######## design 1 ########
design_1/metal_stack.png
(6 px per µm)
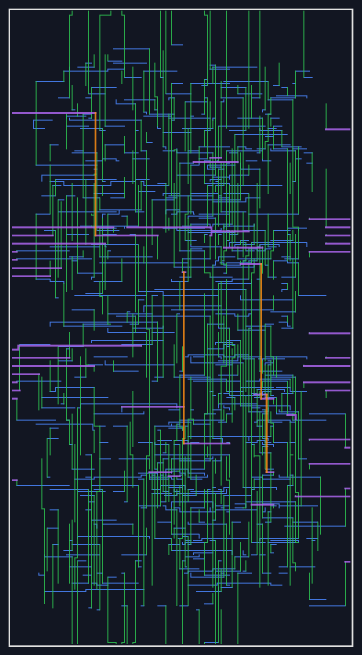

<file path="config.mk">
export PLATFORM = sky130hd
export DESIGN_NAME = bip_program_loader
export DESIGN_NICKNAME = d
export VERILOG_FILES = /design/src/rtl/bip_pkg.sv /design/src/rtl/bip_program_loader.sv
export SDC_FILE = /design/constraint.sdc
export NUM_CORES = 1
export LEC_CHECK = 0
export CAP_MARGIN = 20
export CORE_ASPECT_RATIO = 2
export CORE_MARGIN = 4
export CORE_UTILIZATION = 48
export CTS_CLUSTER_SIZE = 8
export DETAILED_ROUTE_END_ITERATION = 10
export PLACE_DENSITY_LB_ADDON = 0.08
export SLEW_MARGIN = 20
export SYNTH_ARGS = -nofsm -noshare
export SYNTH_HDL_FRONTEND = slang
export SYNTH_SLANG_ARGS = --single-unit
</file>
<file path="constraint.sdc">
create_clock -name clk -period 1.7 [get_ports clk]
set_input_delay 0.17 -clock clk [delete_from_list [all_inputs] [get_ports clk]]
set_output_delay 0.17 -clock clk [all_outputs]
set_load 0.005 [all_outputs]
</file>
<file path="src/rtl/bip_pkg.sv">
// Shared BIP definitions: instruction layout, opcode set, loader error codes and states.
// Used by the program loader and by the instruction decoder.
package bip_pkg;

  localparam int OPCODE_W  = 5;
  localparam int OPERAND_W = 11;
  localparam int INSTR_W   = 16;

  localparam logic [OPCODE_W-1:0] OP_HLT  = 5'd0;
  localparam logic [OPCODE_W-1:0] OP_STO  = 5'd1;
  localparam logic [OPCODE_W-1:0] OP_LD   = 5'd2;
  localparam logic [OPCODE_W-1:0] OP_LDI  = 5'd3;
  localparam logic [OPCODE_W-1:0] OP_ADD  = 5'd4;
  localparam logic [OPCODE_W-1:0] OP_ADDI = 5'd5;
  localparam logic [OPCODE_W-1:0] OP_SUB  = 5'd6;
  localparam logic [OPCODE_W-1:0] OP_SUBI = 5'd7;
  localparam logic [OPCODE_W-1:0] OP_MAX  = 5'd7;

  localparam logic [1:0] ERR_NONE     = 2'd0;
  localparam logic [1:0] ERR_ILLEGAL  = 2'd1;
  localparam logic [1:0] ERR_OVERFLOW = 2'd2;

  typedef enum logic [2:0] {
    ST_IDLE  = 3'd0,
    ST_HI    = 3'd1,
    ST_LO    = 3'd2,
    ST_WRITE = 3'd3,
    ST_DONE  = 3'd4,
    ST_ERR   = 3'd5
  } ld_state_e;

  function automatic logic opcode_legal(input logic [OPCODE_W-1:0] op);
    return op <= OP_MAX;
  endfunction

endpackage

</file>
<file path="src/rtl/bip_program_loader.sv">
// Streams bytes into 16-bit BIP instructions and writes legal ones into program memory
// from address 0, holding the CPU off until a HALT is written.
module bip_program_loader
  import bip_pkg::*;
#(
  parameter int ADDR_W    = 11,
  parameter int MEM_DEPTH = 2048
) (
  input  logic              clk,
  input  logic              rst,
  input  logic              start,
  input  logic [7:0]        rx_data,
  input  logic              rx_valid,
  output logic              rx_ready,
  output logic [ADDR_W-1:0] mem_addr,
  output logic [15:0]       mem_data,
  output logic              mem_we,
  output logic              busy,
  output logic              cpu_hold,
  output logic              done,
  output logic              error,
  output logic [1:0]        error_code,
  output logic [ADDR_W:0]   instr_count
);

  localparam logic [ADDR_W:0] LAST_IDX = (ADDR_W+1)'(MEM_DEPTH - 1);

  ld_state_e           state_q, state_d;
  logic [7:0]          hi_q, hi_d;
  logic [ADDR_W-1:0]   addr_q, addr_d;
  logic [INSTR_W-1:0]  data_q, data_d;
  logic [ADDR_W:0]     cnt_q, cnt_d;
  logic [1:0]          err_code_q, err_code_d;
  logic [INSTR_W-1:0]  word;

  always_ff @(posedge clk or negedge rst) begin
    if (!rst) begin
      state_q    <= ST_IDLE;
      hi_q       <= '0;
      addr_q     <= '0;
      data_q     <= '0;
      cnt_q      <= '0;
      err_code_q <= ERR_NONE;
    end else begin
      state_q    <= state_d;
      hi_q       <= hi_d;
      addr_q     <= addr_d;
      data_q     <= data_d;
      cnt_q      <= cnt_d;
      err_code_q <= err_code_d;
    end
  end

  always_comb begin
    state_d    = state_q;
    hi_d       = hi_q;
    addr_d     = addr_q;
    data_d     = data_q;
    cnt_d      = cnt_q;
    err_code_d = err_code_q;
    word       = {hi_q, rx_data};

    case (state_q)
      ST_IDLE, ST_DONE, ST_ERR: begin
        if (start) begin
          state_d    = ST_HI;
          cnt_d      = '0;
          err_code_d = ERR_NONE;
        end
      end
      ST_HI: begin
        if (rx_valid) begin
          hi_d    = rx_data;
          state_d = ST_LO;
        end
      end
      ST_LO: begin
        if (rx_valid) begin
          // Illegal words are never presented to memory; the address/data bus keeps the last write.
          if (!opcode_legal(word[INSTR_W-1 -: OPCODE_W])) begin
            state_d    = ST_ERR;
            err_code_d = ERR_ILLEGAL;
          end else begin
            addr_d  = cnt_q[ADDR_W-1:0];
            data_d  = word;
            state_d = ST_WRITE;
          end
        end
      end
      ST_WRITE: begin
        cnt_d = cnt_q + 1'b1;
        // HALT wins over overflow, so a program that exactly fills memory still completes.
        if (data_q[INSTR_W-1 -: OPCODE_W] == OP_HLT) begin
          state_d = ST_DONE;
        end else if (cnt_q == LAST_IDX) begin
          state_d    = ST_ERR;
          err_code_d = ERR_OVERFLOW;
        end else begin
          state_d = ST_HI;
        end
      end
      default: state_d = ST_IDLE;
    endcase
  end

  assign rx_ready    = (state_q == ST_HI) || (state_q == ST_LO);
  assign mem_we      = (state_q == ST_WRITE);
  assign busy        = (state_q == ST_HI) || (state_q == ST_LO) || (state_q == ST_WRITE);
  // An aborted load keeps the CPU parked so a partial program never runs.
  assign cpu_hold    = busy || (state_q == ST_ERR);
  assign done        = (state_q == ST_DONE);
  assign error       = (state_q == ST_ERR);
  assign error_code  = err_code_q;
  assign mem_addr    = addr_q;
  assign mem_data    = data_q;
  assign instr_count = cnt_q;

endmodule

</file>
######## design 2 ########
## src/rtl/mem_request_queue.sv

```systemverilog
// Request queue: tags each accepted memory request with a sequential ID and buffers it in a FWFT FIFO.
// Optional sticky overflow/underflow monitoring is built when MEMQ_ERR_FLAGS_EN is defined.
module mem_request_queue #(
   parameter int DEPTH         = 8,
   parameter int DATA_WIDTH    = 32,
   parameter int ADDR_WIDTH    = 31,
   parameter int TID_WIDTH     = 16,
   parameter int REQ_WIDTH     = 1 + ADDR_WIDTH + DATA_WIDTH,
   parameter int DP_DATA_WIDTH = TID_WIDTH + REQ_WIDTH,
   parameter int CNT_WIDTH     = $clog2(DEPTH) + 1
) (
   input  logic                     clk,
   input  logic                     reset,
   input  logic                     req_valid,
   output logic                     req_ready,
   input  logic                     req_rw,
   input  logic [ADDR_WIDTH-1:0]    req_addr,
   input  logic [DATA_WIDTH-1:0]    req_data,
   input  logic                     rd_en,
   output logic [DP_DATA_WIDTH-1:0] data_out,
   output logic                     empty,
   output logic                     full,
   output logic [CNT_WIDTH-1:0]     count,
   output logic [TID_WIDTH-1:0]     tid_next,
   output logic                     err_overflow,
   output logic                     err_underflow
);

   localparam int PTR_WIDTH = $clog2(DEPTH);
   localparam logic [CNT_WIDTH-1:0] CNT_FULL = CNT_WIDTH'(DEPTH);
   localparam logic [CNT_WIDTH-1:0] CNT_ZERO = {CNT_WIDTH{1'b0}};
   localparam logic [CNT_WIDTH-1:0] CNT_ONE  = CNT_WIDTH'(1);
   localparam logic [PTR_WIDTH-1:0] PTR_ONE  = PTR_WIDTH'(1);
   localparam logic [TID_WIDTH-1:0] TID_ONE  = TID_WIDTH'(1);

   logic [DP_DATA_WIDTH-1:0] mem_r [DEPTH];
   logic [PTR_WIDTH-1:0]     wr_ptr_r;
   logic [PTR_WIDTH-1:0]     rd_ptr_r;
   logic [CNT_WIDTH-1:0]     count_r;
   logic [CNT_WIDTH-1:0]     count_nxt_s;
   logic [TID_WIDTH-1:0]     tid_r;
   logic                     empty_r;
   logic                     full_r;
   logic [DP_DATA_WIDTH-1:0] hold_r;
   logic [REQ_WIDTH-1:0]     req_s;
   logic                     push_s;
   logic                     pop_s;

   // Handshakes are qualified only by registered flags, so full/empty never see req_valid/rd_en combinationally.
   assign push_s = req_valid && !full_r;
   assign pop_s  = rd_en && !empty_r;
   assign req_s  = {req_rw, req_addr, req_data};

   // Next occupancy from the qualified push/pop pair.
   always_comb begin
      count_nxt_s = count_r;
      case ({push_s, pop_s})
         2'b10:   count_nxt_s = count_r + CNT_ONE;
         2'b01:   count_nxt_s = count_r - CNT_ONE;
         default: count_nxt_s = count_r;
      endcase
   end

   // Pointers, occupancy, flags, ID counter and the last popped head.
   always_ff @(posedge clk or negedge reset) begin
      if (!reset) begin
         wr_ptr_r <= {PTR_WIDTH{1'b0}};
         rd_ptr_r <= {PTR_WIDTH{1'b0}};
         count_r  <= CNT_ZERO;
         tid_r    <= {TID_WIDTH{1'b0}};
         empty_r  <= 1'b1;
         full_r   <= 1'b0;
         hold_r   <= {DP_DATA_WIDTH{1'b0}};
      end else begin
         if (push_s) begin
            wr_ptr_r <= wr_ptr_r + PTR_ONE;
            tid_r    <= tid_r + TID_ONE;
         end
         if (pop_s) begin
            rd_ptr_r <= rd_ptr_r + PTR_ONE;
            hold_r   <= mem_r[rd_ptr_r];
         end
         count_r <= count_nxt_s;
         empty_r <= (count_nxt_s == CNT_ZERO);
         full_r  <= (count_nxt_s == CNT_FULL);
      end
   end

   // Entry storage; contents are don't-care until written, so no reset.
   always_ff @(posedge clk) begin
      if (push_s) begin
         mem_r[wr_ptr_r] <= {tid_r, req_s};
      end
   end

   // While empty the head slot may be stale, so show the last popped entry (0 after reset).
   assign data_out  = empty_r ? hold_r : mem_r[rd_ptr_r];
   assign empty     = empty_r;
   assign full      = full_r;
   assign req_ready = !full_r;
   assign count     = count_r;
   assign tid_next  = tid_r;

`ifdef MEMQ_ERR_FLAGS_EN
   logic ovf_r;
   logic unf_r;

   // Sticky illegal-access monitors, cleared only by reset.
   always_ff @(posedge clk or negedge reset) begin
      if (!reset) begin
         ovf_r <= 1'b0;
         unf_r <= 1'b0;
      end else begin
         if (req_valid && full_r) begin
            ovf_r <= 1'b1;
            $display("%m: push attempted while full, tid_next=%0d", tid_r);
         end
         if (rd_en && empty_r) begin
            unf_r <= 1'b1;
            $display("%m: pop attempted while empty, tid_next=%0d", tid_r);
         end
      end
   end

   assign err_overflow  = ovf_r;
   assign err_underflow = unf_r;
`else
   assign err_overflow  = 1'b0;
   assign err_underflow = 1'b0;
`endif

endmodule
```

## config.mk

```make
export PLATFORM = sky130hd
export DESIGN_NAME = mem_request_queue
export DESIGN_NICKNAME = d
export VERILOG_FILES = /design/src/rtl/mem_request_queue.sv
export SDC_FILE = /design/constraint.sdc
export NUM_CORES = 1
export LEC_CHECK = 0
export CAP_MARGIN = 5
export CORE_MARGIN = 1.5
export CORE_UTILIZATION = 30
export CTS_BUF_LIST = sky130_fd_sc_hd__clkbuf_8
export CTS_CLUSTER_SIZE = 14
export DETAILED_ROUTE_END_ITERATION = 12
export GPL_TIMING_DRIVEN = 1
export SLEW_MARGIN = 20
export SYNTH_ARGS = -nofsm -noshare
export SYNTH_HDL_FRONTEND = slang
export SYNTH_SLANG_ARGS = --single-unit
```

## constraint.sdc

```tcl
create_clock -name clk -period 13.4 [get_ports clk]
set_input_delay 2.01 -clock clk [delete_from_list [all_inputs] [get_ports clk]]
set_output_delay 2.01 -clock clk [all_outputs]
set_load 0.02 [all_outputs]
```

######## design 3 ########
<file path="config.mk">
export PLATFORM = sky130hd
export DESIGN_NAME = uart_tx_fifo
export DESIGN_NICKNAME = d
export VERILOG_FILES = /design/src/rtl/uart_tx_fifo.sv
export SDC_FILE = /design/constraint.sdc
export NUM_CORES = 1
export LEC_CHECK = 0
export ABC_AREA = 1
export CORE_UTILIZATION = 53
export DETAILED_ROUTE_END_ITERATION = 8
export PLACE_DENSITY = 0.77
export SLEW_MARGIN = 20
export SYNTH_ARGS = -nofsm -noshare
export SYNTH_HDL_FRONTEND = slang
export SYNTH_SLANG_ARGS = --single-unit
</file>
<file path="constraint.sdc">
create_clock -name clk -period 1.46 [get_ports clk]
set_input_delay 0.292 -clock clk [delete_from_list [all_inputs] [get_ports clk]]
set_output_delay 0.292 -clock clk [all_outputs]
set_load 0.1 [all_outputs]
</file>
<file path="src/rtl/uart_tx_fifo.sv">
// UART transmitter that drains an upstream FIFO one word per frame: start bit, DATA_WIDTH bits LSB first, stop bit.
// Latency: 3 cycles from a non-empty FIFO to the start bit edge; back-to-back frame period (DATA_WIDTH+2)*CLKS_PER_BIT+3.
// Backpressure: pops only from IDLE when fifo_empty is low, one single-cycle pop per frame; FIFO is held off for the whole frame.
module uart_tx_fifo #(
    parameter int DATA_WIDTH   = 8,
    parameter int CLKS_PER_BIT = 16
) (
    input  logic                  clk,
    input  logic                  reset,
    input  logic                  fifo_empty,
    input  logic [DATA_WIDTH-1:0] fifo_data,
    output logic                  fifo_read_req,
    output logic                  tx,
    output logic                  busy,
    output logic                  tx_done
);

    localparam int CW = (CLKS_PER_BIT > 1) ? $clog2(CLKS_PER_BIT) : 1;
    localparam int BW = $clog2(DATA_WIDTH) + 1;
    localparam logic [CW-1:0] CNT_LAST = CW'(CLKS_PER_BIT - 1);
    localparam logic [BW-1:0] BIT_LAST = BW'(DATA_WIDTH - 1);

    typedef enum logic [2:0] {
        IDLE,
        READ,
        LATCH,
        START,
        DATA,
        STOP
    } state_t;

    state_t                state_q, state_d;
    logic [CW-1:0]         cnt_q, cnt_d;
    logic [BW-1:0]         bit_q, bit_d;
    logic [DATA_WIDTH-1:0] shift_q, shift_d;
    logic                  tx_q, tx_d;
    logic                  rd_q, rd_d;
    logic                  done_q, done_d;

    always_ff @(posedge clk) begin
        if (reset) begin
            state_q <= IDLE;
            cnt_q   <= '0;
            bit_q   <= '0;
            shift_q <= '0;
            tx_q    <= 1'b1;
            rd_q    <= 1'b0;
            done_q  <= 1'b0;
        end else begin
            state_q <= state_d;
            cnt_q   <= cnt_d;
            bit_q   <= bit_d;
            shift_q <= shift_d;
            tx_q    <= tx_d;
            rd_q    <= rd_d;
            done_q  <= done_d;
        end
    end

    // tx is computed one cycle ahead so the line itself is always a flop output.
    always_comb begin
        state_d = state_q;
        cnt_d   = cnt_q;
        bit_d   = bit_q;
        shift_d = shift_q;
        tx_d    = tx_q;
        rd_d    = 1'b0;
        done_d  = 1'b0;
        case (state_q)
            IDLE: begin
                tx_d = 1'b1;
                if (!fifo_empty) begin
                    rd_d    = 1'b1;
                    state_d = READ;
                end
            end
            READ: begin
                state_d = LATCH;
            end
            LATCH: begin
                shift_d = fifo_data;
                tx_d    = 1'b0;
                cnt_d   = '0;
                bit_d   = '0;
                state_d = START;
            end
            START: begin
                if (cnt_q == CNT_LAST) begin
                    cnt_d   = '0;
                    bit_d   = '0;
                    tx_d    = shift_q[0];
                    shift_d = {1'b0, shift_q[DATA_WIDTH-1:1]};
                    state_d = DATA;
                end else begin
                    cnt_d = cnt_q + CW'(1);
                end
            end
            DATA: begin
                if (cnt_q == CNT_LAST) begin
                    cnt_d = '0;
                    if (bit_q == BIT_LAST) begin
                        tx_d    = 1'b1;
                        state_d = STOP;
                    end else begin
                        bit_d   = bit_q + BW'(1);
                        tx_d    = shift_q[0];
                        shift_d = {1'b0, shift_q[DATA_WIDTH-1:1]};
                    end
                end else begin
                    cnt_d = cnt_q + CW'(1);
                end
            end
            STOP: begin
                if (cnt_q == CNT_LAST) begin
                    cnt_d   = '0;
                    done_d  = 1'b1;
                    state_d = IDLE;
                end else begin
                    cnt_d = cnt_q + CW'(1);
                end
            end
            default: begin
                tx_d    = 1'b1;
                state_d = IDLE;
            end
        endcase
    end

    assign fifo_read_req = rd_q;
    assign tx            = tx_q;
    assign tx_done       = done_q;
    assign busy          = (state_q != IDLE);

endmodule

</file>

==> layout pictures side by side <==
Supply network.
picture 1
(4 px per µm) Pins as bars on the die edge.
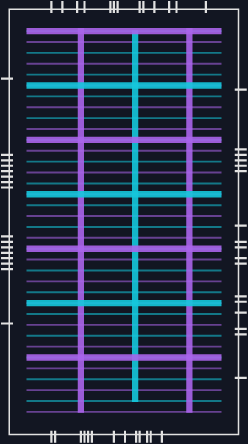
picture 2
(8 px per µm) Pins as bars on the die edge.
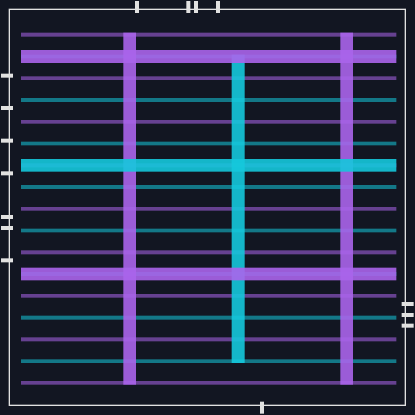
picture 3
(1 px per µm) Pins as bars on the die edge.
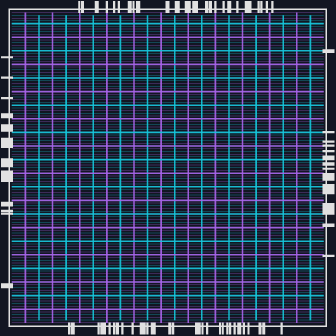
picture 1: design 1
picture 3: design 2
picture 2: design 3
Of these, largest die: picture 3
Of these, most pins: picture 3

design_3/final_clocks.png
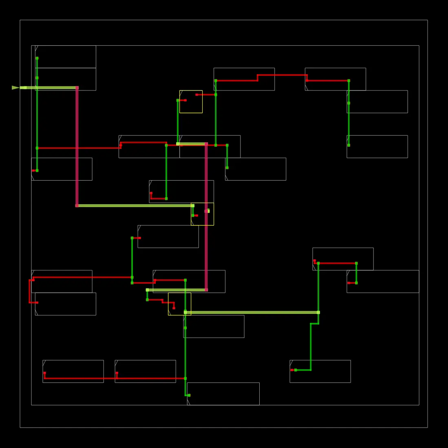
clk pwr: 279 µW
number of clock buffers in the layout: 3
Seq cells: 22
CTS Sinks: 22
Clock Latency Late Sink: 0.31 ns

==> impl_metrics.py, design 3 <==
# Flow results
metrics = {
    "outcome": {
        "status": "finished with violations",
        "failed_checks": "negative setup slack",
    },
    "critical_path": {
        "worstRegToRegCells": 8,
        "crit_chain": "inv_4 -> nand2_4 -> nor2_4 -> clkinvlp_4 -> buf_12",
        "critPathBufInv": 3,
        "endpoint": "busy",
        "cp_slowest_cell": "dfxtp_4",
    },
    "final_layout": {
        "logic_area_um2": 747.0,
        "area_growth_pct": 38.78,
        "bufAreaShareNonClock_pct": 17.62,
        "comb_cells": 131,
        "final_area_um2": 1648,
    },
    "final_timing": {
        "fmax_ghz": 0.6527,
        "fin_ws_ns": -0.07206,
        "worstMarginPinSlew_ns": 0.2819,
        "holdWs_ns": 0.5012,
        "final-setup-viol-count": 2,
    },
    "synthesis": {
        "syn_area_um2": 1187,
        "synth.area.mux_share_pct": 0,
    },
    "grt": {
        "grt_overflow_total": 0,
        "grt_pass1_vias": 1120,
    },
    "floorplan": {
        "die_w_um": 49.33,
    },
    "detailed_routing": {
        "drc_errors": 0,
        "via_per_inst": 5.416,
    },
    "clock_tree": {
        "postCtsHoldBufs": 0,
        "cts_tree": "built",
    },
    "placed_design": {
        "globalplace.congestion": 0.8450,
        "place_area_um2": 1421,
    },
    "hold_path": {
        "hp-start": "bit_q[0]$_SDFFE_PP0P_",
    },
}
[design 3: registers in the layout, summed over array words and instances (netlist names)]
signal and count:
shift_q 8, fifo_read_req 1, tx 1, state_q 3, cnt_q 4, bit_q 4
tx_done 1
[design 3: kinds of logic after synthesis]
group	after synthesis
simple gates	99
flops	22
xor+xnor	1
buf+inv	30
compound gates	26
fa+ha+maj	2
[design 3: Yosys cell counts, drive strengths merged]
cell type,number
nand3b,1
nand4,3
nor3,1
o21ai,11
nand3,11
inv,24
nor2,27
dfxtp,22
clkbuf,1
o21a,1
ha,2
nor4,1
xor2,1
a21oi,13
buf,5
o21bai,1
nand2,55
[design 3: metal layers]
layer,share of wire [%],up-vias,GRT usage (%)
li1,-,625,-
met1,42,576,26.78
met2,50,50,43.15
met3,5.8,11,3.738
met4,2.8,0,12.75
met5,0,-,0
[design 3: power by group]
part,leakage (µW),switching (µW),internal [µW],total (µW)
combinational,0.000520,1430,821,2250
sequential,0.000182,98.6,807,906
clock,0.0000138,183,96.6,279
total,0.000716,1710,1720,3430
[design 3: what timing repair did]
action,4_1_cts,5_1_grt
cloned,1,2
resized,10,22
pin swaps,2,5
setup buffers,5,3
endpoints found under the setup margin,13,16
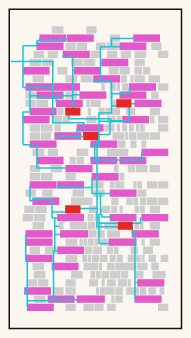
design_1/clock_map.png
(3 px per µm)
legend:
  clock wires:
    color: cyan
    length: 599 µm
  cells driving clock nets:
    color: red
    count: 5
  flip-flops:
    color: magenta
    count: 52
routed clock nets: 6

## Picture notes: design_1/metal_stack.png
legend:
  met4:
    color: orange
    wire_length: 84.3 µm
  met2:
    color: green
    wire_length: 3080 µm
  met1:
    color: blue
    wire_length: 1980 µm
  met3:
    color: purple
    wire_length: 290 µm

==> impl_metrics.py, design 1 <==
# Flow results
metrics = {
    "outcome": {
        "status": "complete, no violations",
    },
    "pwr": {
        "switching_share_pct": 31.78,
        "power_leader": "combinational logic",
        "power_frac_comb_pct": 43.5,
    },
    "detailed_routing": {
        "route.met2.wl_um": 3075,
        "num_vias": 1780,
    },
    "synthesis": {
        "top_cell_area_share_pct": 56.55,
        "top_logic_kind": "multiplexers",
        "aoi_share_pct": 7.178,
    },
    "placed_design": {
        "hpwlAfterDp_um": 4010,
        "port_buffers": 58,
    },
    "critical_path": {
        "slowest_delay_ns": 0.49,
        "crit_chain": "nand3b_4 -> inv_4 -> clkdlybuf4s50_1",
        "worstPathArrival_ns": 1.46,
        "crit_fanout": 4,
        "worstReg2RegStart": "state_q[0]$_DFFE_PN0P_",
    },
    "final_layout": {
        "post-route-util_pct": 69.22,
        "clk_share_pct": 2.998,
    },
    "final_timing": {
        "fin_ws_ns": 0.06739,
    },
    "clock_tree": {
        "cts_setup_buffers": 7,
        "cts.root.buffer_cell": "clkbuf_8",
    },
    "grt": {
        "antenna_found_initial": 0,
        "grt_pass1_vias": 1958,
    },
    "floorplan": {
        "ioPinCount": 59,
        "tapcell.inserted": 55,
    },
}
[design 1: critical path, delay by kind of cell, from the launching register on]
kind	cells	cell delay, ns
buffers and inverters	2	0.55
DFF	1	0.44
and+or+nand+nor	1	0.18
[design 1: state kept, by name, summed over array words and instances, names as in the netlist]
signal,cells
mem_data,16
instr_count,12
mem_addr,11
hi_q,8
state_q,3
error_code,2
[design 1: cell families (layout without fill, tap and decap cells)]
family                     after synthesis  in the layout
muxes                                   38             38
xor gates and xnor gates                 2              2
and+or+nand+nor                         52             52
DFF                                     52             52
buffers and inverters                    9             94
AOI/OAI and AO/OA                       27             27
adders and majority gates                1              1
[design 1: path summary, 6_finish.rpt]
check,end,cells past startpoint
min in group clk,mem_data[5]$_DFFE_PN0P_,2
worst min register to register,mem_data[10]$_DFFE_PN0P_,1
worst min-delay path,mem_addr[2]$_DFFE_PN0P_,2
worst max-delay path,mem_we,3
max in group asynchronous,mem_data[7]$_DFFE_PN0P_,3
worst max register to register,mem_data[6]$_DFFE_PN0P_,6
[design 1: metrics by stage]
step	hold WS, ns	instances
after global routing	0.3764	321
after floorplan	-0.1256	181
after global placement	0.1317	303
final	0.3424	321
after CTS	0.3413	319
after detailed placement	0.1393	303
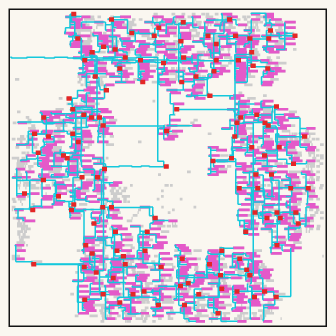
design_2/clock_map.png
(1 px per µm)
legend:
  flip-flops:
    color: magenta
    count: 748
  cells driving clock nets:
    color: red
    count: 131
  clock wires:
    color: cyan
    length: 10000 µm
routed clock nets: 132
Clock power frac: 24.0%
Clock Latency Late Sink: 0.80 ns

==> impl_metrics.py, design 2 <==
# Flow results
metrics = {
    "outcome": {
        "status": "complete, no violations",
    },
    "placed_design": {
        "globalplace.congestion": 0.6674,
    },
    "grt": {
        "grt_usage_pct": 14.15,
        "grt_util_met3_pct": 3.529,
        "grt_pass1_wl_um": 102300,
    },
    "final_layout": {
        "final_nets": 1817,
        "area_growth_pct": 19.86,
    },
    "hold_path": {
        "min_path_type": "reg2reg",
        "holdPathStages": 2,
    },
    "floorplan": {
        "design.die.area_um2": 99540,
        "ioPinCount": 173,
        "core_um2": 96710,
    },
    "critical_path": {
        "critPathBufInv": 4,
    },
    "final_timing": {
        "rsz0062_at_grt": "no",
        "final-setup-viol-count": 0,
        "fin_ws_ns": 6.517,
    },
    "detailed_routing": {
        "firstDrtPassIters": 5,
        "dr.first_iter.drc_count": 906,
    },
}
## design 2: cells by family (layout without fill, tap and decap cells)
group           count (synthesis)  after routing  synth area share (%)
xor+xnor                       24             24                0.7687
compound gates                  6              6                0.1367
other cells                     1              3               0.01280
flops                         748            748                 74.83
fa+ha+maj                       6              6                0.2562
mux                           321            321                 18.49
simple gates                  300            300                 4.130
buf+inv                        80            445                 1.379
## design 2: tightest hold or removal path, delay by kind of cell, from the launching register on
family / cells / cell delay [ns]
AND/OR/NAND/NOR: 2 / 0.10
flip-flops: 1 / 0.33
## design 2: area by class of cell
type | instances | share of cell area, %
clock buffer | 141 | 5.526
sequential | 748 | 62.47
clock inverter | 101 | 1.782
antenna | 1 | 0.007126
inverter | 3 | 0.03919
multi-input combinational | 659 | 20.02
tap | 1276 | 4.547
timing repair buffer | 200 | 5.605
## design 2: power by group
part           total, µW  switching (µW)  internal [µW]  leakage, µW
Sequential          3330             299           3030      0.00715
Combinational       3100            1570           1530      0.00343
Clock               2030             949           1080      0.00148
Total               8470            2820           5650       0.0121

######## design 4 ########
design_4/pdn.png
(4 px per µm) Pins as bars on the die edge.
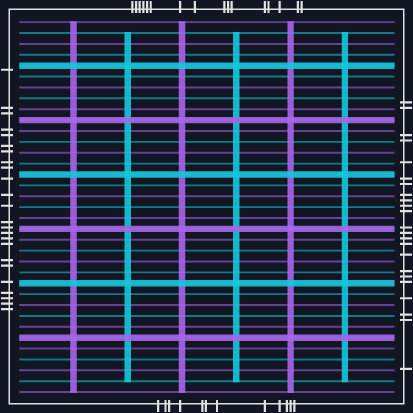

**config.mk**
```make
export PLATFORM = sky130hd
export DESIGN_NAME = shl32_seq
export DESIGN_NICKNAME = d
export VERILOG_FILES = /design/src/rtl/shift_pkg.sv /design/src/rtl/shl_step.sv /design/src/rtl/shl32_seq.sv
export SDC_FILE = /design/constraint.sdc
export NUM_CORES = 1
export LEC_CHECK = 0
export ABC_AREA = 1
export CORE_MARGIN = 2
export CORE_UTILIZATION = 48
export DETAILED_ROUTE_END_ITERATION = 6
export GPL_TIMING_DRIVEN = 0
export PLACE_DENSITY = 0.84
export SYNTH_ARGS = -nofsm -noshare
export SYNTH_HDL_FRONTEND = slang
export SYNTH_SLANG_ARGS = --single-unit
```
**constraint.sdc**
```tcl
create_clock -name clk -period 2.4 [get_ports clk]
set_input_delay 0.48 -clock clk [delete_from_list [all_inputs] [get_ports clk]]
set_output_delay 0.48 -clock clk [all_outputs]
set_load 0.005 [all_outputs]
```
**src/rtl/shift_pkg.sv**
```systemverilog
// -----------------------------------------------------------------------------
// shift_pkg
// Shared definitions for the multi-cycle shifter datapath blocks.
//   - SH_SHL / SH_ROL : operation select encodings
//   - sh_state_e      : FSM state encoding for the sequential shifter
//   - step_is_legal() : checks that a per-cycle shift step is supported
// -----------------------------------------------------------------------------
package shift_pkg;

    localparam logic SH_SHL = 1'b0;
    localparam logic SH_ROL = 1'b1;

    localparam int DATA_W = 32;
    localparam int CNT_W  = 5;

    typedef enum logic [1:0] {
        ST_IDLE  = 2'd0,
        ST_SHIFT = 2'd1,
        ST_DONE  = 2'd2
    } sh_state_e;

    // Only power-of-two steps up to one byte are supported by the step shifter.
    function automatic logic step_is_legal(input int step);
        logic ok;
        case (step)
            32'sd1, 32'sd2, 32'sd4, 32'sd8: ok = 1'b1;
            default:                        ok = 1'b0;
        endcase
        return ok;
    endfunction

endpackage

```
**src/rtl/shl_step.sv**
```systemverilog
// -----------------------------------------------------------------------------
// shl_step
// Combinational single-step left shifter / rotator.
// Ports:
//   value_i [31:0] : value to shift
//   n_i     [4:0]  : shift count for this step (0..STEP)
//   mode_i         : SH_SHL (zero fill) or SH_ROL (rotate)
//   value_o [31:0] : shifted / rotated value
// -----------------------------------------------------------------------------
module shl_step
    import shift_pkg::*;
(
    input  logic [31:0] value_i,
    input  logic [4:0]  n_i,
    input  logic        mode_i,
    output logic [31:0] value_o
);

    logic [31:0] shl_s;
    logic [31:0] wrap_s;
    logic [5:0]  wrap_amt_s;

    // Rotate is the left shift OR'ed with the bits that fell off the top.
    // For n = 0 the wrap amount is 32, which shifts everything out and
    // leaves the operand unchanged.
    always_comb begin
        shl_s      = value_i << n_i;
        wrap_amt_s = 6'd32 - {1'b0, n_i};
        wrap_s     = value_i >> wrap_amt_s;
        if (mode_i == SH_ROL) begin
            value_o = shl_s | wrap_s;
        end else begin
            value_o = shl_s;
        end
    end

endmodule

```
**src/rtl/shl32_seq.sv**
```systemverilog
// -----------------------------------------------------------------------------
// shl32_seq
// Multi-cycle 32-bit logical left shifter / left rotator. Shifts at most
// STEP bits per clock and reports completion with a one-cycle done pulse.
// Parameters:
//   STEP : bits shifted per cycle, one of 1, 2, 4, 8
// Ports:
//   clk            : rising-edge clock
//   clr_n          : asynchronous active-low reset
//   start          : request a new operation (accepted in IDLE or DONE)
//   mode           : 0 = SHL, 1 = ROL
//   Ra [31:0]      : operand, captured on accept
//   shift_amt[4:0] : shift count, captured on accept
//   busy           : high while shifting
//   done           : one-cycle pulse, result valid
//   result [31:0]  : shifted value, held until the next accepted op
// -----------------------------------------------------------------------------
module shl32_seq
    import shift_pkg::*;
#(
    parameter int STEP = 1
) (
    input  logic        clk,
    input  logic        clr_n,
    input  logic        start,
    input  logic        mode,
    input  logic [31:0] Ra,
    input  logic [4:0]  shift_amt,
    output logic        busy,
    output logic        done,
    output logic [31:0] result
);

    generate
        if (!step_is_legal(STEP)) begin : g_bad_step
            $error("shl32_seq: STEP must be 1, 2, 4 or 8");
        end
    endgenerate

    localparam logic [4:0] STEP_AMT = 5'(STEP);

    sh_state_e   state_q,  state_d;
    logic [31:0] acc_q,    acc_d;
    logic [4:0]  rem_q,    rem_d;
    logic        mode_q,   mode_d;
    logic [31:0] result_q, result_d;
    logic        busy_q,   busy_d;
    logic        done_q,   done_d;

    logic [4:0]  n_s;
    logic [4:0]  rem_left_s;
    logic [31:0] step_s;
    logic        accept_s;

    // Per-cycle step count: never more than what remains, so rem cannot wrap.
    always_comb begin
        if (rem_q < STEP_AMT) begin
            n_s = rem_q;
        end else begin
            n_s = STEP_AMT;
        end
        rem_left_s = rem_q - n_s;
    end

    shl_step u_step (
        .value_i (acc_q),
        .n_i     (n_s),
        .mode_i  (mode_q),
        .value_o (step_s)
    );

    // Next-state, datapath and registered-output logic.
    always_comb begin
        state_d  = state_q;
        acc_d    = acc_q;
        rem_d    = rem_q;
        mode_d   = mode_q;
        result_d = result_q;
        // A start in the DONE cycle is honoured, giving back-to-back ops.
        accept_s = start && ((state_q == ST_IDLE) || (state_q == ST_DONE));

        case (state_q)
            ST_IDLE, ST_DONE: begin
                if (accept_s) begin
                    acc_d  = Ra;
                    rem_d  = shift_amt;
                    mode_d = mode;
                    if (shift_amt == 5'd0) begin
                        result_d = Ra;
                        state_d  = ST_DONE;
                    end else begin
                        state_d  = ST_SHIFT;
                    end
                end else begin
                    state_d = ST_IDLE;
                end
            end
            ST_SHIFT: begin
                acc_d = step_s;
                rem_d = rem_left_s;
                if (rem_left_s == 5'd0) begin
                    result_d = step_s;
                    state_d  = ST_DONE;
                end else begin
                    state_d  = ST_SHIFT;
                end
            end
            default: begin
                state_d = ST_IDLE;
            end
        endcase

        // Status flags are derived from the next state so they are registered.
        busy_d = (state_d == ST_SHIFT);
        done_d = (state_d == ST_DONE);
    end

    // State, datapath and output registers.
    always_ff @(posedge clk or negedge clr_n) begin
        if (!clr_n) begin
            state_q  <= ST_IDLE;
            acc_q    <= 32'h0000_0000;
            rem_q    <= 5'd0;
            mode_q   <= SH_SHL;
            result_q <= 32'h0000_0000;
            busy_q   <= 1'b0;
            done_q   <= 1'b0;
        end else begin
            state_q  <= state_d;
            acc_q    <= acc_d;
            rem_q    <= rem_d;
            mode_q   <= mode_d;
            result_q <= result_d;
            busy_q   <= busy_d;
            done_q   <= done_d;
        end
    end

    assign busy   = busy_q;
    assign done   = done_q;
    assign result = result_q;

endmodule

```
######## design 5 ########
### src/rtl/riscv_mem_arbiter.sv
// riscv_mem_arbiter
//   Shares the single-port instruction/data block RAM of the riscv core
//   between the fetch requester and the load/store requester. Only one
//   transaction is in flight at a time. Data requests win ties. Once
//   STARVE_LIMIT consecutive data grants have gone by while fetch was
//   waiting, fetch is served first.
//
// Ports
//   clk, rst          rising-edge clock, synchronous active-high reset
//   if_req_*          fetch request: valid/addr in, ready out
//   if_rsp_*          fetch response: one-cycle valid pulse and held data
//   d_req_*           load/store request: valid/we/be/addr/wdata in, ready out
//   d_rsp_*           load/store response: one-cycle valid pulse, read data
//                     (0 on a write acknowledge)
//   mem_*             RAM port: en/we/addr/wdata registered out, rdata in
//   busy              high whenever a transaction occupies the arbiter
//
// Timing, with the request accepted on edge T:
//   T+1               ISSUE: mem_en pulse
//   T+2..T+1+LAT      WAIT (reads only): rdata captured on the last cycle
//   T+2 (write) or T+2+LAT (read)    RESP: rsp_valid pulse, then IDLE
module riscv_mem_arbiter #(
  parameter int unsigned ADDR_W       = 10,
  parameter int unsigned DATA_W       = 32,
  parameter int unsigned MEM_LATENCY  = 1,
  parameter int unsigned STARVE_LIMIT = 4
) (
  input  logic                  clk,
  input  logic                  rst,

  input  logic                  if_req_valid,
  input  logic [ADDR_W-1:0]     if_req_addr,
  output logic                  if_req_ready,
  output logic                  if_rsp_valid,
  output logic [DATA_W-1:0]     if_rsp_data,

  input  logic                  d_req_valid,
  input  logic                  d_req_we,
  input  logic [DATA_W/8-1:0]   d_req_be,
  input  logic [ADDR_W-1:0]     d_req_addr,
  input  logic [DATA_W-1:0]     d_req_wdata,
  output logic                  d_req_ready,
  output logic                  d_rsp_valid,
  output logic [DATA_W-1:0]     d_rsp_rdata,

  output logic                  mem_en,
  output logic [DATA_W/8-1:0]   mem_we,
  output logic [ADDR_W-1:0]     mem_addr,
  output logic [DATA_W-1:0]     mem_wdata,
  input  logic [DATA_W-1:0]     mem_rdata,

  output logic                  busy
);

  localparam int unsigned BE_W  = DATA_W / 8;
  localparam int unsigned LAT_W = 3;
  localparam int unsigned CNT_W = (STARVE_LIMIT < 1) ? 1 : $clog2(STARVE_LIMIT + 1);

  // Reject configurations the datapath cannot represent.
  generate
    if ((DATA_W % 8) != 0) begin : g_bad_data_w
      $error("riscv_mem_arbiter: DATA_W must be a multiple of 8");
    end
    if ((MEM_LATENCY == 0) || (MEM_LATENCY > 4)) begin : g_bad_latency
      $error("riscv_mem_arbiter: MEM_LATENCY must be in 1..4");
    end
  endgenerate

  typedef enum logic [1:0] {
    IDLE  = 2'd0,
    ISSUE = 2'd1,
    WAIT  = 2'd2,
    RESP  = 2'd3
  } state_t;

  state_t             state_q, state_d;
  logic [CNT_W-1:0]   starve_q, starve_d;
  logic [LAT_W-1:0]   lat_q, lat_d;
  logic               sel_if_q, sel_if_d;   // granted requester is fetch
  logic               we_q, we_d;           // granted request is a write

  logic               mem_en_d;
  logic [BE_W-1:0]    mem_we_d;
  logic [ADDR_W-1:0]  mem_addr_d;
  logic [DATA_W-1:0]  mem_wdata_d;
  logic               if_rsp_valid_d;
  logic [DATA_W-1:0]  if_rsp_data_d;
  logic               d_rsp_valid_d;
  logic [DATA_W-1:0]  d_rsp_rdata_d;
  logic               busy_d;

  logic               force_if;
  logic               if_grant;
  logic               d_grant;

  // Request readies; held low during reset so nothing is accepted then.
  always_comb begin
    force_if     = (starve_q == CNT_W'(STARVE_LIMIT));
    d_req_ready  = !rst && (state_q == IDLE) && !(force_if && if_req_valid);
    if_req_ready = !rst && (state_q == IDLE) && (!d_req_valid || force_if);
    if_grant     = if_req_valid && if_req_ready;
    d_grant      = d_req_valid && d_req_ready;
  end

  // Next-state and registered-output values.
  always_comb begin
    state_d        = state_q;
    starve_d       = starve_q;
    lat_d          = lat_q;
    sel_if_d       = sel_if_q;
    we_d           = we_q;
    mem_en_d       = 1'b0;
    mem_we_d       = '0;
    mem_addr_d     = mem_addr;
    mem_wdata_d    = mem_wdata;
    if_rsp_valid_d = 1'b0;
    if_rsp_data_d  = if_rsp_data;
    d_rsp_valid_d  = 1'b0;
    d_rsp_rdata_d  = d_rsp_rdata;

    unique case (state_q)
      IDLE: begin
        // The mem_* registers double as the request latch: they are loaded
        // on accept so the ISSUE cycle drives them straight to the RAM.
        if (if_grant) begin
          sel_if_d   = 1'b1;
          we_d       = 1'b0;
          mem_en_d   = 1'b1;
          mem_addr_d = if_req_addr;
          starve_d   = '0;
          state_d    = ISSUE;
        end else if (d_grant) begin
          sel_if_d    = 1'b0;
          we_d        = d_req_we;
          mem_en_d    = 1'b1;
          mem_we_d    = d_req_we ? d_req_be : '0;
          mem_addr_d  = d_req_addr;
          mem_wdata_d = d_req_wdata;
          state_d     = ISSUE;
          // Count data grants that overtook a waiting fetch.
          if (if_req_valid) begin
            if (!force_if) begin
              starve_d = starve_q + CNT_W'(1);
            end
          end else begin
            starve_d = '0;
          end
        end
      end

      ISSUE: begin
        if (we_q) begin
          // Writes are acknowledged right away; only data can write.
          d_rsp_valid_d = 1'b1;
          d_rsp_rdata_d = '0;
          state_d       = RESP;
        end else begin
          lat_d   = LAT_W'(MEM_LATENCY);
          state_d = WAIT;
        end
      end

      WAIT: begin
        lat_d = lat_q - LAT_W'(1);
        // Last wait cycle: RAM data is valid now.
        if (lat_q <= LAT_W'(1)) begin
          state_d = RESP;
          if (sel_if_q) begin
            if_rsp_valid_d = 1'b1;
            if_rsp_data_d  = mem_rdata;
          end else begin
            d_rsp_valid_d = 1'b1;
            d_rsp_rdata_d = mem_rdata;
          end
        end
      end

      RESP: begin
        state_d = IDLE;
      end

      default: begin
        state_d = IDLE;
      end
    endcase

    busy_d = (state_d != IDLE);
  end

  // State and output registers.
  always_ff @(posedge clk) begin
    if (rst) begin
      state_q      <= IDLE;
      starve_q     <= '0;
      lat_q        <= '0;
      sel_if_q     <= 1'b0;
      we_q         <= 1'b0;
      mem_en       <= 1'b0;
      mem_we       <= '0;
      mem_addr     <= '0;
      mem_wdata    <= '0;
      if_rsp_valid <= 1'b0;
      if_rsp_data  <= '0;
      d_rsp_valid  <= 1'b0;
      d_rsp_rdata  <= '0;
      busy         <= 1'b0;
    end else begin
      state_q      <= state_d;
      starve_q     <= starve_d;
      lat_q        <= lat_d;
      sel_if_q     <= sel_if_d;
      we_q         <= we_d;
      mem_en       <= mem_en_d;
      mem_we       <= mem_we_d;
      mem_addr     <= mem_addr_d;
      mem_wdata    <= mem_wdata_d;
      if_rsp_valid <= if_rsp_valid_d;
      if_rsp_data  <= if_rsp_data_d;
      d_rsp_valid  <= d_rsp_valid_d;
      d_rsp_rdata  <= d_rsp_rdata_d;
      busy         <= busy_d;
    end
  end

endmodule

### config.mk
export PLATFORM = sky130hd
export DESIGN_NAME = riscv_mem_arbiter
export DESIGN_NICKNAME = d
export VERILOG_FILES = /design/src/rtl/riscv_mem_arbiter.sv
export SDC_FILE = /design/constraint.sdc
export NUM_CORES = 1
export LEC_CHECK = 0
export CORE_AREA = 2 2 114 116
export DETAILED_ROUTE_END_ITERATION = 8
export DIE_AREA = 0 0 116 118
export PLACE_DENSITY = 0.75
export SYNTH_ARGS = -nofsm -noshare
export SYNTH_HDL_FRONTEND = slang
export SYNTH_SLANG_ARGS = --single-unit
### constraint.sdc
create_clock -name clk -period 1.8 [get_ports clk]
set_input_delay 0.36 -clock clk [delete_from_list [all_inputs] [get_ports clk]]
set_output_delay 0.36 -clock clk [all_outputs]
set_load 0.01 [all_outputs]
design_4/metal_stack.png
(4 px per µm)
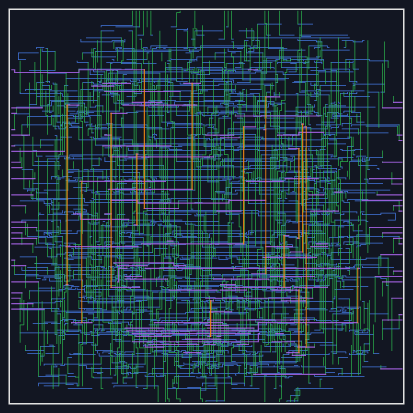
legend:
  met4:
    color: orange
    wire_length: 437 µm
  met1:
    color: blue
    wire_length: 6190 µm
  met2:
    color: green
    wire_length: 6520 µm
  met3:
    color: purple
    wire_length: 1120 µm

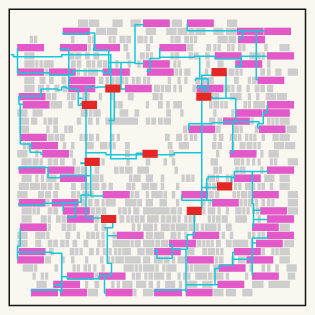
design_4/clock_map.png
(3 px per µm)
legend:
  flip-flops:
    color: magenta
    count: 74
  cells driving clock nets:
    color: red
    count: 9
  clock wires:
    color: cyan
    length: 1050 µm
flops lie: all over the die

Notes on design_4/pdn.png above:
legend:
  VSS:
    color: purple
  VDD:
    color: cyan
rows: 34
signal pins: 75
met1 rails: 35
met5 straps: 6
met4 straps: 6
Core ar.: 8678 µm²
VDD IR-drop max: 0.7275 mV
Die Ht: 98.24 µm
Die Wd: 98.24 µm

==> impl_metrics.py, design 4 <==
# Flow results
metrics = {
    "final_timing": {
        "hold_viol": 0,
    },
    "grt": {
        "busiest_layer": "met2",
        "met2_usage_pct": 47.47,
    },
    "detailed_routing": {
        "met3WireLength_um": 1118,
        "dr.first_iter.drc_count": 348,
        "num_vias": 4481,
    },
    "clock_tree": {
        "path_clk_slew_ns": 0.09,
    },
    "outcome": {
        "status": "complete, no violations",
    },
    "final_layout": {
        "seq_share_pct": 33.35,
        "logic_area_um2": 2145,
        "comb_cells": 443,
    },
    "synthesis": {
        "yosys_cells": 585,
    },
    "floorplan": {
        "fp_util_pct": 49.12,
    },
    "pwr": {
        "switching_share_pct": 46.86,
    },
    "placed_design": {
        "place_area_um2": 5156,
    },
}
## design 4: cells by family after synthesis
kind of cell / share of synthesized area [%]
AND/OR/NAND/NOR: 38.10
adder cells (fa/ha/maj): 0.5869
buffers and inverters: 7.690
flip-flops: 43.44
XOR/XNOR: 0.2055
other: 0.08797
AND-OR/OR-AND: 9.892
## design 4: registers in the layout (all words and copies together), names as in the netlist
name,flops
busy,1
result,32
done,1
state_q,2
rem_q,5
acc_q,32
mode_q,1
## design 4: path summary, 6_finish.rpt
check | start | depth (start not counted) | slack, ns | to
min in group clk | result[23]$_DFFE_PN0P_ | 2 | 0.47 | result[23]$_DFFE_PN0P_
setup reg to reg | rem_q[4]$_DFFE_PN0P_ | 12 | 0.11 | acc_q[3]$_DFFE_PN0P_
hold / removal | clr_n | 1 | 0.06 | result[30]$_DFFE_PN0P_
max in group asynchronous | clr_n | 2 | 1.75 | acc_q[11]$_DFFE_PN0P_
hold reg to reg | result[23]$_DFFE_PN0P_ | 2 | 0.47 | result[23]$_DFFE_PN0P_
setup / recovery | rem_q[4]$_DFFE_PN0P_ | 12 | 0.11 | acc_q[3]$_DFFE_PN0P_
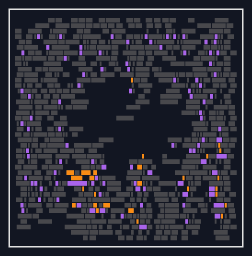
design_5/gate_families.png
(2 px per µm)
legend:
  NOR gates:
    color: orange
    cells: 27
    most_used: nor2_1
  inverting AOI/OAI gates:
    color: purple
    cells: 96
    most_used: a21oi_1
    where: all over the die

==> impl_metrics.py, design 5 <==
# Flow results
metrics = {
    "outcome": {
        "status": "complete, no violations",
    },
    "final_timing": {
        "hold_viol": 0,
        "min_period_over_period_pct": 98.79,
        "fin_ws_ns": 0.02184,
    },
    "pwr": {
        "sequentialPowerShare_pct": 35.1,
        "p_clk_uw": 3410,
    },
    "clock_tree": {
        "cts.root.buffer_cell": "clkbuf_16",
        "clkLatencyLatePin_ns": 0.41,
        "cts.sinks": 124,
    },
    "critical_path": {
        "path_delay_family": "simple AND/OR/NAND/NOR gates",
        "path_class": "reg2reg",
        "cp_slowest_cell": "or4b_4",
        "worstSetupPathDepth": 6,
        "slowest_delay_ns": 0.51,
    },
    "detailed_routing": {
        "avgRoutedWirePerCell_um": 14.88,
        "route.met2.wl_um": 6879,
        "dr.first_iter.drc_count": 270,
        "met3WireLength_um": 1386,
    },
    "placed_design": {
        "place_ws_ns": -0.2084,
        "globalplace.congestion": 0.8250,
    },
    "synthesis": {
        "syn_avg_cell_area_um2": 8.832,
        "area_leaders": "dfxtp_1 55%, nand2_1 13%, a21oi_1 8.1%",
        "top_area_cell": "dfxtp_1",
        "syn_area_um2": 4531,
        "ys_ff": 124,
        "synth_cell_types": 39,
        "yosys_warnings": 0,
    },
    "grt": {
        "grt_pass1_wl_um": 21780,
    },
    "final_layout": {
        "logic_area_um2": 1957,
    },
    "job": {
        "warnings": 33,
    },
}
## design 5: final cells by class
cell class / count / share of cell area (%)
clock buffers: 21 / 5.776
flip-flops and latches: 124 / 31.89
multi-input cells: 347 / 25.09
inverters: 8 / 0.4171
well taps: 172 / 2.760
clock inverters: 11 / 1.845
repair buffers: 248 / 32.22
## design 5: tightest hold or removal path: cells and delay by family (launching register included)
| kind | cells | cell delay, ns |
|---|---|---|
| AOI/OAI and AO/OA | 1 | 0.05 |
| DFF | 1 | 0.30 |
| and+or+nand+nor | 1 | 0.05 |
## design 5: registers in the layout, indices dropped and copies added, names as in the netlist
name          flops
d_rsp_rdata      32
if_rsp_data      32
mem_wdata        32
mem_addr         10
mem_we            4
lat_q             3
starve_q          3
state_q           2
busy              1
d_rsp_valid       1
if_rsp_valid      1
mem_en            1
sel_if_q          1
we_q              1
## design 5: cells by family (layout without fill, tap and decap cells)
| logic type | Yosys count | in the layout | share of synthesized area, % |
|---|---|---|---|
| compound gates | 128 | 128 | 19.30 |
| buf+inv | 42 | 288 | 3.922 |
| flops | 124 | 124 | 54.79 |
| fa+ha+maj | 8 | 8 | 2.209 |
| simple gates | 211 | 211 | 19.77 |

==> gallery <==
Clock wiring as the flow saved it.
shot_01.png
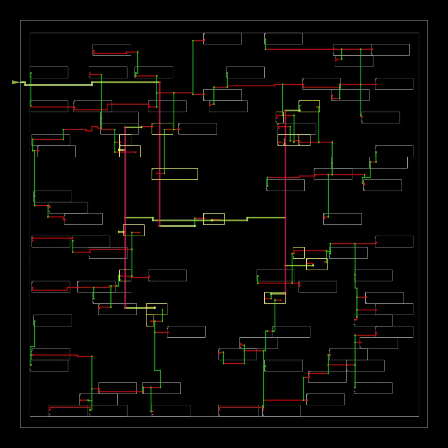
shot_02.png
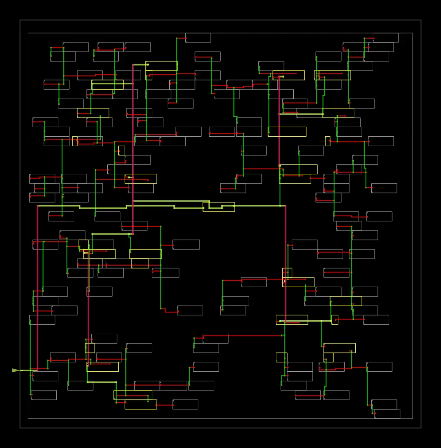
| from | picture |
|---|---|
| design 4 | shot_01.png |
| design 5 | shot_02.png |
The one with the most clock buffers is shot_02.png.
The one with the most sequential cells is shot_02.png.


######## design 6 ########
design_6/metal_stack.png
(10 px per µm)
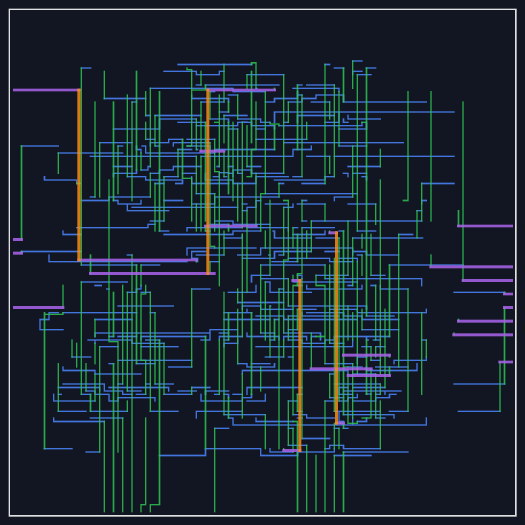

===== config.mk =====
export PLATFORM = sky130hd
export DESIGN_NAME = multicycle_sequencer_flat
export DESIGN_NICKNAME = d
export VERILOG_FILES = /design/src/rtl/multicycle_sequencer_if.sv /design/src/rtl/multicycle_sequencer.sv /design/src/flat_wrapper.sv
export SDC_FILE = /design/constraint.sdc
export NUM_CORES = 1
export LEC_CHECK = 0
export CORE_MARGIN = 3
export CORE_UTILIZATION = 52
export DETAILED_ROUTE_END_ITERATION = 10
export HOLD_SLACK_MARGIN = 0.15
export PLACE_DENSITY = 0.84
export SLEW_MARGIN = 20
export SYNTH_ARGS = -nofsm -noshare
export SYNTH_HDL_FRONTEND = slang
export SYNTH_SLANG_ARGS = --single-unit

===== constraint.sdc =====
create_clock -name clk -period 4.4 [get_ports clk]
set_clock_uncertainty 0.15 [all_clocks]
set_input_delay 0.88 -clock clk [delete_from_list [all_inputs] [get_ports clk]]
set_output_delay 0.88 -clock clk [all_outputs]
set_load 0.02 [all_outputs]

===== src/rtl/multicycle_sequencer_if.sv =====
// multicycle_sequencer_if: sequencer control bus between the KGP-RISC datapath, decode and the shared memory.
// master (sequencer): in  opcode[5:0], branch_taken, mem_ready, halt_req
//                     out mem_req, mem_we, ir_write, pc_write, pc_src, reg_write, wb_sel[1:0],
//                         instr_done, state[2:0], halted, mem_err
// slave (datapath/memory side): the same signals with the opposite directions
interface multicycle_sequencer_if;
    logic [5:0] opcode;
    logic       branch_taken;
    logic       mem_ready;
    logic       halt_req;
    logic       mem_req;
    logic       mem_we;
    logic       ir_write;
    logic       pc_write;
    logic       pc_src;
    logic       reg_write;
    logic [1:0] wb_sel;
    logic       instr_done;
    logic [2:0] state;
    logic       halted;
    logic       mem_err;
    modport master (
        input  opcode, branch_taken, mem_ready, halt_req,
        output mem_req, mem_we, ir_write, pc_write, pc_src, reg_write, wb_sel,
               instr_done, state, halted, mem_err
    );
    modport slave (
        output opcode, branch_taken, mem_ready, halt_req,
        input  mem_req, mem_we, ir_write, pc_write, pc_src, reg_write, wb_sel,
               instr_done, state, halted, mem_err
    );
endinterface


===== src/rtl/multicycle_sequencer.sv =====
// multicycle_sequencer: KGP-RISC multi-cycle IF/ID/EX/MEM/WB control FSM with memory wait timeout.
// Ports: clk, rst (async, active-high); bus = multicycle_sequencer_if.master
//   (opcode, branch_taken, mem_ready, halt_req in; memory handshake, PC/IR/regfile enables,
//    wb_sel, instr_done, state, halted, mem_err out).
// Parameter MEM_TIMEOUT: cycles a memory request may wait before the FSM enters ERR (1..255).
// Macro ILLEGAL_TRAP_EN: when defined an illegal opcode traps to ERR from ID; otherwise it retires as a NOP.
module multicycle_sequencer #(
    parameter int MEM_TIMEOUT = 15
) (
    input logic                   clk,
    input logic                   rst,
    multicycle_sequencer_if.master bus
);
    typedef enum logic [2:0] {
        ST_IDLE = 3'd0, ST_IF = 3'd1, ST_ID = 3'd2, ST_EX = 3'd3,
        ST_MEM  = 3'd4, ST_WB = 3'd5, ST_HALT = 3'd6, ST_ERR = 3'd7
    } state_t;
    typedef enum logic [2:0] {C_ALU, C_LW, C_SW, C_JAL, C_BR, C_ILL} cls_t;
    localparam logic [7:0] TMO = 8'(MEM_TIMEOUT);
    state_t     state, state_nxt;
    cls_t       cls, dec;
    logic [7:0] wait_cnt;
    logic       mem_req, mem_we, ir_write, pc_write, pc_src, reg_write, instr_done;
    logic [1:0] wb_sel;
    logic       timeout;
    assign dec = bus.opcode[5:2] == 4'b1111 ? C_BR  :
                 bus.opcode[5:2] == 4'b0000 ? C_ALU :
                 bus.opcode == 6'b000100    ? C_LW  :
                 bus.opcode == 6'b000101    ? C_SW  :
                 bus.opcode == 6'b000110    ? C_JAL : C_ILL;
    // The wait that would bring the count to MEM_TIMEOUT is the last one allowed.
    assign timeout = wait_cnt >= TMO - 8'd1;
    always_comb begin
        state_nxt  = state;
        mem_req    = 1'b0;
        mem_we     = 1'b0;
        ir_write   = 1'b0;
        pc_write   = 1'b0;
        pc_src     = 1'b0;
        reg_write  = 1'b0;
        wb_sel     = 2'b00;
        instr_done = 1'b0;
        case (state)
            ST_IDLE: state_nxt = ST_IF;
            ST_IF: begin
                mem_req   = 1'b1;
                ir_write  = bus.mem_ready;
                state_nxt = bus.mem_ready ? ST_ID : timeout ? ST_ERR : ST_IF;
            end
`ifdef ILLEGAL_TRAP_EN
            ST_ID: state_nxt = dec == C_ILL ? ST_ERR : ST_EX;
`else
            ST_ID: state_nxt = ST_EX;
`endif
            ST_EX: begin
                // BR and NOP-treated illegal ops retire here; LW/SW go to memory.
                pc_write   = cls == C_BR || cls == C_ILL;
                pc_src     = cls == C_BR && bus.branch_taken;
                instr_done = pc_write;
                state_nxt  = pc_write ? ST_IF : (cls == C_LW || cls == C_SW) ? ST_MEM : ST_WB;
            end
            ST_MEM: begin
                mem_req    = 1'b1;
                mem_we     = cls == C_SW;
                pc_write   = mem_we && bus.mem_ready;
                instr_done = pc_write;
                state_nxt  = bus.mem_ready ? (mem_we ? ST_IF : ST_WB) : timeout ? ST_ERR : ST_MEM;
            end
            ST_WB: begin
                reg_write  = 1'b1;
                wb_sel     = cls == C_LW ? 2'b01 : cls == C_JAL ? 2'b10 : 2'b00;
                pc_write   = 1'b1;
                pc_src     = cls == C_JAL;
                instr_done = 1'b1;
                state_nxt  = ST_IF;
            end
            default: state_nxt = state;
        endcase
        // halt_req only matters at an instruction boundary.
        if (instr_done && bus.halt_req) state_nxt = ST_HALT;
    end
    always_ff @(posedge clk or posedge rst) begin
        if (rst) begin
            state    <= ST_IDLE;
            cls      <= C_ALU;
            wait_cnt <= 8'd0;
        end else begin
            state <= state_nxt;
            if (state == ST_ID) cls <= dec;
            if ((state_nxt == ST_IF || state_nxt == ST_MEM) && state_nxt != state)
                wait_cnt <= 8'd0;
            else if (mem_req && !bus.mem_ready && wait_cnt != TMO)
                wait_cnt <= wait_cnt + 8'd1;
        end
    end
    assign bus.mem_req    = mem_req;
    assign bus.mem_we     = mem_we;
    assign bus.ir_write   = ir_write;
    assign bus.pc_write   = pc_write;
    assign bus.pc_src     = pc_src;
    assign bus.reg_write  = reg_write;
    assign bus.wb_sel     = wb_sel;
    assign bus.instr_done = instr_done;
    assign bus.state      = state;
    assign bus.halted     = state == ST_HALT || state == ST_ERR;
    assign bus.mem_err    = state == ST_ERR;
endmodule


===== src/flat_wrapper.sv =====
// flat-port wrapper written by rule: the top's interface ports become plain ports
module multicycle_sequencer_flat 
#(
    parameter int MEM_TIMEOUT = 15
)
  (clk, rst, bus_opcode, bus_branch_taken, bus_mem_ready, bus_halt_req, bus_mem_req, bus_mem_we, bus_ir_write, bus_pc_write, bus_pc_src, bus_reg_write, bus_wb_sel, bus_instr_done, bus_state, bus_halted, bus_mem_err);
  multicycle_sequencer_if bus_i ();
  input logic clk;
  input logic rst;
  input wire logic [$bits(bus_i.opcode)-1:0] bus_opcode;
  input wire logic [$bits(bus_i.branch_taken)-1:0] bus_branch_taken;
  input wire logic [$bits(bus_i.mem_ready)-1:0] bus_mem_ready;
  input wire logic [$bits(bus_i.halt_req)-1:0] bus_halt_req;
  output wire logic [$bits(bus_i.mem_req)-1:0] bus_mem_req;
  output wire logic [$bits(bus_i.mem_we)-1:0] bus_mem_we;
  output wire logic [$bits(bus_i.ir_write)-1:0] bus_ir_write;
  output wire logic [$bits(bus_i.pc_write)-1:0] bus_pc_write;
  output wire logic [$bits(bus_i.pc_src)-1:0] bus_pc_src;
  output wire logic [$bits(bus_i.reg_write)-1:0] bus_reg_write;
  output wire logic [$bits(bus_i.wb_sel)-1:0] bus_wb_sel;
  output wire logic [$bits(bus_i.instr_done)-1:0] bus_instr_done;
  output wire logic [$bits(bus_i.state)-1:0] bus_state;
  output wire logic [$bits(bus_i.halted)-1:0] bus_halted;
  output wire logic [$bits(bus_i.mem_err)-1:0] bus_mem_err;
  assign bus_i.opcode = bus_opcode;
  assign bus_i.branch_taken = bus_branch_taken;
  assign bus_i.mem_ready = bus_mem_ready;
  assign bus_i.halt_req = bus_halt_req;
  assign bus_mem_req = bus_i.mem_req;
  assign bus_mem_we = bus_i.mem_we;
  assign bus_ir_write = bus_i.ir_write;
  assign bus_pc_write = bus_i.pc_write;
  assign bus_pc_src = bus_i.pc_src;
  assign bus_reg_write = bus_i.reg_write;
  assign bus_wb_sel = bus_i.wb_sel;
  assign bus_instr_done = bus_i.instr_done;
  assign bus_state = bus_i.state;
  assign bus_halted = bus_i.halted;
  assign bus_mem_err = bus_i.mem_err;
  multicycle_sequencer #(.MEM_TIMEOUT(MEM_TIMEOUT)) u_core (.clk(clk), .rst(rst), .bus(bus_i));
endmodule

######## design 7 ########
**src/rtl/mem_port_arbiter_pkg.sv**
```systemverilog
// Shared definitions for the memory port arbiter: FSM/owner encodings and
// the data/address width defaults common to the memory and the CPU.
package mem_port_arbiter_pkg;

    localparam int BITS_DATA_DEF = 32;
    localparam int BITS_ADDR_DEF = 16;

    // FSM state encoding
    localparam logic [1:0] ST_IDLE  = 2'd0;
    localparam logic [1:0] ST_GRANT = 2'd1;
    localparam logic [1:0] ST_ACK   = 2'd2;

    // Owner of the access currently in flight
    localparam logic OWN_F = 1'b0;
    localparam logic OWN_D = 1'b1;

    // Saturating increment of the fetch starvation counter
    function automatic logic [3:0] starve_inc(input logic [3:0] cnt, input logic [3:0] max);
        return (cnt >= max) ? max : cnt + 4'd1;
    endfunction

endpackage

```
**src/rtl/mem_port_arbiter.sv**
```systemverilog
// Two-port arbiter in front of a single-port async-read memory.
// Data port has fixed priority; fetch is forced through after STARVE_MAX
// consecutive losses. One access in flight: IDLE -> GRANT -> ACK -> IDLE.
module mem_port_arbiter
    import mem_port_arbiter_pkg::*;
#(
    parameter int BITS_DATA  = BITS_DATA_DEF,
    parameter int BITS_ADDR  = BITS_ADDR_DEF,
    parameter int STARVE_MAX = 3
) (
    input  logic                 clk,
    input  logic                 rst_n,
    input  logic                 f_req,
    input  logic [BITS_ADDR-1:0] f_addr,
    output logic                 f_ack,
    output logic [BITS_DATA-1:0] f_rdata,
    input  logic                 d_req,
    input  logic                 d_we,
    input  logic [BITS_ADDR-1:0] d_addr,
    input  logic [BITS_DATA-1:0] d_wdata,
    output logic                 d_ack,
    output logic [BITS_DATA-1:0] d_rdata,
    output logic [BITS_ADDR-1:0] mem_address,
    output logic [BITS_DATA-1:0] mem_data_in,
    output logic                 mem_write,
    input  logic [BITS_DATA-1:0] mem_data_out,
    output logic                 busy
);

    localparam logic [3:0] LP_STARVE_MAX = 4'(STARVE_MAX);

    logic [1:0]           r_state;
    logic [BITS_ADDR-1:0] r_addr;
    logic [BITS_DATA-1:0] r_wdata;
    logic                 r_we;
    logic                 r_owner;
    logic [3:0]           r_starve;
    logic                 r_f_ack;
    logic                 r_d_ack;
    logic [BITS_DATA-1:0] r_f_rdata;
    logic [BITS_DATA-1:0] r_d_rdata;

    logic w_any_req;
    logic w_f_forced;
    logic w_d_wins;

    // Winner selection: D by priority unless F has lost too many times in a row
    always_comb begin
        w_any_req  = f_req | d_req;
        w_f_forced = f_req & (r_starve == LP_STARVE_MAX);
        w_d_wins   = d_req & ~w_f_forced;
    end

    // Arbitration FSM, request latch, starvation counter and response registers
    always_ff @(posedge clk or negedge rst_n) begin
        if (!rst_n) begin
            r_state   <= ST_IDLE;
            r_addr    <= '0;
            r_wdata   <= '0;
            r_we      <= 1'b0;
            r_owner   <= OWN_F;
            r_starve  <= 4'd0;
            r_f_ack   <= 1'b0;
            r_d_ack   <= 1'b0;
            r_f_rdata <= '0;
            r_d_rdata <= '0;
        end else begin
            case (r_state)
                ST_IDLE: begin
                    // Counter only moves on an arbitration edge; any cycle
                    // without a pending fetch breaks the losing streak.
                    if (f_req && w_d_wins)
                        r_starve <= starve_inc(r_starve, LP_STARVE_MAX);
                    else
                        r_starve <= 4'd0;
                    if (w_any_req) begin
                        if (w_d_wins) begin
                            r_addr  <= d_addr;
                            r_wdata <= d_wdata;
                            r_we    <= d_we;
                            r_owner <= OWN_D;
                        end else begin
                            r_addr  <= f_addr;
                            r_wdata <= '0;
                            r_we    <= 1'b0;
                            r_owner <= OWN_F;
                        end
                        r_state <= ST_GRANT;
                    end
                end
                ST_GRANT: begin
                    // Memory read is async, so its output is valid by this edge
                    if (r_owner == OWN_D) begin
                        r_d_ack <= 1'b1;
                        if (!r_we)
                            r_d_rdata <= mem_data_out;
                    end else begin
                        r_f_ack   <= 1'b1;
                        r_f_rdata <= mem_data_out;
                    end
                    r_state <= ST_ACK;
                end
                ST_ACK: begin
                    // Still-high requests are ignored here to avoid a re-grant
                    r_f_ack <= 1'b0;
                    r_d_ack <= 1'b0;
                    r_state <= ST_IDLE;
                end
                default: begin
                    r_state <= ST_IDLE;
                end
            endcase
        end
    end

    // Write strobe decoded from state so a reset in GRANT drops it at once
    always_comb begin
        mem_write   = (r_state == ST_GRANT) & r_we;
        mem_address = r_addr;
        mem_data_in = r_wdata;
        busy        = (r_state == ST_GRANT) | (r_state == ST_ACK);
        f_ack       = r_f_ack;
        d_ack       = r_d_ack;
        f_rdata     = r_f_rdata;
        d_rdata     = r_d_rdata;
    end

endmodule

```
**config.mk**
```make
export PLATFORM = sky130hd
export DESIGN_NAME = mem_port_arbiter
export DESIGN_NICKNAME = d
export VERILOG_FILES = /design/src/rtl/mem_port_arbiter_pkg.sv /design/src/rtl/mem_port_arbiter.sv
export SDC_FILE = /design/constraint.sdc
export NUM_CORES = 1
export LEC_CHECK = 0
export ABC_CLOCK_PERIOD_IN_PS = 2200
export CORE_ASPECT_RATIO = 1.5
export CORE_MARGIN = 8
export CORE_UTILIZATION = 42
export DETAILED_ROUTE_END_ITERATION = 12
export GPL_TIMING_DRIVEN = 0
export HOLD_SLACK_MARGIN = 0.05
export PLACE_DENSITY_LB_ADDON = 0.3
export SLEW_MARGIN = 20
export SYNTH_ARGS = -nofsm -noshare
export SYNTH_HDL_FRONTEND = slang
export SYNTH_SLANG_ARGS = --single-unit
```
**constraint.sdc**
```tcl
create_clock -name clk -period 2.2 [get_ports clk]
set_input_delay 0.66 -clock clk [delete_from_list [all_inputs] [get_ports clk]]
set_output_delay 0.66 -clock clk [all_outputs]
set_load 0.1 [all_outputs]
```

==> notes/layouts.md <==
Pictures saved along the way, in no particular order.

Supply network.
Plate I
(2 px per µm) Pins as bars on the die edge.
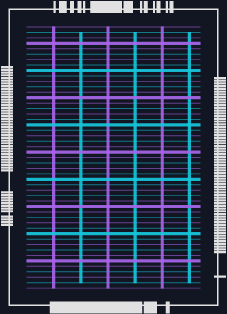
Plate II
(8 px per µm) Pins as bars on the die edge.
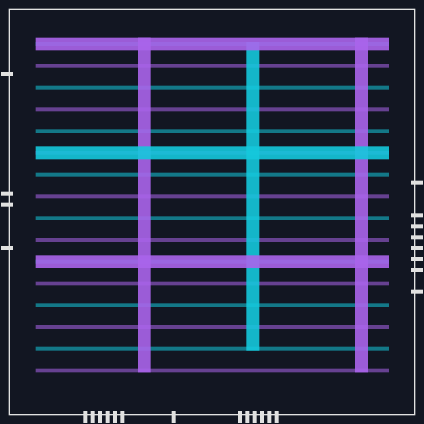
- design 6 = Plate II
- design 7 = Plate I
The one with the most pins is Plate I.
The one with the largest die is Plate I.

Key to Plate I:
legend:
  VDD:
    color: cyan
  VSS:
    color: purple
met1 rails: 49
met5 straps: 9
signal pins: 217

design_7/gate_families.png
(2 px per µm)
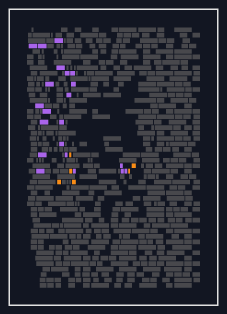
legend:
  NOR gates:
    color: orange
    cells: 6
    most_used: nor2b_1
  inverting AOI/OAI gates:
    color: purple
    cells: 21
    most_used: o211ai_2

==> impl_metrics.py, design 7 <==
# Flow results
metrics = {
    "outcome": {
        "status": "complete, no violations",
    },
    "final_timing": {
        "hold_viol": 0,
    },
    "final_layout": {
        "final_area_um2": 7979,
        "n_clock_buffer": 18,
        "drive_gt1_share_pct": 40.85,
    },
    "grt": {
        "met2_usage_pct": 34.80,
    },
    "synthesis": {
        "synth_nets": 446,
    },
    "floorplan": {
        "die_w_um": 103.5,
        "ioPinCount": 217,
        "die_y_um": 147.2,
        "design.die.area_um2": 15230,
    },
    "placed_design": {
        "place_ws_ns": -0.4847,
    },
    "clock_tree": {
        "cts_setup_buffers": 0,
    },
    "detailed_routing": {
        "met3WireLength_um": 1178,
    },
}
==> design 7: through the flow <==
| step | setup TNS [ns] | utilization (%) |
|---|---|---|
| final | 0 | 70.29 |
| after global routing | 0 | 70.29 |
| after CTS | 0 | 70.23 |
| after detailed placement | -10.40 | 63.43 |
| after global placement | -511.00 | 63.17 |
| after floorplan | 0 | - |
==> design 7: registers in the layout, indices dropped and copies added, names as in the netlist <==
register,count
d_ack,1
r_state,2
f_ack,1
r_starve,4
mem_address,16
mem_data_in,32
r_owner,1
r_we,1
f_rdata,32
d_rdata,32
==> design 7: worst paths after layout <==
path | from | to | slack [ns] | cells after the start
max in group asynchronous | rst_n | mem_data_in[26]$_DFFE_PN0P_ | 1.27 | 2
min reg2reg | mem_address[0]$_DFFE_PN0P_ | mem_address[0]$_DFFE_PN0P_ | 0.49 | 2
min | rst_n | f_rdata[13]$_DFFE_PN0P_ | 0.23 | 1
min in group clk | mem_address[0]$_DFFE_PN0P_ | mem_address[0]$_DFFE_PN0P_ | 0.49 | 2
max | r_state[1]$_DFFE_PN0P_ | mem_write | 0.1 | 4
max reg2reg | r_state[1]$_DFFE_PN0P_ | f_rdata[19]$_DFFE_PN0P_ | 0.39 | 6
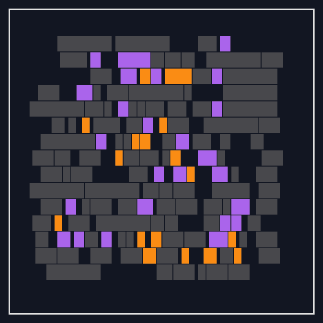
design_6/gate_families.png
(6 px per µm)
legend:
  inverting AOI/OAI gates:
    color: purple
    cells: 25
    most_used: a21oi_1
  NOR gates:
    color: orange
    cells: 17
    most_used: nor2_1

About design_6/metal_stack.png:
legend:
  met2:
    color: green
    wire_length: 1260 µm
  met3:
    color: purple
    wire_length: 101 µm
  met4:
    color: orange
    wire_length: 71.4 µm
  met1:
    color: blue
    wire_length: 1120 µm

==> impl_metrics.py, design 6 <==
# Flow results
metrics = {
    "outcome": {
        "status": "complete, no violations",
    },
    "detailed_routing": {
        "ant_nets": 0,
        "met3WireLength_um": 100,
        "via_per_inst": 5.904,
    },
    "final_layout": {
        "final_nets": 156,
        "bufAreaShareNonClock_pct": 18.60,
        "logic_area_um2": 624.3,
        "seq_share_pct": 27.13,
        "dominant_cells": "multi-input combinational cells",
        "inverters_excl_clock": 6,
        "drive_gt1_share_pct": 5.674,
    },
    "synthesis": {
        "top_logic_kind": "AND-OR/OR-AND gates",
        "ys_sh_simple_pct": 24.18,
        "synth_cell_types": 46,
    },
    "critical_path": {
        "slowest_delay_ns": 0.70,
        "path_delay_family": "buffers and inverters",
        "startpoint_type": "primary input",
        "cp_slowest_cell": "clkdlybuf4s50_1",
        "path_class": "in2out",
        "path_common_cell": "clkdlybuf4s50_1",
    },
    "clock_tree": {
        "cts_setup_buffers": 0,
        "cts-buffers-inserted": 3,
    },
    "placed_design": {
        "place_ws_ns": 0.5292,
    },
}
-- design 6: worst paths after layout --
check                      cells after the start                             end  slack [ns]                           from
setup / recovery                               5                  bus_instr_done        0.51                  bus_mem_ready
hold / removal                                 2       u_core.cls[2]$_DFFE_PP0P_        0.45      u_core.cls[2]$_DFFE_PP0P_
setup reg to reg                               5  u_core.wait_cnt[2]$_DFFE_PP0P_        2.26  u_core.bus.state[1]$_DFF_PP0_
hold reg to reg                                2       u_core.cls[2]$_DFFE_PP0P_        0.45      u_core.cls[2]$_DFFE_PP0P_
max in group asynchronous                      2  u_core.wait_cnt[6]$_DFFE_PP0P_        2.98                            rst
min in group asynchronous                      2       u_core.cls[1]$_DFFE_PP0P_        0.77                            rst
-- design 6: worst register-to-register path, cell delays in order (launching register included) --
cell and delay [ns]:
dfrtp_1 0.65, nand2b_1 0.28, nor2_1 0.08, o31a_1 0.35, a31o_4 0.29, a221oi_2 0.26
-- design 6: registers in the layout, summed over array words and instances, names as in the netlist --
register,cells
u_core.bus.state,3
u_core.wait_cnt,8
u_core.cls,3

######## design 8 ########
design_8/pdn.png
(4 px per µm) Pins as bars on the die edge.
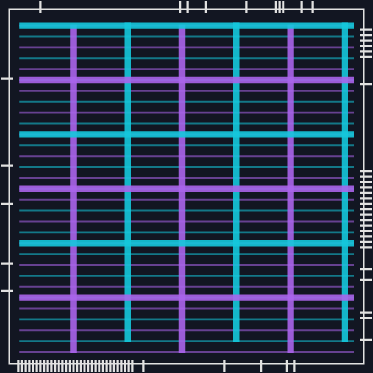

==> config.mk <==
export PLATFORM = sky130hd
export DESIGN_NAME = pio_in
export DESIGN_NICKNAME = d
export VERILOG_FILES = /design/src/rtl/pio_in_pkg.sv /design/src/rtl/pio_in_debounce.sv /design/src/rtl/pio_in.sv
export SDC_FILE = /design/constraint.sdc
export NUM_CORES = 1
export LEC_CHECK = 0
export CORE_MARGIN = 2
export CORE_UTILIZATION = 50
export DETAILED_ROUTE_END_ITERATION = 6
export HOLD_SLACK_MARGIN = 0.06
export MAX_ROUTING_LAYER = met4
export PLACE_DENSITY = 0.79
export SLEW_MARGIN = 20
export SYNTH_ARGS = -nofsm -noshare
export SYNTH_HDL_FRONTEND = slang
export SYNTH_HIERARCHICAL = 1
export SYNTH_SLANG_ARGS = --single-unit
==> constraint.sdc <==
create_clock -name clk -period 3 [get_ports clk]
set_input_delay 0.6 -clock clk [delete_from_list [all_inputs] [get_ports clk]]
set_output_delay 0.6 -clock clk [all_outputs]
set_load 0.01 [all_outputs]
==> src/rtl/pio_in_pkg.sv <==
// Shared definitions for the parallel input port: register addresses and the bus data width.
package pio_in_pkg;

  localparam int PIO_IN_BUS_W = 32;

  localparam logic [1:0] PIO_IN_ADDR_LVL  = 2'd0;
  localparam logic [1:0] PIO_IN_ADDR_FLAG = 2'd1;
  localparam logic [1:0] PIO_IN_ADDR_MASK = 2'd2;

endpackage

==> src/rtl/pio_in_debounce.sv <==
// Single-bit input conditioner: 2-FF synchronizer, tick-paced sample history, and the
// accepted debounced level.
import pio_in_pkg::*;

module pio_in_debounce #(
  parameter int DB_DEPTH = 4
) (
  input  logic clk,
  input  logic rst_n,
  input  logic tick,
  input  logic sw,
  output logic lvl
);

  logic                sync_p0;
  logic                sync_p1;
  logic [DB_DEPTH-2:0] hist_p2;
  logic [DB_DEPTH-1:0] samp_nxt;

  // The newest synchronized value plus the DB_DEPTH-1 older samples form the full window.
  assign samp_nxt = {hist_p2, sync_p1};

  always_ff @(posedge clk or negedge rst_n) begin
    if (!rst_n) begin
      sync_p0 <= 1'b0;
      sync_p1 <= 1'b0;
      hist_p2 <= '0;
      lvl     <= 1'b0;
    end else begin
      sync_p0 <= sw;
      sync_p1 <= sync_p0;
      // Sample boundary: shift on tick, accept a new level only on a unanimous window
      if (tick) begin
        hist_p2 <= samp_nxt[DB_DEPTH-2:0];
        if (&samp_nxt) begin
          lvl <= 1'b1;
        end else if (~|samp_nxt) begin
          lvl <= 1'b0;
        end
      end
    end
  end

endmodule

==> src/rtl/pio_in.sv <==
// Parallel input port: debounced switch levels and sticky rising-edge flags on the EN/PData bus.
// Build option PIO_IN_IRQ_EN adds a mask register at addr 2 and drives irq = |(flag & mask).
import pio_in_pkg::*;

module pio_in #(
  parameter int WIDTH    = 8,
  parameter int TICK_DIV = 50000,
  parameter int DB_DEPTH = 4
) (
  input  logic                    clk,
  input  logic                    rst_n,
  input  logic                    EN,
  input  logic                    WE,
  input  logic [1:0]              addr,
  input  logic [PIO_IN_BUS_W-1:0] PData_in,
  output logic [PIO_IN_BUS_W-1:0] PData_out,
  input  logic [WIDTH-1:0]        SW_in,
  output logic                    irq
);

  localparam int CNT_W = (TICK_DIV > 1) ? $clog2(TICK_DIV) : 1;

  logic [CNT_W-1:0]        tick_cnt;
  logic                    tick;
  logic [WIDTH-1:0]        lvl;
  logic [WIDTH-1:0]        lvl_d;
  logic [WIDTH-1:0]        rise;
  logic [WIDTH-1:0]        flag;
  logic [WIDTH-1:0]        flag_clr;
  logic [WIDTH-1:0]        mask;
  logic                    rd;
  logic                    wr;
  logic [PIO_IN_BUS_W-1:0] rd_data;
  logic                    unused_wdata;

  assign rd   = EN & ~WE;
  assign wr   = EN & WE;
  assign tick = (tick_cnt == CNT_W'(TICK_DIV - 1));
  // Data bits above WIDTH (and all of them without the mask option) are never stored.
  assign unused_wdata = ^PData_in;

  always_ff @(posedge clk or negedge rst_n) begin
    if (!rst_n) begin
      tick_cnt <= '0;
    end else if (tick) begin
      tick_cnt <= '0;
    end else begin
      tick_cnt <= tick_cnt + 1'b1;
    end
  end

  for (genvar i = 0; i < WIDTH; i++) begin : g_db
    pio_in_debounce #(.DB_DEPTH(DB_DEPTH)) u_db (
      .clk   (clk),
      .rst_n (rst_n),
      .tick  (tick),
      .sw    (SW_in[i]),
      .lvl   (lvl[i])
    );
  end

  assign rise = lvl & ~lvl_d;
  // Only bits the CPU actually saw as 1 are cleared, so an edge landing on the read survives.
  assign flag_clr = (rd && addr == PIO_IN_ADDR_FLAG) ? flag : '0;

`ifdef PIO_IN_IRQ_EN
  always_ff @(posedge clk or negedge rst_n) begin
    if (!rst_n) begin
      mask <= '0;
    end else if (wr && addr == PIO_IN_ADDR_MASK) begin
      mask <= PData_in[WIDTH-1:0];
    end
  end

  assign irq = |(flag & mask);
`else
  assign mask = '0;
  assign irq  = 1'b0;
`endif

  always_comb begin
    rd_data = '0;
    case (addr)
      PIO_IN_ADDR_LVL:  rd_data[WIDTH-1:0] = lvl;
      PIO_IN_ADDR_FLAG: rd_data[WIDTH-1:0] = flag;
      PIO_IN_ADDR_MASK: rd_data[WIDTH-1:0] = mask;
      default:          rd_data = '0;
    endcase
  end

  always_ff @(posedge clk or negedge rst_n) begin
    if (!rst_n) begin
      lvl_d     <= '0;
      flag      <= '0;
      PData_out <= '0;
    end else begin
      lvl_d <= lvl;
      flag  <= (flag & ~flag_clr) | rise;
      if (rd) begin
        PData_out <= rd_data;
      end
    end
  end

endmodule

######## design 9 ########
`src/rtl/phy_link_pkg.sv`:
```
// Shared definitions for the receive-side link training path:
// state encodings, SKP ordered-symbol codes and small sizing helpers.
package phy_link_pkg;

  typedef enum logic [2:0] {
    ST_IDLE    = 3'd0,
    ST_SRST    = 3'd1,
    ST_SETTLE  = 3'd2,
    ST_ALIGN   = 3'd3,
    ST_LINK_UP = 3'd4,
    ST_FAILED  = 3'd5
  } link_state_e;

  localparam logic [9:0] K_CODE_SKP_RD_N = 10'h33C;
  localparam logic [9:0] K_CODE_SKP_RD_P = 10'h0C3;

  function automatic int unsigned max3(input int unsigned a, input int unsigned b,
                                       input int unsigned c);
    int unsigned m;
    m = (a > b) ? a : b;
    return (m > c) ? m : c;
  endfunction

  function automatic logic is_skp(input logic [9:0] w);
    return (w == K_CODE_SKP_RD_N) || (w == K_CODE_SKP_RD_P);
  endfunction

endpackage

```
`src/rtl/async_reset.sv`:
```
// Reset bridge: asynchronous assertion, synchronous 2-stage deassertion.
module async_reset (
  input  logic clk_i,
  input  logic arst_n_i,
  output logic rst_n_o
);

  logic [1:0] sync_q;

  always_ff @(posedge clk_i or negedge arst_n_i) begin
    if (!arst_n_i) sync_q <= '0;
    else           sync_q <= {sync_q[0], 1'b1};
  end

  assign rst_n_o = sync_q[1];

endmodule

```
`src/rtl/physical_link_training_ctrl_skp_monitor.sv`:
```
// SKP loss monitor: counts words since the last SKP while enabled and
// pulses timeout_o when SKP_TIMEOUT words pass without one.
module phy_skp_monitor
  import phy_link_pkg::*;
#(
  parameter int unsigned SKP_TIMEOUT = 4096
) (
  input  logic       clk_i,
  input  logic       rst_n_i,
  input  logic       en_i,
  input  logic [9:0] data_i,
  output logic       timeout_o
);

  localparam int unsigned CW = (SKP_TIMEOUT > 2) ? $clog2(SKP_TIMEOUT) : 1;
  localparam logic [CW-1:0] CNT_LAST = CW'(SKP_TIMEOUT - 1);

  logic [CW-1:0] cnt_q, cnt_d;

  assign timeout_o = en_i && (cnt_q == CNT_LAST);

  always_comb begin
    cnt_d = cnt_q + 1'b1;
    if (!en_i || timeout_o || is_skp(data_i)) cnt_d = '0;
  end

  always_ff @(posedge clk_i or negedge rst_n_i) begin
    if (!rst_n_i) cnt_q <= '0;
    else          cnt_q <= cnt_d;
  end

endmodule

```
`src/rtl/sync_2ff.sv`:
```
// Single-bit 2-flop synchroniser for level inputs.
module sync_2ff (
  input  logic clk_i,
  input  logic rst_n_i,
  input  logic d_i,
  output logic q_o
);

  logic [1:0] sync_q;

  always_ff @(posedge clk_i or negedge rst_n_i) begin
    if (!rst_n_i) sync_q <= '0;
    else          sync_q <= {sync_q[0], d_i};
  end

  assign q_o = sync_q[1];

endmodule

```
`src/rtl/physical_link_training_ctrl.sv`:
```
// Receive link training sequencer: SERDES reset, settle, word-align with
// timeout and retry, then SKP-supervised link-up with forced retraining.
module physical_link_training_ctrl
  import phy_link_pkg::*;
#(
  parameter int unsigned SERDES_RST_CYCLES = 16,
  parameter int unsigned SETTLE_CYCLES     = 64,
  parameter int unsigned ALIGN_TIMEOUT     = 1024,
  parameter int unsigned MAX_RETRY         = 7,
  parameter int unsigned SKP_TIMEOUT       = 4096
) (
  input  logic       i_clk,
  input  logic       i_arst_n,
  input  logic       i_enable,
  input  logic       i_phy_ready,
  input  logic [9:0] i_data,
  input  logic       i_align_run,
  input  logic       i_align_done,
  input  logic       i_align_fail,
  output logic       o_serdes_rst,
  output logic       o_align_start,
  output logic       o_link_up,
  output logic       o_link_fail,
  output logic [3:0] o_retry_cnt,
  output logic [7:0] o_loss_cnt,
  output logic [2:0] o_state
);

  localparam int unsigned WAIT_MAX = max3(SERDES_RST_CYCLES, SETTLE_CYCLES, ALIGN_TIMEOUT);
  localparam int unsigned WW       = (WAIT_MAX > 2) ? $clog2(WAIT_MAX) : 2;

  localparam logic [WW-1:0] SRST_LAST   = WW'(SERDES_RST_CYCLES - 1);
  localparam logic [WW-1:0] SETTLE_LAST = WW'(SETTLE_CYCLES - 1);
  localparam logic [WW-1:0] ALIGN_LAST  = WW'(ALIGN_TIMEOUT - 1);
  localparam logic [3:0]    RETRY_LAST  = 4'(MAX_RETRY - 1);
  localparam logic [3:0]    RETRY_MAX   = 4'(MAX_RETRY);

  logic rst_n, en_s, rdy_s, skp_timeout;
  logic align_armed, attempt_fail, attempt_done;

  link_state_e   state_q, state_d;
  logic [WW-1:0] wait_q, wait_d;
  logic [3:0]    retry_q, retry_d;
  logic [7:0]    loss_q, loss_d;

  async_reset u_rst (.clk_i(i_clk), .arst_n_i(i_arst_n), .rst_n_o(rst_n));

  sync_2ff u_sync_en  (.clk_i(i_clk), .rst_n_i(rst_n), .d_i(i_enable),    .q_o(en_s));
  sync_2ff u_sync_rdy (.clk_i(i_clk), .rst_n_i(rst_n), .d_i(i_phy_ready), .q_o(rdy_s));

  phy_skp_monitor #(.SKP_TIMEOUT(SKP_TIMEOUT)) u_skp (
    .clk_i    (i_clk),
    .rst_n_i  (rst_n),
    .en_i     (state_q == ST_LINK_UP),
    .data_i   (i_data),
    .timeout_o(skp_timeout)
  );

  // The aligner still shows the previous attempt's sticky flags until it sees the start edge.
  assign align_armed  = (wait_q >= WW'(2));
  assign attempt_fail = (align_armed && i_align_fail) || (wait_q == ALIGN_LAST);
  assign attempt_done = align_armed && i_align_done && !i_align_run;

  always_comb begin
    state_d = state_q;
    retry_d = retry_q;
    loss_d  = loss_q;
    unique case (state_q)
      ST_IDLE:   if (en_s && rdy_s) state_d = ST_SRST;
      ST_SRST:   if (wait_q == SRST_LAST) state_d = ST_SETTLE;
      ST_SETTLE: if (wait_q == SETTLE_LAST) state_d = ST_ALIGN;
      ST_ALIGN: begin
        if (attempt_fail) begin
          if (retry_q == RETRY_LAST) begin
            state_d = ST_FAILED;
            retry_d = RETRY_MAX;
          end else begin
            state_d = ST_SRST;
            retry_d = retry_q + 1'b1;
          end
        end else if (attempt_done) begin
          state_d = ST_LINK_UP;
          retry_d = '0;
        end
      end
      ST_LINK_UP: begin
        if (skp_timeout) begin
          state_d = ST_SRST;
          retry_d = '0;
          if (loss_q != '1) loss_d = loss_q + 1'b1;
        end
      end
      ST_FAILED: if (!en_s) state_d = ST_IDLE;
      default:   state_d = ST_IDLE;
    endcase

    // Losing enable or PHY clocking overrides anything decided above, including loss counting.
    if (state_q != ST_IDLE && !(en_s && rdy_s)) begin
      state_d = ST_IDLE;
      retry_d = '0;
      loss_d  = loss_q;
    end

    wait_d = wait_q + 1'b1;
    if (state_d != state_q || state_q == ST_IDLE || state_q == ST_LINK_UP ||
        state_q == ST_FAILED) begin
      wait_d = '0;
    end
  end

  always_ff @(posedge i_clk or negedge rst_n) begin
    if (!rst_n) begin
      state_q <= ST_IDLE;
      wait_q  <= '0;
      retry_q <= '0;
      loss_q  <= '0;
    end else begin
      state_q <= state_d;
      wait_q  <= wait_d;
      retry_q <= retry_d;
      loss_q  <= loss_d;
    end
  end

  assign o_serdes_rst  = (state_q == ST_SRST);
  assign o_align_start = (state_q == ST_ALIGN);
  assign o_link_up     = (state_q == ST_LINK_UP);
  assign o_link_fail   = (state_q == ST_FAILED);
  assign o_retry_cnt   = retry_q;
  assign o_loss_cnt    = loss_q;
  assign o_state       = state_q;

endmodule
```
`config.mk`:
```
export PLATFORM = sky130hd
export DESIGN_NAME = physical_link_training_ctrl
export DESIGN_NICKNAME = d
export VERILOG_FILES = /design/src/rtl/phy_link_pkg.sv /design/src/rtl/async_reset.sv /design/src/rtl/physical_link_training_ctrl_skp_monitor.sv /design/src/rtl/sync_2ff.sv /design/src/rtl/physical_link_training_ctrl.sv
export SDC_FILE = /design/constraint.sdc
export NUM_CORES = 1
export LEC_CHECK = 0
export CAP_MARGIN = 20
export CORE_MARGIN = 10
export CORE_UTILIZATION = 25
export CTS_CLUSTER_DIAMETER = 50
export CTS_CLUSTER_SIZE = 28
export DETAILED_ROUTE_END_ITERATION = 7
export PLACE_DENSITY = 0.45
export SETUP_SLACK_MARGIN = 0.05
export SYNTH_ARGS = -nofsm -noshare
export SYNTH_HDL_FRONTEND = slang
export SYNTH_HIERARCHICAL = 1
export SYNTH_SLANG_ARGS = --single-unit
```
`constraint.sdc`:
```
create_clock -name i_clk -period 1.9 [get_ports i_clk]
set_input_delay 0.38 -clock i_clk [delete_from_list [all_inputs] [get_ports i_clk]]
set_output_delay 0.38 -clock i_clk [all_outputs]
set_load 0.005 [all_outputs]
```
######## design 10 ########
**src/rtl/mem_stage_ctrl_if.sv**
```systemverilog
// Data-memory request/acknowledge bus between the memory stage and the data memory.
interface mem_stage_ctrl_if;
    logic        mem_req;
    logic        mem_we;
    logic [31:0] mem_addr;
    logic [31:0] mem_wdata;
    logic        mem_ack;
    logic [31:0] mem_rdata;

    modport master (
        output mem_req, mem_we, mem_addr, mem_wdata,
        input  mem_ack, mem_rdata
    );

    modport slave (
        input  mem_req, mem_we, mem_addr, mem_wdata,
        output mem_ack, mem_rdata
    );
endinterface

```
**src/rtl/mem_stage_ctrl.sv**
```systemverilog
// Memory-stage controller: runs loads/stores over a req/ack bus, stalls upstream while
// an access is outstanding, and registers MEM/WB outputs (flagged bubbles on error).
module mem_stage_ctrl #(
    parameter int unsigned MAX_WAIT = 16
) (
    input  logic              clk,
    input  logic              rst_n,
    input  logic              syscall_m,
    input  logic              reg_write_m,
    input  logic              mem_to_reg_m,
    input  logic              mem_write_m,
    input  logic [31:0]       alu_out_m,
    input  logic [31:0]       write_data_m,
    input  logic [4:0]        write_reg_m,
    input  logic [31:0]       instr_m,
    output logic              stall_m,
    mem_stage_ctrl_if.master  bus,
    output logic              syscall_w,
    output logic              reg_write_w,
    output logic              mem_to_reg_w,
    output logic [31:0]       read_data_w,
    output logic [31:0]       alu_out_w,
    output logic [4:0]        write_reg_w,
    output logic [31:0]       instr_w,
    output logic              misaligned_w,
    output logic              timeout_err
);

    localparam int unsigned          CNT_W    = $clog2(MAX_WAIT + 1);
    localparam logic [CNT_W-1:0]     CNT_LAST = CNT_W'(MAX_WAIT - 1);

    typedef enum logic {IDLE, REQ} state_t;

    typedef struct packed {
        logic        syscall;
        logic        reg_write;
        logic        mem_to_reg;
        logic [31:0] read_data;
        logic [31:0] alu_out;
        logic [4:0]  write_reg;
        logic [31:0] instr;
        logic        misaligned;
        logic        timeout;
    } wb_t;

    state_t           state_q, state_d;
    logic [CNT_W-1:0] cnt_q, cnt_d;
    logic             req_q, req_d;
    logic             we_q, we_d;
    logic [31:0]      addr_q, addr_d;
    logic [31:0]      wdata_q, wdata_d;
    wb_t              wb_q, wb_d;
    wb_t              wb_pass;
    logic             stall_c;
    logic             mem_op;
    logic             aligned;

    // NOTE: every signal written here gets a default first, so no path can infer a latch.
    always_comb begin
        mem_op  = mem_to_reg_m | mem_write_m;
        aligned = (alu_out_m[1:0] == 2'b00);

        wb_pass            = '0;
        wb_pass.syscall    = syscall_m;
        wb_pass.reg_write  = reg_write_m;
        wb_pass.mem_to_reg = mem_to_reg_m;
        wb_pass.alu_out    = alu_out_m;
        wb_pass.write_reg  = write_reg_m;
        wb_pass.instr      = instr_m;

        state_d = state_q;
        cnt_d   = cnt_q;
        req_d   = req_q;
        we_d    = we_q;
        addr_d  = addr_q;
        wdata_d = wdata_q;
        wb_d    = '0;
        stall_c = 1'b0;

        unique case (state_q)
            IDLE: begin
                if (!mem_op) begin
                    wb_d = wb_pass;
                end else if (aligned) begin
                    stall_c = 1'b1;
                    addr_d  = alu_out_m;
                    wdata_d = write_data_m;
                    we_d    = mem_write_m;
                    req_d   = 1'b1;
                    state_d = REQ;
                end else begin
                    wb_d.instr      = instr_m;
                    wb_d.misaligned = 1'b1;
                end
            end
            REQ: begin
                // An ack on the final wait cycle still completes the access normally.
                if (bus.mem_ack) begin
                    wb_d           = wb_pass;
                    wb_d.read_data = mem_to_reg_m ? bus.mem_rdata : 32'h0;
                    req_d          = 1'b0;
                    cnt_d          = '0;
                    state_d        = IDLE;
                end else if (cnt_q == CNT_LAST) begin
                    wb_d.instr   = instr_m;
                    wb_d.timeout = 1'b1;
                    req_d        = 1'b0;
                    cnt_d        = '0;
                    state_d      = IDLE;
                end else begin
                    stall_c = 1'b1;
                    cnt_d   = cnt_q + 1'b1;
                end
            end
            default: state_d = IDLE;
        endcase
    end

    // NOTE: registers use non-blocking assignments so every flop samples pre-edge values.
    always_ff @(posedge clk or negedge rst_n) begin
        if (!rst_n) begin
            state_q <= IDLE;
            cnt_q   <= '0;
            req_q   <= 1'b0;
            we_q    <= 1'b0;
            addr_q  <= '0;
            wdata_q <= '0;
            wb_q    <= '0;
        end else begin
            state_q <= state_d;
            cnt_q   <= cnt_d;
            req_q   <= req_d;
            we_q    <= we_d;
            addr_q  <= addr_d;
            wdata_q <= wdata_d;
            wb_q    <= wb_d;
        end
    end

    // Held in reset, the stall must read 0 even though the M inputs may still show a load.
    assign stall_m       = rst_n & stall_c;
    assign bus.mem_req   = req_q;
    assign bus.mem_we    = we_q;
    assign bus.mem_addr  = addr_q;
    assign bus.mem_wdata = wdata_q;

    assign syscall_w    = wb_q.syscall;
    assign reg_write_w  = wb_q.reg_write;
    assign mem_to_reg_w = wb_q.mem_to_reg;
    assign read_data_w  = wb_q.read_data;
    assign alu_out_w    = wb_q.alu_out;
    assign write_reg_w  = wb_q.write_reg;
    assign instr_w      = wb_q.instr;
    assign misaligned_w = wb_q.misaligned;
    assign timeout_err  = wb_q.timeout;

endmodule

```
**src/flat_wrapper.sv**
```systemverilog
// flat-port wrapper written by rule: the top's interface ports become plain ports
module mem_stage_ctrl_flat 
#(
    parameter int unsigned MAX_WAIT = 16
)
  (clk, rst_n, syscall_m, reg_write_m, mem_to_reg_m, mem_write_m, alu_out_m, write_data_m, write_reg_m, instr_m, stall_m, syscall_w, reg_write_w, mem_to_reg_w, read_data_w, alu_out_w, write_reg_w, instr_w, misaligned_w, timeout_err, bus_mem_req, bus_mem_we, bus_mem_addr, bus_mem_wdata, bus_mem_ack, bus_mem_rdata);
  mem_stage_ctrl_if bus_i ();
  input  logic clk;
  input  logic rst_n;
  input  logic syscall_m;
  input  logic reg_write_m;
  input  logic mem_to_reg_m;
  input  logic mem_write_m;
  input  logic [31:0] alu_out_m;
  input  logic [31:0] write_data_m;
  input  logic [4:0] write_reg_m;
  input  logic [31:0] instr_m;
  output logic stall_m;
  output logic syscall_w;
  output logic reg_write_w;
  output logic mem_to_reg_w;
  output logic [31:0] read_data_w;
  output logic [31:0] alu_out_w;
  output logic [4:0] write_reg_w;
  output logic [31:0] instr_w;
  output logic misaligned_w;
  output logic timeout_err;
  output wire logic [$bits(bus_i.mem_req)-1:0] bus_mem_req;
  output wire logic [$bits(bus_i.mem_we)-1:0] bus_mem_we;
  output wire logic [$bits(bus_i.mem_addr)-1:0] bus_mem_addr;
  output wire logic [$bits(bus_i.mem_wdata)-1:0] bus_mem_wdata;
  input wire logic [$bits(bus_i.mem_ack)-1:0] bus_mem_ack;
  input wire logic [$bits(bus_i.mem_rdata)-1:0] bus_mem_rdata;
  assign bus_mem_req = bus_i.mem_req;
  assign bus_mem_we = bus_i.mem_we;
  assign bus_mem_addr = bus_i.mem_addr;
  assign bus_mem_wdata = bus_i.mem_wdata;
  assign bus_i.mem_ack = bus_mem_ack;
  assign bus_i.mem_rdata = bus_mem_rdata;
  mem_stage_ctrl #(.MAX_WAIT(MAX_WAIT)) u_core (.clk(clk), .rst_n(rst_n), .syscall_m(syscall_m), .reg_write_m(reg_write_m), .mem_to_reg_m(mem_to_reg_m), .mem_write_m(mem_write_m), .alu_out_m(alu_out_m), .write_data_m(write_data_m), .write_reg_m(write_reg_m), .instr_m(instr_m), .stall_m(stall_m), .bus(bus_i), .syscall_w(syscall_w), .reg_write_w(reg_write_w), .mem_to_reg_w(mem_to_reg_w), .read_data_w(read_data_w), .alu_out_w(alu_out_w), .write_reg_w(write_reg_w), .instr_w(instr_w), .misaligned_w(misaligned_w), .timeout_err(timeout_err));
endmodule
```
**config.mk**
```make
export PLATFORM = sky130hd
export DESIGN_NAME = mem_stage_ctrl_flat
export DESIGN_NICKNAME = d
export VERILOG_FILES = /design/src/rtl/mem_stage_ctrl_if.sv /design/src/rtl/mem_stage_ctrl.sv /design/src/flat_wrapper.sv
export SDC_FILE = /design/constraint.sdc
export NUM_CORES = 1
export LEC_CHECK = 0
export ABC_AREA = 1
export CORE_MARGIN = 5
export CORE_UTILIZATION = 43
export DETAILED_ROUTE_END_ITERATION = 10
export PLACE_DENSITY = 0.85
export REMOVE_ABC_BUFFERS = 1
export SLEW_MARGIN = 20
export SYNTH_ARGS = -nofsm -noshare
export SYNTH_HDL_FRONTEND = slang
export SYNTH_SLANG_ARGS = --single-unit
export TNS_END_PERCENT = 30
```
**constraint.sdc**
```tcl
create_clock -name clk -period 2.9 [get_ports clk]
set_input_delay 0.29 -clock clk [delete_from_list [all_inputs] [get_ports clk]]
set_output_delay 0.29 -clock clk [all_outputs]
set_load 0.01 [all_outputs]
```
######## design 11 ########
$ cat src/rtl/bcd_display_ctrl.sv
// Sequential binary-to-BCD converter driving one active-low seven-segment
// display per decimal digit. A double-dabble (shift/add-3) engine processes
// one input bit per clock under a start/busy/done handshake. The result is
// held in a register, and the segment patterns are decoded from that
// register, with optional leading-zero blanking.
module bcd_display_ctrl #(
   parameter int W      = 8,
   parameter int DIGITS = 3,
   parameter bit BLANK  = 1'b1
) (
   input  logic                  Clock,
   input  logic                  Resetn,
   input  logic                  start,
   input  logic [W-1:0]          bin,
   output logic                  busy,
   output logic                  done,
   output logic [4*DIGITS-1:0]   bcd,
   output logic [7*DIGITS-1:0]   HEX
);

   // Width of the bit counter: it must be able to hold the value W.
   localparam int CNT_W = (W < 2) ? 1 : $clog2(W + 1);

   // 10^n, used to check at elaboration that DIGITS can hold the largest input.
   function automatic longint pow10(input int n);
      longint r;
      r = longint'(1);
      for (int k = 0; k < n; k++) begin
         r = r * longint'(10);
      end
      return r;
   endfunction

   localparam longint MAX_BIN = (longint'(1) << W) - longint'(1);

   if (W < 1 || W > 16) begin : g_bad_width
      $error("bcd_display_ctrl: W must lie in 1..16");
   end
   if (DIGITS < 1 || pow10(DIGITS) <= MAX_BIN) begin : g_bad_digits
      $error("bcd_display_ctrl: DIGITS too small to represent 2^W-1");
   end

   // Active-low seven-segment pattern {g,f,e,d,c,b,a} for one BCD digit.
   // Codes 10..15 cannot arise from a valid conversion; they are shown blank.
   function automatic logic [6:0] seg7(input logic [3:0] d);
      logic [6:0] s;
      case (d)
         4'd0:    s = 7'h40;
         4'd1:    s = 7'h79;
         4'd2:    s = 7'h24;
         4'd3:    s = 7'h30;
         4'd4:    s = 7'h19;
         4'd5:    s = 7'h12;
         4'd6:    s = 7'h02;
         4'd7:    s = 7'h78;
         4'd8:    s = 7'h00;
         4'd9:    s = 7'h18;
         default: s = 7'h7F;
      endcase
      return s;
   endfunction

   typedef enum logic [1:0] {
      S_IDLE = 2'd0,
      S_CONV = 2'd1,
      S_LOAD = 2'd2,
      S_DONE = 2'd3
   } state_t;

   state_t                    state_q, state_d;
   logic [W-1:0]              shift_q, shift_d;
   logic [4*DIGITS-1:0]       acc_q,   acc_d;
   logic [CNT_W-1:0]          cnt_q,   cnt_d;
   logic [4*DIGITS-1:0]       bcd_q,   bcd_d;
   logic                      busy_q,  busy_d;
   logic                      done_q,  done_d;

   logic [4*DIGITS-1:0]       adj_s;
   logic [4*DIGITS+W-1:0]     shifted_s;
   logic [7*DIGITS-1:0]       hex_s;
   logic                      upper_zero_s;

   // Digit correction: any accumulator digit of 5 or more gets 3 added, so
   // the following left shift carries correctly into the next decimal digit.
   // The addition is 4-bit and never carries into the neighbouring digit.
   always_comb begin
      adj_s = acc_q;
      for (int i = 0; i < DIGITS; i++) begin
         if (acc_q[4*i +: 4] >= 4'd5) begin
            adj_s[4*i +: 4] = acc_q[4*i +: 4] + 4'd3;
         end else begin
            adj_s[4*i +: 4] = acc_q[4*i +: 4];
         end
      end
      shifted_s = {adj_s, shift_q} << 1'b1;
   end

   // Next-state logic for the handshake and conversion sequence.
   always_comb begin
      state_d = state_q;
      shift_d = shift_q;
      acc_d   = acc_q;
      cnt_d   = cnt_q;
      bcd_d   = bcd_q;
      busy_d  = busy_q;
      done_d  = 1'b0;
      case (state_q)
         S_IDLE, S_DONE: begin
            if (start) begin
               shift_d = bin;
               acc_d   = {(4*DIGITS){1'b0}};
               cnt_d   = CNT_W'(W);
               busy_d  = 1'b1;
               state_d = S_CONV;
            end else begin
               busy_d  = 1'b0;
               state_d = S_IDLE;
            end
         end
         S_CONV: begin
            acc_d   = shifted_s[W +: 4*DIGITS];
            shift_d = shifted_s[W-1:0];
            cnt_d   = cnt_q - CNT_W'(1);
            if (cnt_q == CNT_W'(1)) begin
               state_d = S_LOAD;
            end else begin
               state_d = S_CONV;
            end
         end
         S_LOAD: begin
            bcd_d   = acc_q;
            done_d  = 1'b1;
            busy_d  = 1'b0;
            state_d = S_DONE;
         end
         default: begin
            busy_d  = 1'b0;
            state_d = S_IDLE;
         end
      endcase
   end

   // State and datapath registers. Reset abandons any conversion in flight.
   always_ff @(posedge Clock or negedge Resetn) begin
      if (!Resetn) begin
         state_q <= S_IDLE;
         shift_q <= {W{1'b0}};
         acc_q   <= {(4*DIGITS){1'b0}};
         cnt_q   <= {CNT_W{1'b0}};
         bcd_q   <= {(4*DIGITS){1'b0}};
         busy_q  <= 1'b0;
         done_q  <= 1'b0;
      end else begin
         state_q <= state_d;
         shift_q <= shift_d;
         acc_q   <= acc_d;
         cnt_q   <= cnt_d;
         bcd_q   <= bcd_d;
         busy_q  <= busy_d;
         done_q  <= done_d;
      end
   end

   // Segment decode from the registered result. Scanning from the most
   // significant digit down, a digit is blanked while it and every digit
   // above it are zero. The ones digit is always shown.
   always_comb begin
      hex_s        = {(7*DIGITS){1'b1}};
      upper_zero_s = 1'b1;
      for (int i = DIGITS - 1; i >= 0; i--) begin
         upper_zero_s = upper_zero_s & (bcd_q[4*i +: 4] == 4'd0);
         if (BLANK && (i > 0) && upper_zero_s) begin
            hex_s[7*i +: 7] = 7'h7F;
         end else begin
            hex_s[7*i +: 7] = seg7(bcd_q[4*i +: 4]);
         end
      end
   end

   assign busy = busy_q;
   assign done = done_q;
   assign bcd  = bcd_q;
   assign HEX  = hex_s;

endmodule
$ cat config.mk
export PLATFORM = sky130hd
export DESIGN_NAME = bcd_display_ctrl
export DESIGN_NICKNAME = d
export VERILOG_FILES = /design/src/rtl/bcd_display_ctrl.sv
export SDC_FILE = /design/constraint.sdc
export NUM_CORES = 1
export LEC_CHECK = 0
export CORE_AREA = 2 2 74 76
export DETAILED_ROUTE_END_ITERATION = 8
export DIE_AREA = 0 0 76 78
export PLACE_DENSITY = 0.78
export SYNTH_ARGS = -nofsm -noshare
export SYNTH_HDL_FRONTEND = slang
export SYNTH_SLANG_ARGS = --single-unit
$ cat constraint.sdc
create_clock -name Clock -period 2.1 [get_ports Clock]
set_input_delay 0.21 -clock Clock [delete_from_list [all_inputs] [get_ports Clock]]
set_output_delay 0.21 -clock Clock [all_outputs]
set_load 0.03 [all_outputs]
design_8/clock_map.png
(3 px per µm)
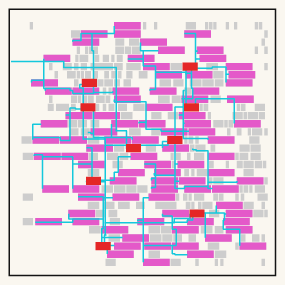
legend:
  clock wires:
    color: cyan
    length: 910 µm
  cells driving clock nets:
    color: red
    count: 9
  flip-flops:
    color: magenta
    count: 88
routed clock nets: 10
flops lie: all over the die

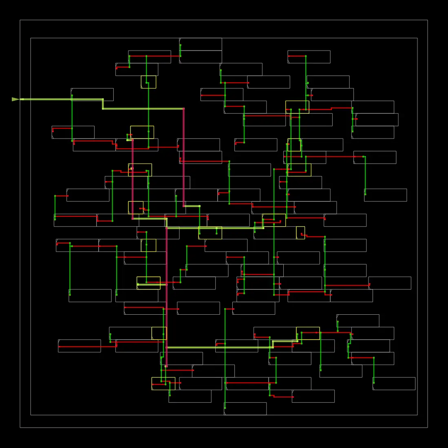
design_8/final_clocks.png
Clock Latency Late Sink: 0.35 ns
Seq cells: 88
total CTS buffers: 9
clk pwr: 705 µW

Notes on design_8/pdn.png above:
legend:
  VDD:
    color: cyan
  VSS:
    color: purple
met1 rails: 31
rows: 30
met4 straps: 6
met5 straps: 6

==> impl_metrics.py, design 8 <==
# Flow results
metrics = {
    "outcome": {
        "status": "complete, no violations",
    },
    "critical_path": {
        "startpoint_type": "register",
        "worstPathRequired_ns": 3.23,
        "end_kind": "register",
        "worstSetupPathDepth": 6,
    },
    "synthesis": {
        "yosys_cells": 272,
        "aoi_share_pct": 6.490,
    },
    "placed_design": {
        "globalplace.congestion": 0.7958,
        "port_buffers": 21,
    },
    "final_layout": {
        "drive_gt1_share_pct": 15.64,
        "dominant_cells": "flip-flops and latches",
        "lay_top_count": "dfrtp_1",
    },
    "hold_path": {
        "min_path_type": "in2async",
    },
    "final_timing": {
        "worstMarginPinSlew_ns": 0.5717,
        "finalSetupTns_ns": 0,
    },
}
[design 8: Yosys cell counts, drive strengths merged]
cell type	count	area share, %
xnor2	9	2.2
buf	26	5.4
inv	9	0.95
nand2	19	2.0
or3b	1	0.25
and4	1	0.25
mux2i	8	2.3
mux2	24	7.6
and3	3	0.53
nor4b	1	0.25
xor2	5	1.2
ha	1	0.35
nand3	5	0.71
clkbuf	3	0.32
nor4	4	1.1
a41o	8	2.3
a22o	8	2.0
or4b	9	2.6
dfrtp	88	62
nor3	3	0.42
nor2	11	1.2
nand4	6	1.1
nand2b	1	0.18
nor2b	1	0.18
conb	1	0.11
o21ai	16	2.3
or2	1	0.18
[design 8: layer usage]
metal | track usage [%] | routed length, µm | vias to the layer above
li1 | - | - | 972
met1 | 19.04 | 2344 | 1012
met2 | 23.03 | 2412 | 45
met3 | 4.198 | 225 | 9
met4 | 6.198 | 68 | 0
met5 | - | 0 | -
[design 8: report_power, final]
part           leakage (µW)  switching, µW  internal (µW)
Sequential          0.00117           13.5           1210
Combinational      0.000657           59.9           44.0
Clock             0.0000852            405            300
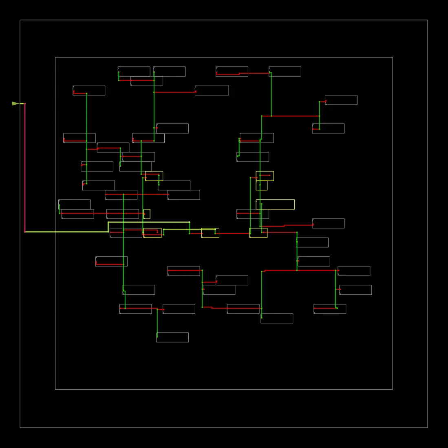
design_9/final_clocks.png
Seq cells: 43
total CTS buffers: 5
number of clock buffers in the layout: 5
Clock Latency Late Sink: 0.29 ns

==> impl_metrics.py, design 9 <==
# Flow results
metrics = {
    "pwr": {
        "totalPowerFinal_uw": 2328,
        "power_frac_comb_pct": 27.6,
        "p_switching_uw": 628.2,
        "clock_power_share_pct": 31.6,
        "ir_drop_mv": 0.3005,
    },
    "final_timing": {
        "fin_ws_ns": -0.2136,
        "final-setup-viol-count": 14,
    },
    "outcome": {
        "status": "finished with violations",
        "failed_checks": "negative setup slack",
    },
    "floorplan": {
        "die_w_um": 116.8,
    },
    "clock_tree": {
        "cts.sinks": 43,
        "cts_tree": "built",
        "postCtsHoldBufs": 0,
    },
    "synthesis": {
        "yosys_cells": 227,
        "ys_sh_simple_pct": 26.99,
        "synth_nets": 250,
        "xor_share_pct": 8.979,
        "top_logic_kind": "simple AND/OR/NAND/NOR gates",
        "syn_inst": 227,
    },
    "critical_path": {
        "reg2reg_slack_ns": -0.21,
    },
    "final_layout": {
        "layout_top_cells": "67 x buf_4, 41 x dfrtp_1, 29 x clkdlybuf4s50_1",
        "lay_top_count": "buf_4",
    },
    "detailed_routing": {
        "ant_nets": 0,
        "avgRoutedWirePerCell_um": 14.18,
    },
}
[design 9: routing by layer]
layer	track usage [%]	routed length [µm]	up-vias
li1	-	-	1056
met1	12.31	3049	1062
met2	16.16	3152	35
met3	2.260	198	2
met4	2.306	36	0
met5	0	0	-
[design 9: power groups by stage]
| stage | clock (µW) | combinational (µW) | sequential, µW |
|---|---|---|---|
| after global placement | 0 | 521 | 975 |
| after floorplan | 0 | 226 | 977 |
| after detailed placement | 0 | 515 | 974 |
| final | 735 | 642 | 952 |
| after global routing | 798 | 694 | 955 |
| after CTS | 769 | 579 | 951 |
[design 9: critical path: stages, from the launching register on]
cell     delay (ns)
dfrtp_1        0.39
ha_2           0.19
and3_4         0.18
nand4_4        0.09
nor2_4         0.05
mux2_2         0.26
nand2_2        0.07
nand4_1        0.09
or4b_4         0.57
a21oi_2        0.15
[design 9: cell type report]
class / count / area, µm²
well taps: 111 / 138.9
clock buffers: 5 / 68.82
multi-input cells: 171 / 1419
clock inverters: 3 / 43.79
fillers: 895 / 5439
repair buffers: 114 / 982.2
inverters: 7 / 26.28
flip-flops and latches: 43 / 1079
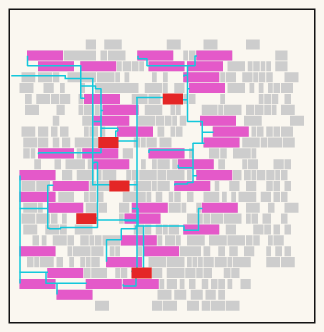
design_11/clock_map.png
(4 px per µm)
legend:
  cells driving clock nets:
    color: red
    count: 5
  clock wires:
    color: cyan
    length: 460 µm
  flip-flops:
    color: magenta
    count: 40
routed clock nets: 6
Clock power frac: 14.5%
clk pwr: 617 µW

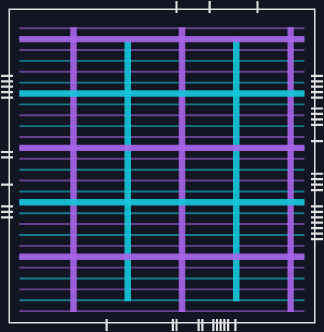
design_11/pdn.png
(4 px per µm) Pins as bars on the die edge.
legend:
  VDD:
    color: cyan
  VSS:
    color: purple
met4 straps: 5
signal pins: 46
met1 rails: 27
met5 straps: 5

==> impl_metrics.py, design 11 <==
# Flow results
metrics = {
    "clock_tree": {
        "postCtsHoldBufs": 1,
        "cts_tree": "built",
        "clkLatencyLatePin_ns": 0.29,
        "cts.sinks": 40,
    },
    "pwr": {
        "p_per_area_nw_per_um2": 1297,
        "power_leakage_uw": 0.001445,
    },
    "critical_path": {
        "rr_endpoint": "acc_q[2]$_DFFE_PN0P_",
        "worstRegToRegCells": 6,
    },
    "synthesis": {
        "most_common_cell": "nand2_1",
        "synthTopCellsByCount": "49 x nand2_1, 44 x o21ai_0, 40 x dfrtp_1",
        "fa_ha_area_share_pct": 12.40,
        "ys_sh_simple_pct": 16.21,
        "area_leaders": "dfrtp_1 38%, ha_1 12%, o21ai_0 8.4%",
        "top_logic_kind": "AND-OR/OR-AND gates",
        "syn_avg_cell_area_um2": 8.834,
    },
    "final_timing": {
        "finalSetupTns_ns": 0,
    },
    "detailed_routing": {
        "via_per_inst": 5.276,
        "routed_wl_um": 5201,
        "num_vias": 2237,
    },
    "final_layout": {
        "area_growth_pct": 25.18,
    },
    "job": {
        "warnings": 44,
    },
    "outcome": {
        "status": "complete, no violations",
    },
}
## design 11: state kept, by name, indices dropped and copies added (netlist names)
signal,count
busy,1
acc_q,12
state_q,2
done,1
shift_q,8
bcd,12
cnt_q,4
## design 11: final cells by class
cell class | count | area share, %
Clock buffer | 5 | 2.095
Tap cell | 70 | 2.667
Clock inverter | 3 | 1.295
Timing Repair Buffer | 62 | 16.15
Sequential cell | 40 | 30.48
Inverter | 20 | 2.286
Multi-Input combinational cell | 224 | 45.03
## design 11: metrics by stage
step,std cells,hold WS [ns]
final,424,0.4279
after global routing,424,0.4771
after CTS,423,0.4303
after detailed placement,414,0.2193
after global placement,414,0.2198
after floorplan,297,-0.08559
## design 11: metal layers
metal,up-vias,GRT usage [%],share of wire [%]
met3,9,3.140,4.4
met5,-,0,0
met4,0,7.273,1.6
li1,1123,-,-
met2,61,32.59,49
met1,1044,22.38,45
## design 11: report_power, final
part / leakage, µW / switching, µW / total [µW] / internal, µW
Combinational: 0.000865 / 1490 / 2420 / 930
Sequential: 0.000526 / 229 / 1230 / 998
Clock: 0.0000541 / 266 / 617 / 351
Total: 0.00144 / 1980 / 4260 / 2280
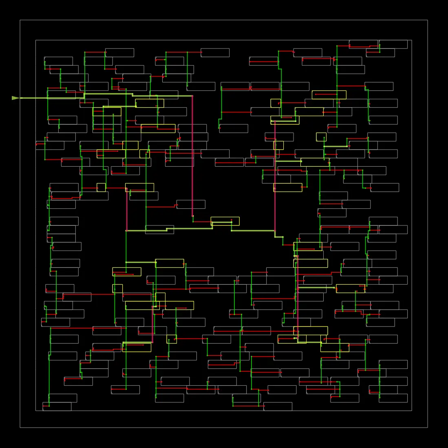
design_10/final_clocks.png
Clock Latency Late Sink: 0.42 ns
clk pwr: 2530 µW
total CTS buffers: 17
Seq cells: 178
number of clock buffers in the layout: 18

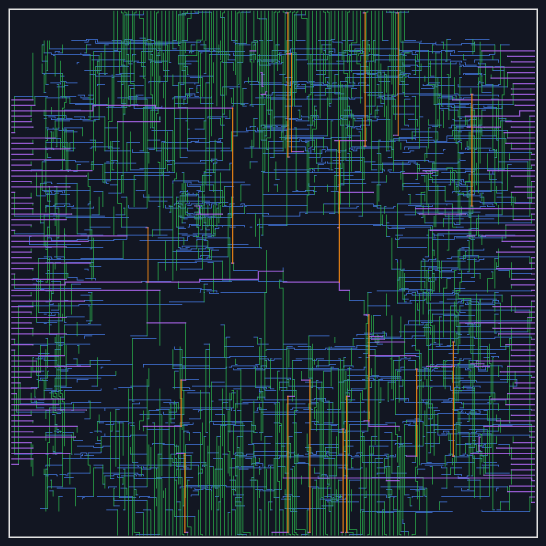
design_10/metal_stack.png
(4 px per µm)
legend:
  met2:
    color: green
    wire_length: 9170 µm
  met1:
    color: blue
    wire_length: 6500 µm
  met3:
    color: purple
    wire_length: 1560 µm
  met4:
    color: orange
    wire_length: 480 µm
Total GRT Usage: 20.23%
vias: 5152
post-DR wirelength/cell: 15.67 µm

==> impl_metrics.py, design 10 <==
# Flow results
metrics = {
    "pwr": {
        "p_per_area_nw_per_um2": 673.6,
        "p_int_uw": 5153,
    },
    "final_timing": {
        "hold_viol": 0,
        "final-setup-viol-count": 0,
    },
    "outcome": {
        "status": "complete, no violations",
    },
    "grt": {
        "use_met1_pct": 22.94,
    },
    "clock_tree": {
        "postCtsHoldBufs": 0,
        "cts_setup_buffers": 0,
        "cts_resized": 0,
    },
    "floorplan": {
        "tapcell.inserted": 184,
    },
    "final_layout": {
        "lay_top_count": "clkdlybuf4s50_1",
        "antenna_cells": 0,
    },
    "synthesis": {
        "syn_avg_cell_area_um2": 10.21,
        "yosys_cells": 623,
        "edf_count": 0,
        "yosys_warnings": 0,
        "area_leaders": "dfrtp_1 70%, nand2_1 6.8%, inv_1 6.6%",
    },
    "detailed_routing": {
        "firstDrtPassIters": 5,
        "dr.first_iter.drc_count": 231,
    },
    "critical_path": {
        "crit_chain": "inv_2 -> nor2_4 -> nand2_2 -> a21boi_0 -> clkdlybuf4s50_1",
        "worstReg2RegStart": "u_core.state_q$_DFF_PN0_",
        "startpoint_type": "register",
    },
    "placed_design": {
        "port_buffers": 312,
    },
}
-- design 10: metrics by stage --
stage	setup slack [ns]	hold WS [ns]	util (%)	instances
2_1_floorplan	0.8999	-0.005591	-	596
3_3_place_gp	0.7607	0.4496	66.12	1099
3_5_place_dp	0.7264	0.4535	66.12	1099
4_1_cts	0.3758	0.1172	70.68	1131
5_1_grt	0.2830	0.1319	70.68	1131
6_report	0.4228	0.02806	70.68	1131
-- design 10: path summary, 6_finish.rpt --
path | endpoint | slack, ns | cells past startpoint
max | stall_m | 0.42 | 5
min | u_core.bus.mem_req$_DFFE_PN0P_ | 0.03 | 2
max reg2reg | u_core.instr_w[22]$_DFF_PN0_ | 1.18 | 5
min reg2reg | u_core.bus.mem_wdata[15]$_DFFE_PN0P_ | 0.47 | 2
max in group asynchronous | u_core.bus.mem_wdata[2]$_DFFE_PN0P_ | 2.19 | 2
min in group clk | u_core.instr_w[1]$_DFF_PN0_ | 0.38 | 3
-- design 10: kinds of logic after synthesis --
family,synth area share [%]
DFF,70.04
buffers and inverters,9.522
AOI/OAI and AO/OA,2.951
and+or+nand+nor,17.29
adders and majority gates,0.1967

==> notes/layouts.md <==
Pictures saved along the way, in no particular order.

Logic cells by family.
(a)
(2 px per µm)
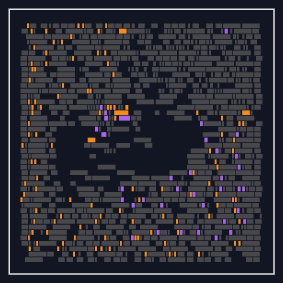
(b)
(4 px per µm)
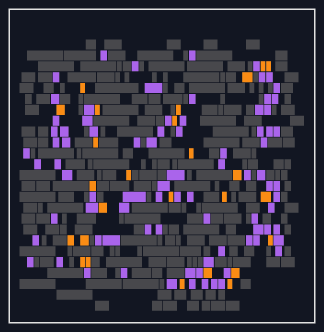
(c)
(3 px per µm)
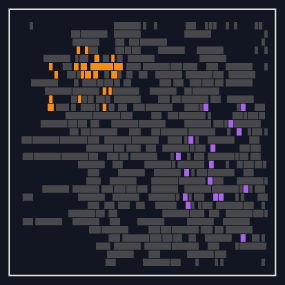
(d)
(2 px per µm)
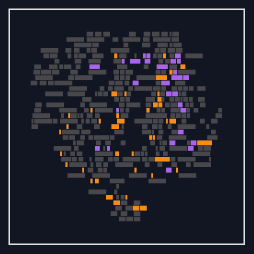
- most cells: (a)
| picture | from |
|---|---|
| (a) | design 10 |
| (b) | design 11 |
| (c) | design 8 |
| (d) | design 9 |


######## design 12 ########
**src/rtl/reg_file.sv**
```systemverilog
// 32 x DW register file with optional write-to-read forwarding, plus the
// syscall display/halt side-channel that snoops the effective v0 (r2) and a0 (r4).
module reg_file #(
    parameter int DW     = 32,
    parameter bit BYPASS = 1'b1
) (
    input  logic          clk,
    input  logic          rst_n,
    input  logic          we,
    input  logic [4:0]    wa,
    input  logic [DW-1:0] wd,
    input  logic [4:0]    ra1,
    input  logic [4:0]    ra2,
    output logic [DW-1:0] rd1,
    output logic [DW-1:0] rd2,
    input  logic          syscall,
    output logic          halt,
    output logic [DW-1:0] disp,
    output logic          disp_valid
);

    typedef enum logic {
        ST_RUN  = 1'b0,
        ST_HALT = 1'b1
    } state_t;

    logic [DW-1:0] regs_reg [0:31];
    logic [31:0]   wen;
    logic          wr_hit;
    logic [DW-1:0] v0_eff;
    logic [DW-1:0] a0_eff;

    state_t        state_reg;
    state_t        state_next;
    logic [DW-1:0] disp_reg;
    logic [DW-1:0] disp_next;
    logic          disp_valid_reg;
    logic          disp_valid_next;

    // A write held under reset is not a write: it neither lands nor forwards.
    assign wr_hit = we && rst_n && (wa != 5'd0);

    for (genvar gi = 0; gi < 32; gi++) begin : g_wen
        assign wen[gi] = wr_hit && (wa == 5'(gi));
    end

    always_ff @(posedge clk or negedge rst_n) begin
        if (!rst_n) begin
            for (int i = 0; i < 32; i++) begin
                regs_reg[i] <= '0;
            end
        end else begin
            for (int i = 1; i < 32; i++) begin
                if (wen[i]) begin
                    regs_reg[i] <= wd;
                end
            end
        end
    end

    always_comb begin
        rd1 = regs_reg[ra1];
        if (BYPASS && wen[ra1]) begin
            rd1 = wd;
        end
        if (ra1 == 5'd0) begin
            rd1 = '0;
        end
    end

    always_comb begin
        rd2 = regs_reg[ra2];
        if (BYPASS && wen[ra2]) begin
            rd2 = wd;
        end
        if (ra2 == 5'd0) begin
            rd2 = '0;
        end
    end

    // The syscall always sees the in-flight WB value, whatever BYPASS says.
    assign v0_eff = wen[2] ? wd : regs_reg[2];
    assign a0_eff = wen[4] ? wd : regs_reg[4];

    always_ff @(posedge clk or negedge rst_n) begin
        if (!rst_n) begin
            state_reg      <= ST_RUN;
            disp_reg       <= '0;
            disp_valid_reg <= 1'b0;
        end else begin
            state_reg      <= state_next;
            disp_reg       <= disp_next;
            disp_valid_reg <= disp_valid_next;
        end
    end

    always_comb begin
        state_next      = state_reg;
        disp_next       = disp_reg;
        disp_valid_next = 1'b0;
        if (state_reg == ST_RUN && syscall) begin
            if (v0_eff == DW'(10)) begin
                state_next = ST_HALT;
            end else begin
                disp_next       = a0_eff;
                disp_valid_next = 1'b1;
            end
        end
    end

    assign halt       = (state_reg == ST_HALT);
    assign disp       = disp_reg;
    assign disp_valid = disp_valid_reg;

endmodule

```
**config.mk**
```make
export PLATFORM = sky130hd
export DESIGN_NAME = reg_file
export DESIGN_NICKNAME = d
export VERILOG_FILES = /design/src/rtl/reg_file.sv
export SDC_FILE = /design/constraint.sdc
export NUM_CORES = 2
export LEC_CHECK = 0
export ABC_CLOCK_PERIOD_IN_PS = 3900
export CORE_MARGIN = 8
export CORE_UTILIZATION = 35
export DETAILED_ROUTE_END_ITERATION = 6
export GPL_ROUTABILITY_DRIVEN = 0
export GPL_TIMING_DRIVEN = 0
export PLACE_DENSITY = 0.51
export SYNTH_ARGS = -nofsm -noshare
export SYNTH_HDL_FRONTEND = slang
export SYNTH_SLANG_ARGS = --single-unit
```
**constraint.sdc**
```tcl
create_clock -name clk -period 3.9 [get_ports clk]
set_input_delay 0.78 -clock clk [delete_from_list [all_inputs] [get_ports clk]]
set_output_delay 0.78 -clock clk [all_outputs]
set_load 0.005 [all_outputs]
```
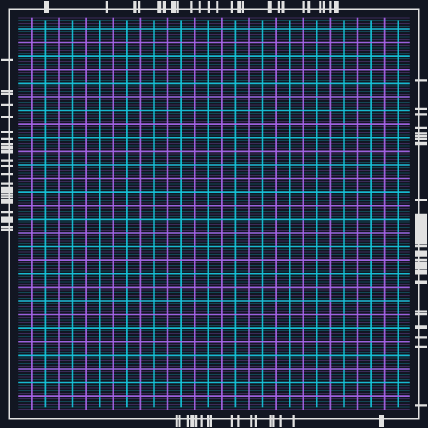
design_12/pdn.png
(1 px per µm) Pins as bars on the die edge.
legend:
  VDD:
    color: cyan
  VSS:
    color: purple
rows: 144
signal pins: 149

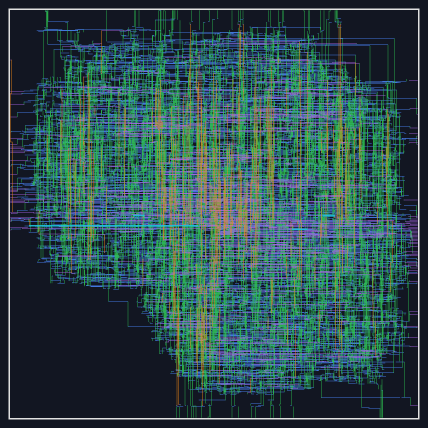
design_12/metal_stack.png
(1 px per µm)
legend:
  met1:
    color: blue
    wire_length: 92.9 mm
  met4:
    color: orange
    wire_length: 12700 µm
  met3:
    color: purple
    wire_length: 23.0 mm
  met5:
    color: cyan
    wire_length: 202 µm
  met2:
    color: green
    wire_length: 99.7 mm

==> impl_metrics.py <==
# Flow results
metrics = {
    "detailed_routing": {
        "drc_errors": 10,
        "num_vias": 39680,
    },
    "job": {
        "cap_violations": 1,
    },
    "outcome": {
        "failed_checks": "design-rule violations, max-capacitance violations, max-slew violations, negative setup slack",
        "status": "finished with violations",
    },
    "floorplan": {
        "num_rows": 144,
    },
    "pwr": {
        "sequentialPowerShare_pct": 43.6,
        "power_leakage_uw": 0.02803,
    },
    "final_timing": {
        "fin_ws_ns": -0.1324,
        "rsz0062_at_grt": "yes",
        "final-setup-viol-count": 43,
        "slew_violations": 6,
    },
    "placed_design": {
        "hpwlAfterDp_um": 159500,
    },
    "critical_path": {
        "worstSetupPathDepth": 7,
        "critPathBufInv": 2,
    },
    "synthesis": {
        "syn_inst": 3932,
    },
    "grt": {
        "grt_overflow_total": 0,
    },
    "clock_tree": {
        "cts-buffers-inserted": 116,
    },
}
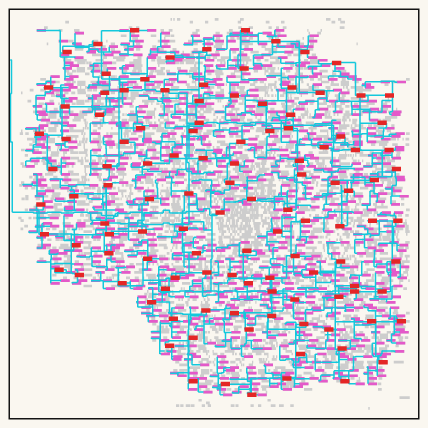
design_12/clock_map.png
(1 px per µm)
legend:
  clock wires:
    color: cyan
    length: 15300 µm
  cells driving clock nets:
    color: red
    count: 116
  flip-flops:
    color: magenta
    count: 1026
routed clock nets: 117
clk pwr: 11400 µW
Clock Latency Late Sink: 0.78 ns

-- layer usage --
metal / GRT usage, % / wire length (µm) / share of wire (%)
met1: 35.85 / 92940 / 41
met5: 0 / 202 / 0.088
met4: 12.68 / 12680 / 5.5
met2: 39.38 / 99740 / 44
met3: 8.555 / 23020 / 10
-- per-stage QoR --
stage / setup TNS, ns / utilization [%] / instance area, µm²
after floorplan: 0 / - / 53760
after detailed placement: -287.53 / 37.61 / 57660
after CTS: -0.8406 / 41.81 / 64110
after global placement: - / 37.47 / 57450
final: -3.117 / 42.07 / 64500
after global routing: -0.3718 / 42.05 / 64480
-- area by class of cell --
cell class	instances	area, µm²	area share (%)
Multi-Input combinational cell	2462	27180	42.14
Sequential cell	1026	25670	39.81
Clock buffer	187	3561	5.521
Buffer	407	3271	5.071
Tap cell	2044	2557	3.965
Timing Repair Buffer	157	1749	2.712
Clock inverter	27	351.6	0.5451
Inverter	33	123.9	0.1920
Antenna cell	13	32.53	0.05044
-- worst register-to-register path: cells and delay by family (launching register included) --
family / cells / cell delay [ns]
flops: 1 / 0.42
compound gates: 1 / 0.28
buf+inv: 1 / 0.26
simple gates: 3 / 1.79
mux: 1 / 0.37


==> gallery <==
Clock wiring as the flow saved it.
panel A
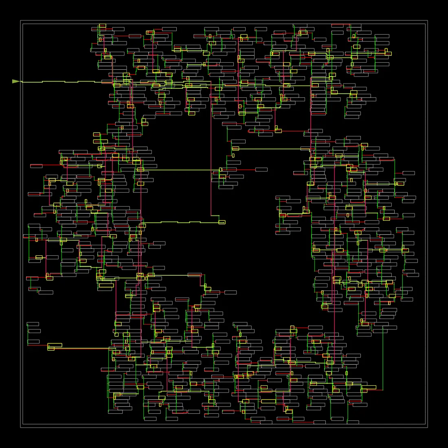
panel B
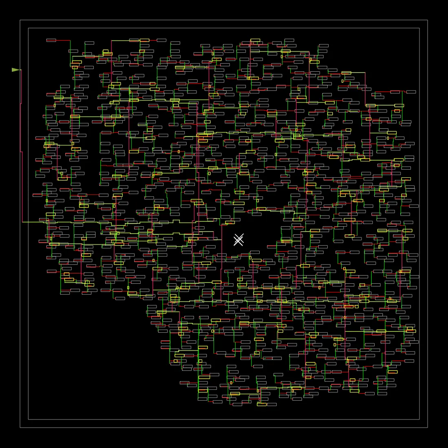
panel C
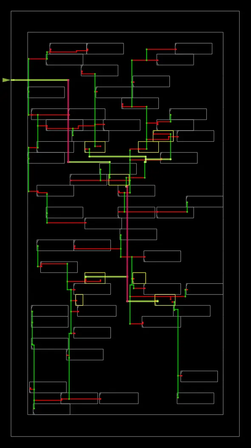
panel D
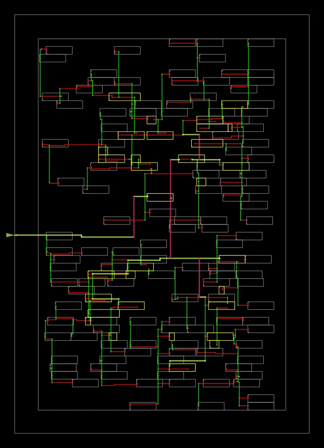
panel E
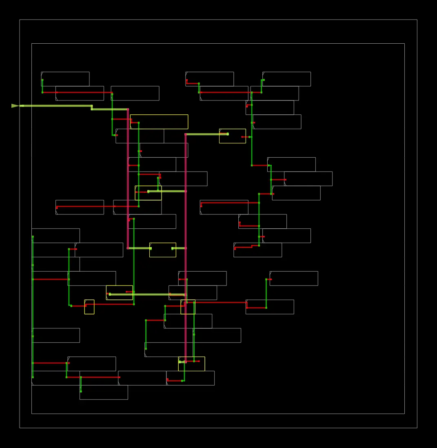
| from | picture |
|---|---|
| design 7 | panel D |
| design 1 | panel C |
| design 11 | panel E |
| design 12 | panel B |
| design 2 | panel A |


==> gallery <==
Metal layers overlaid.
image #1
(4 px per µm)
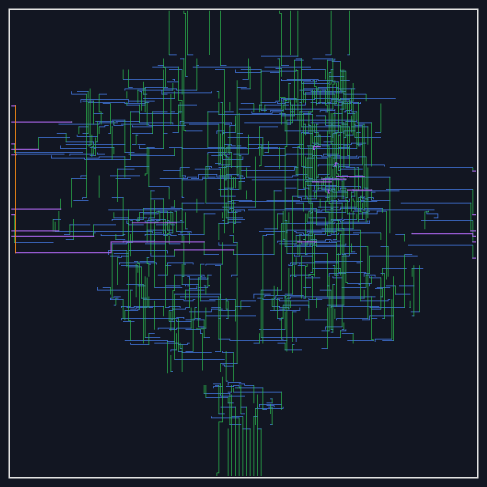
image #2
(10 px per µm)
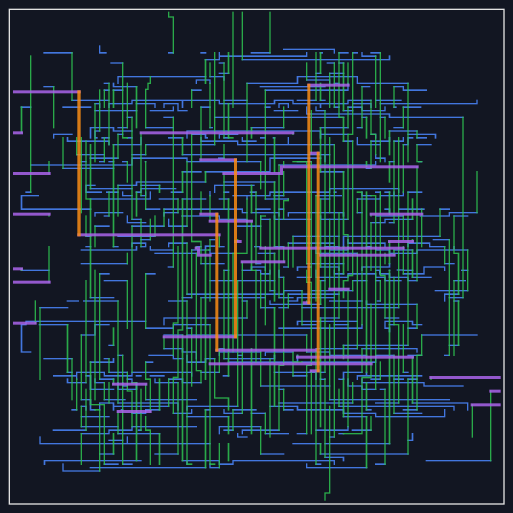
image #3
(3 px per µm)
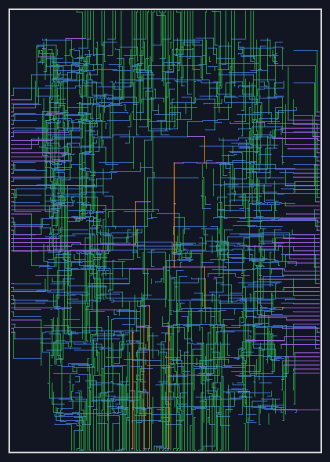
image #4
(1.5 px per µm)
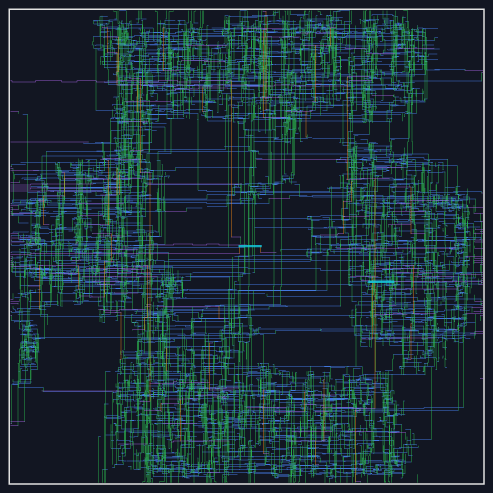
image #5
(6 px per µm)
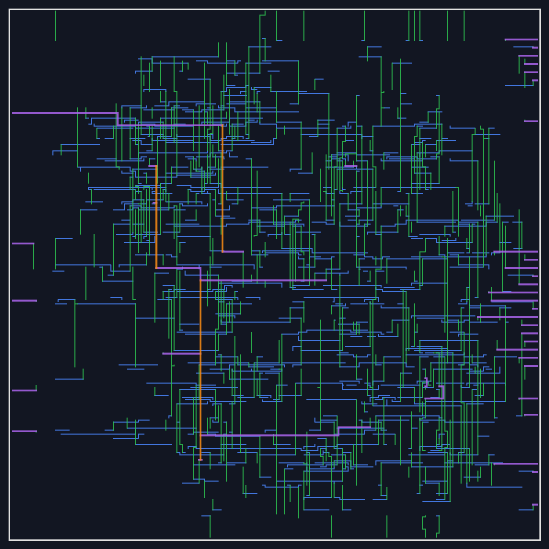
image #6
(4 px per µm)
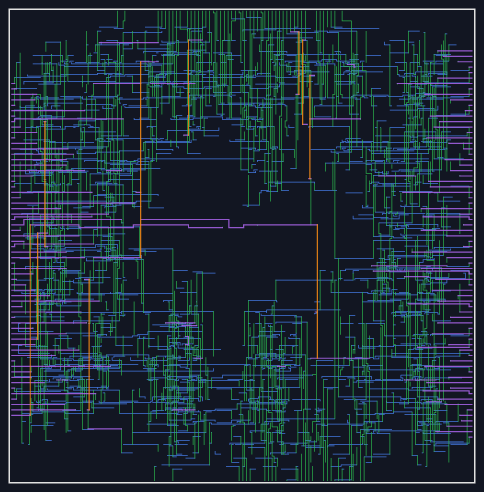
- smallest die: image #2
- least wire: image #2
| from | picture |
|---|---|
| design 2 | image #4 |
| design 8 | image #5 |
| design 7 | image #3 |
| design 3 | image #2 |
| design 9 | image #1 |
| design 5 | image #6 |

Power and IR drop assume default switching activity.
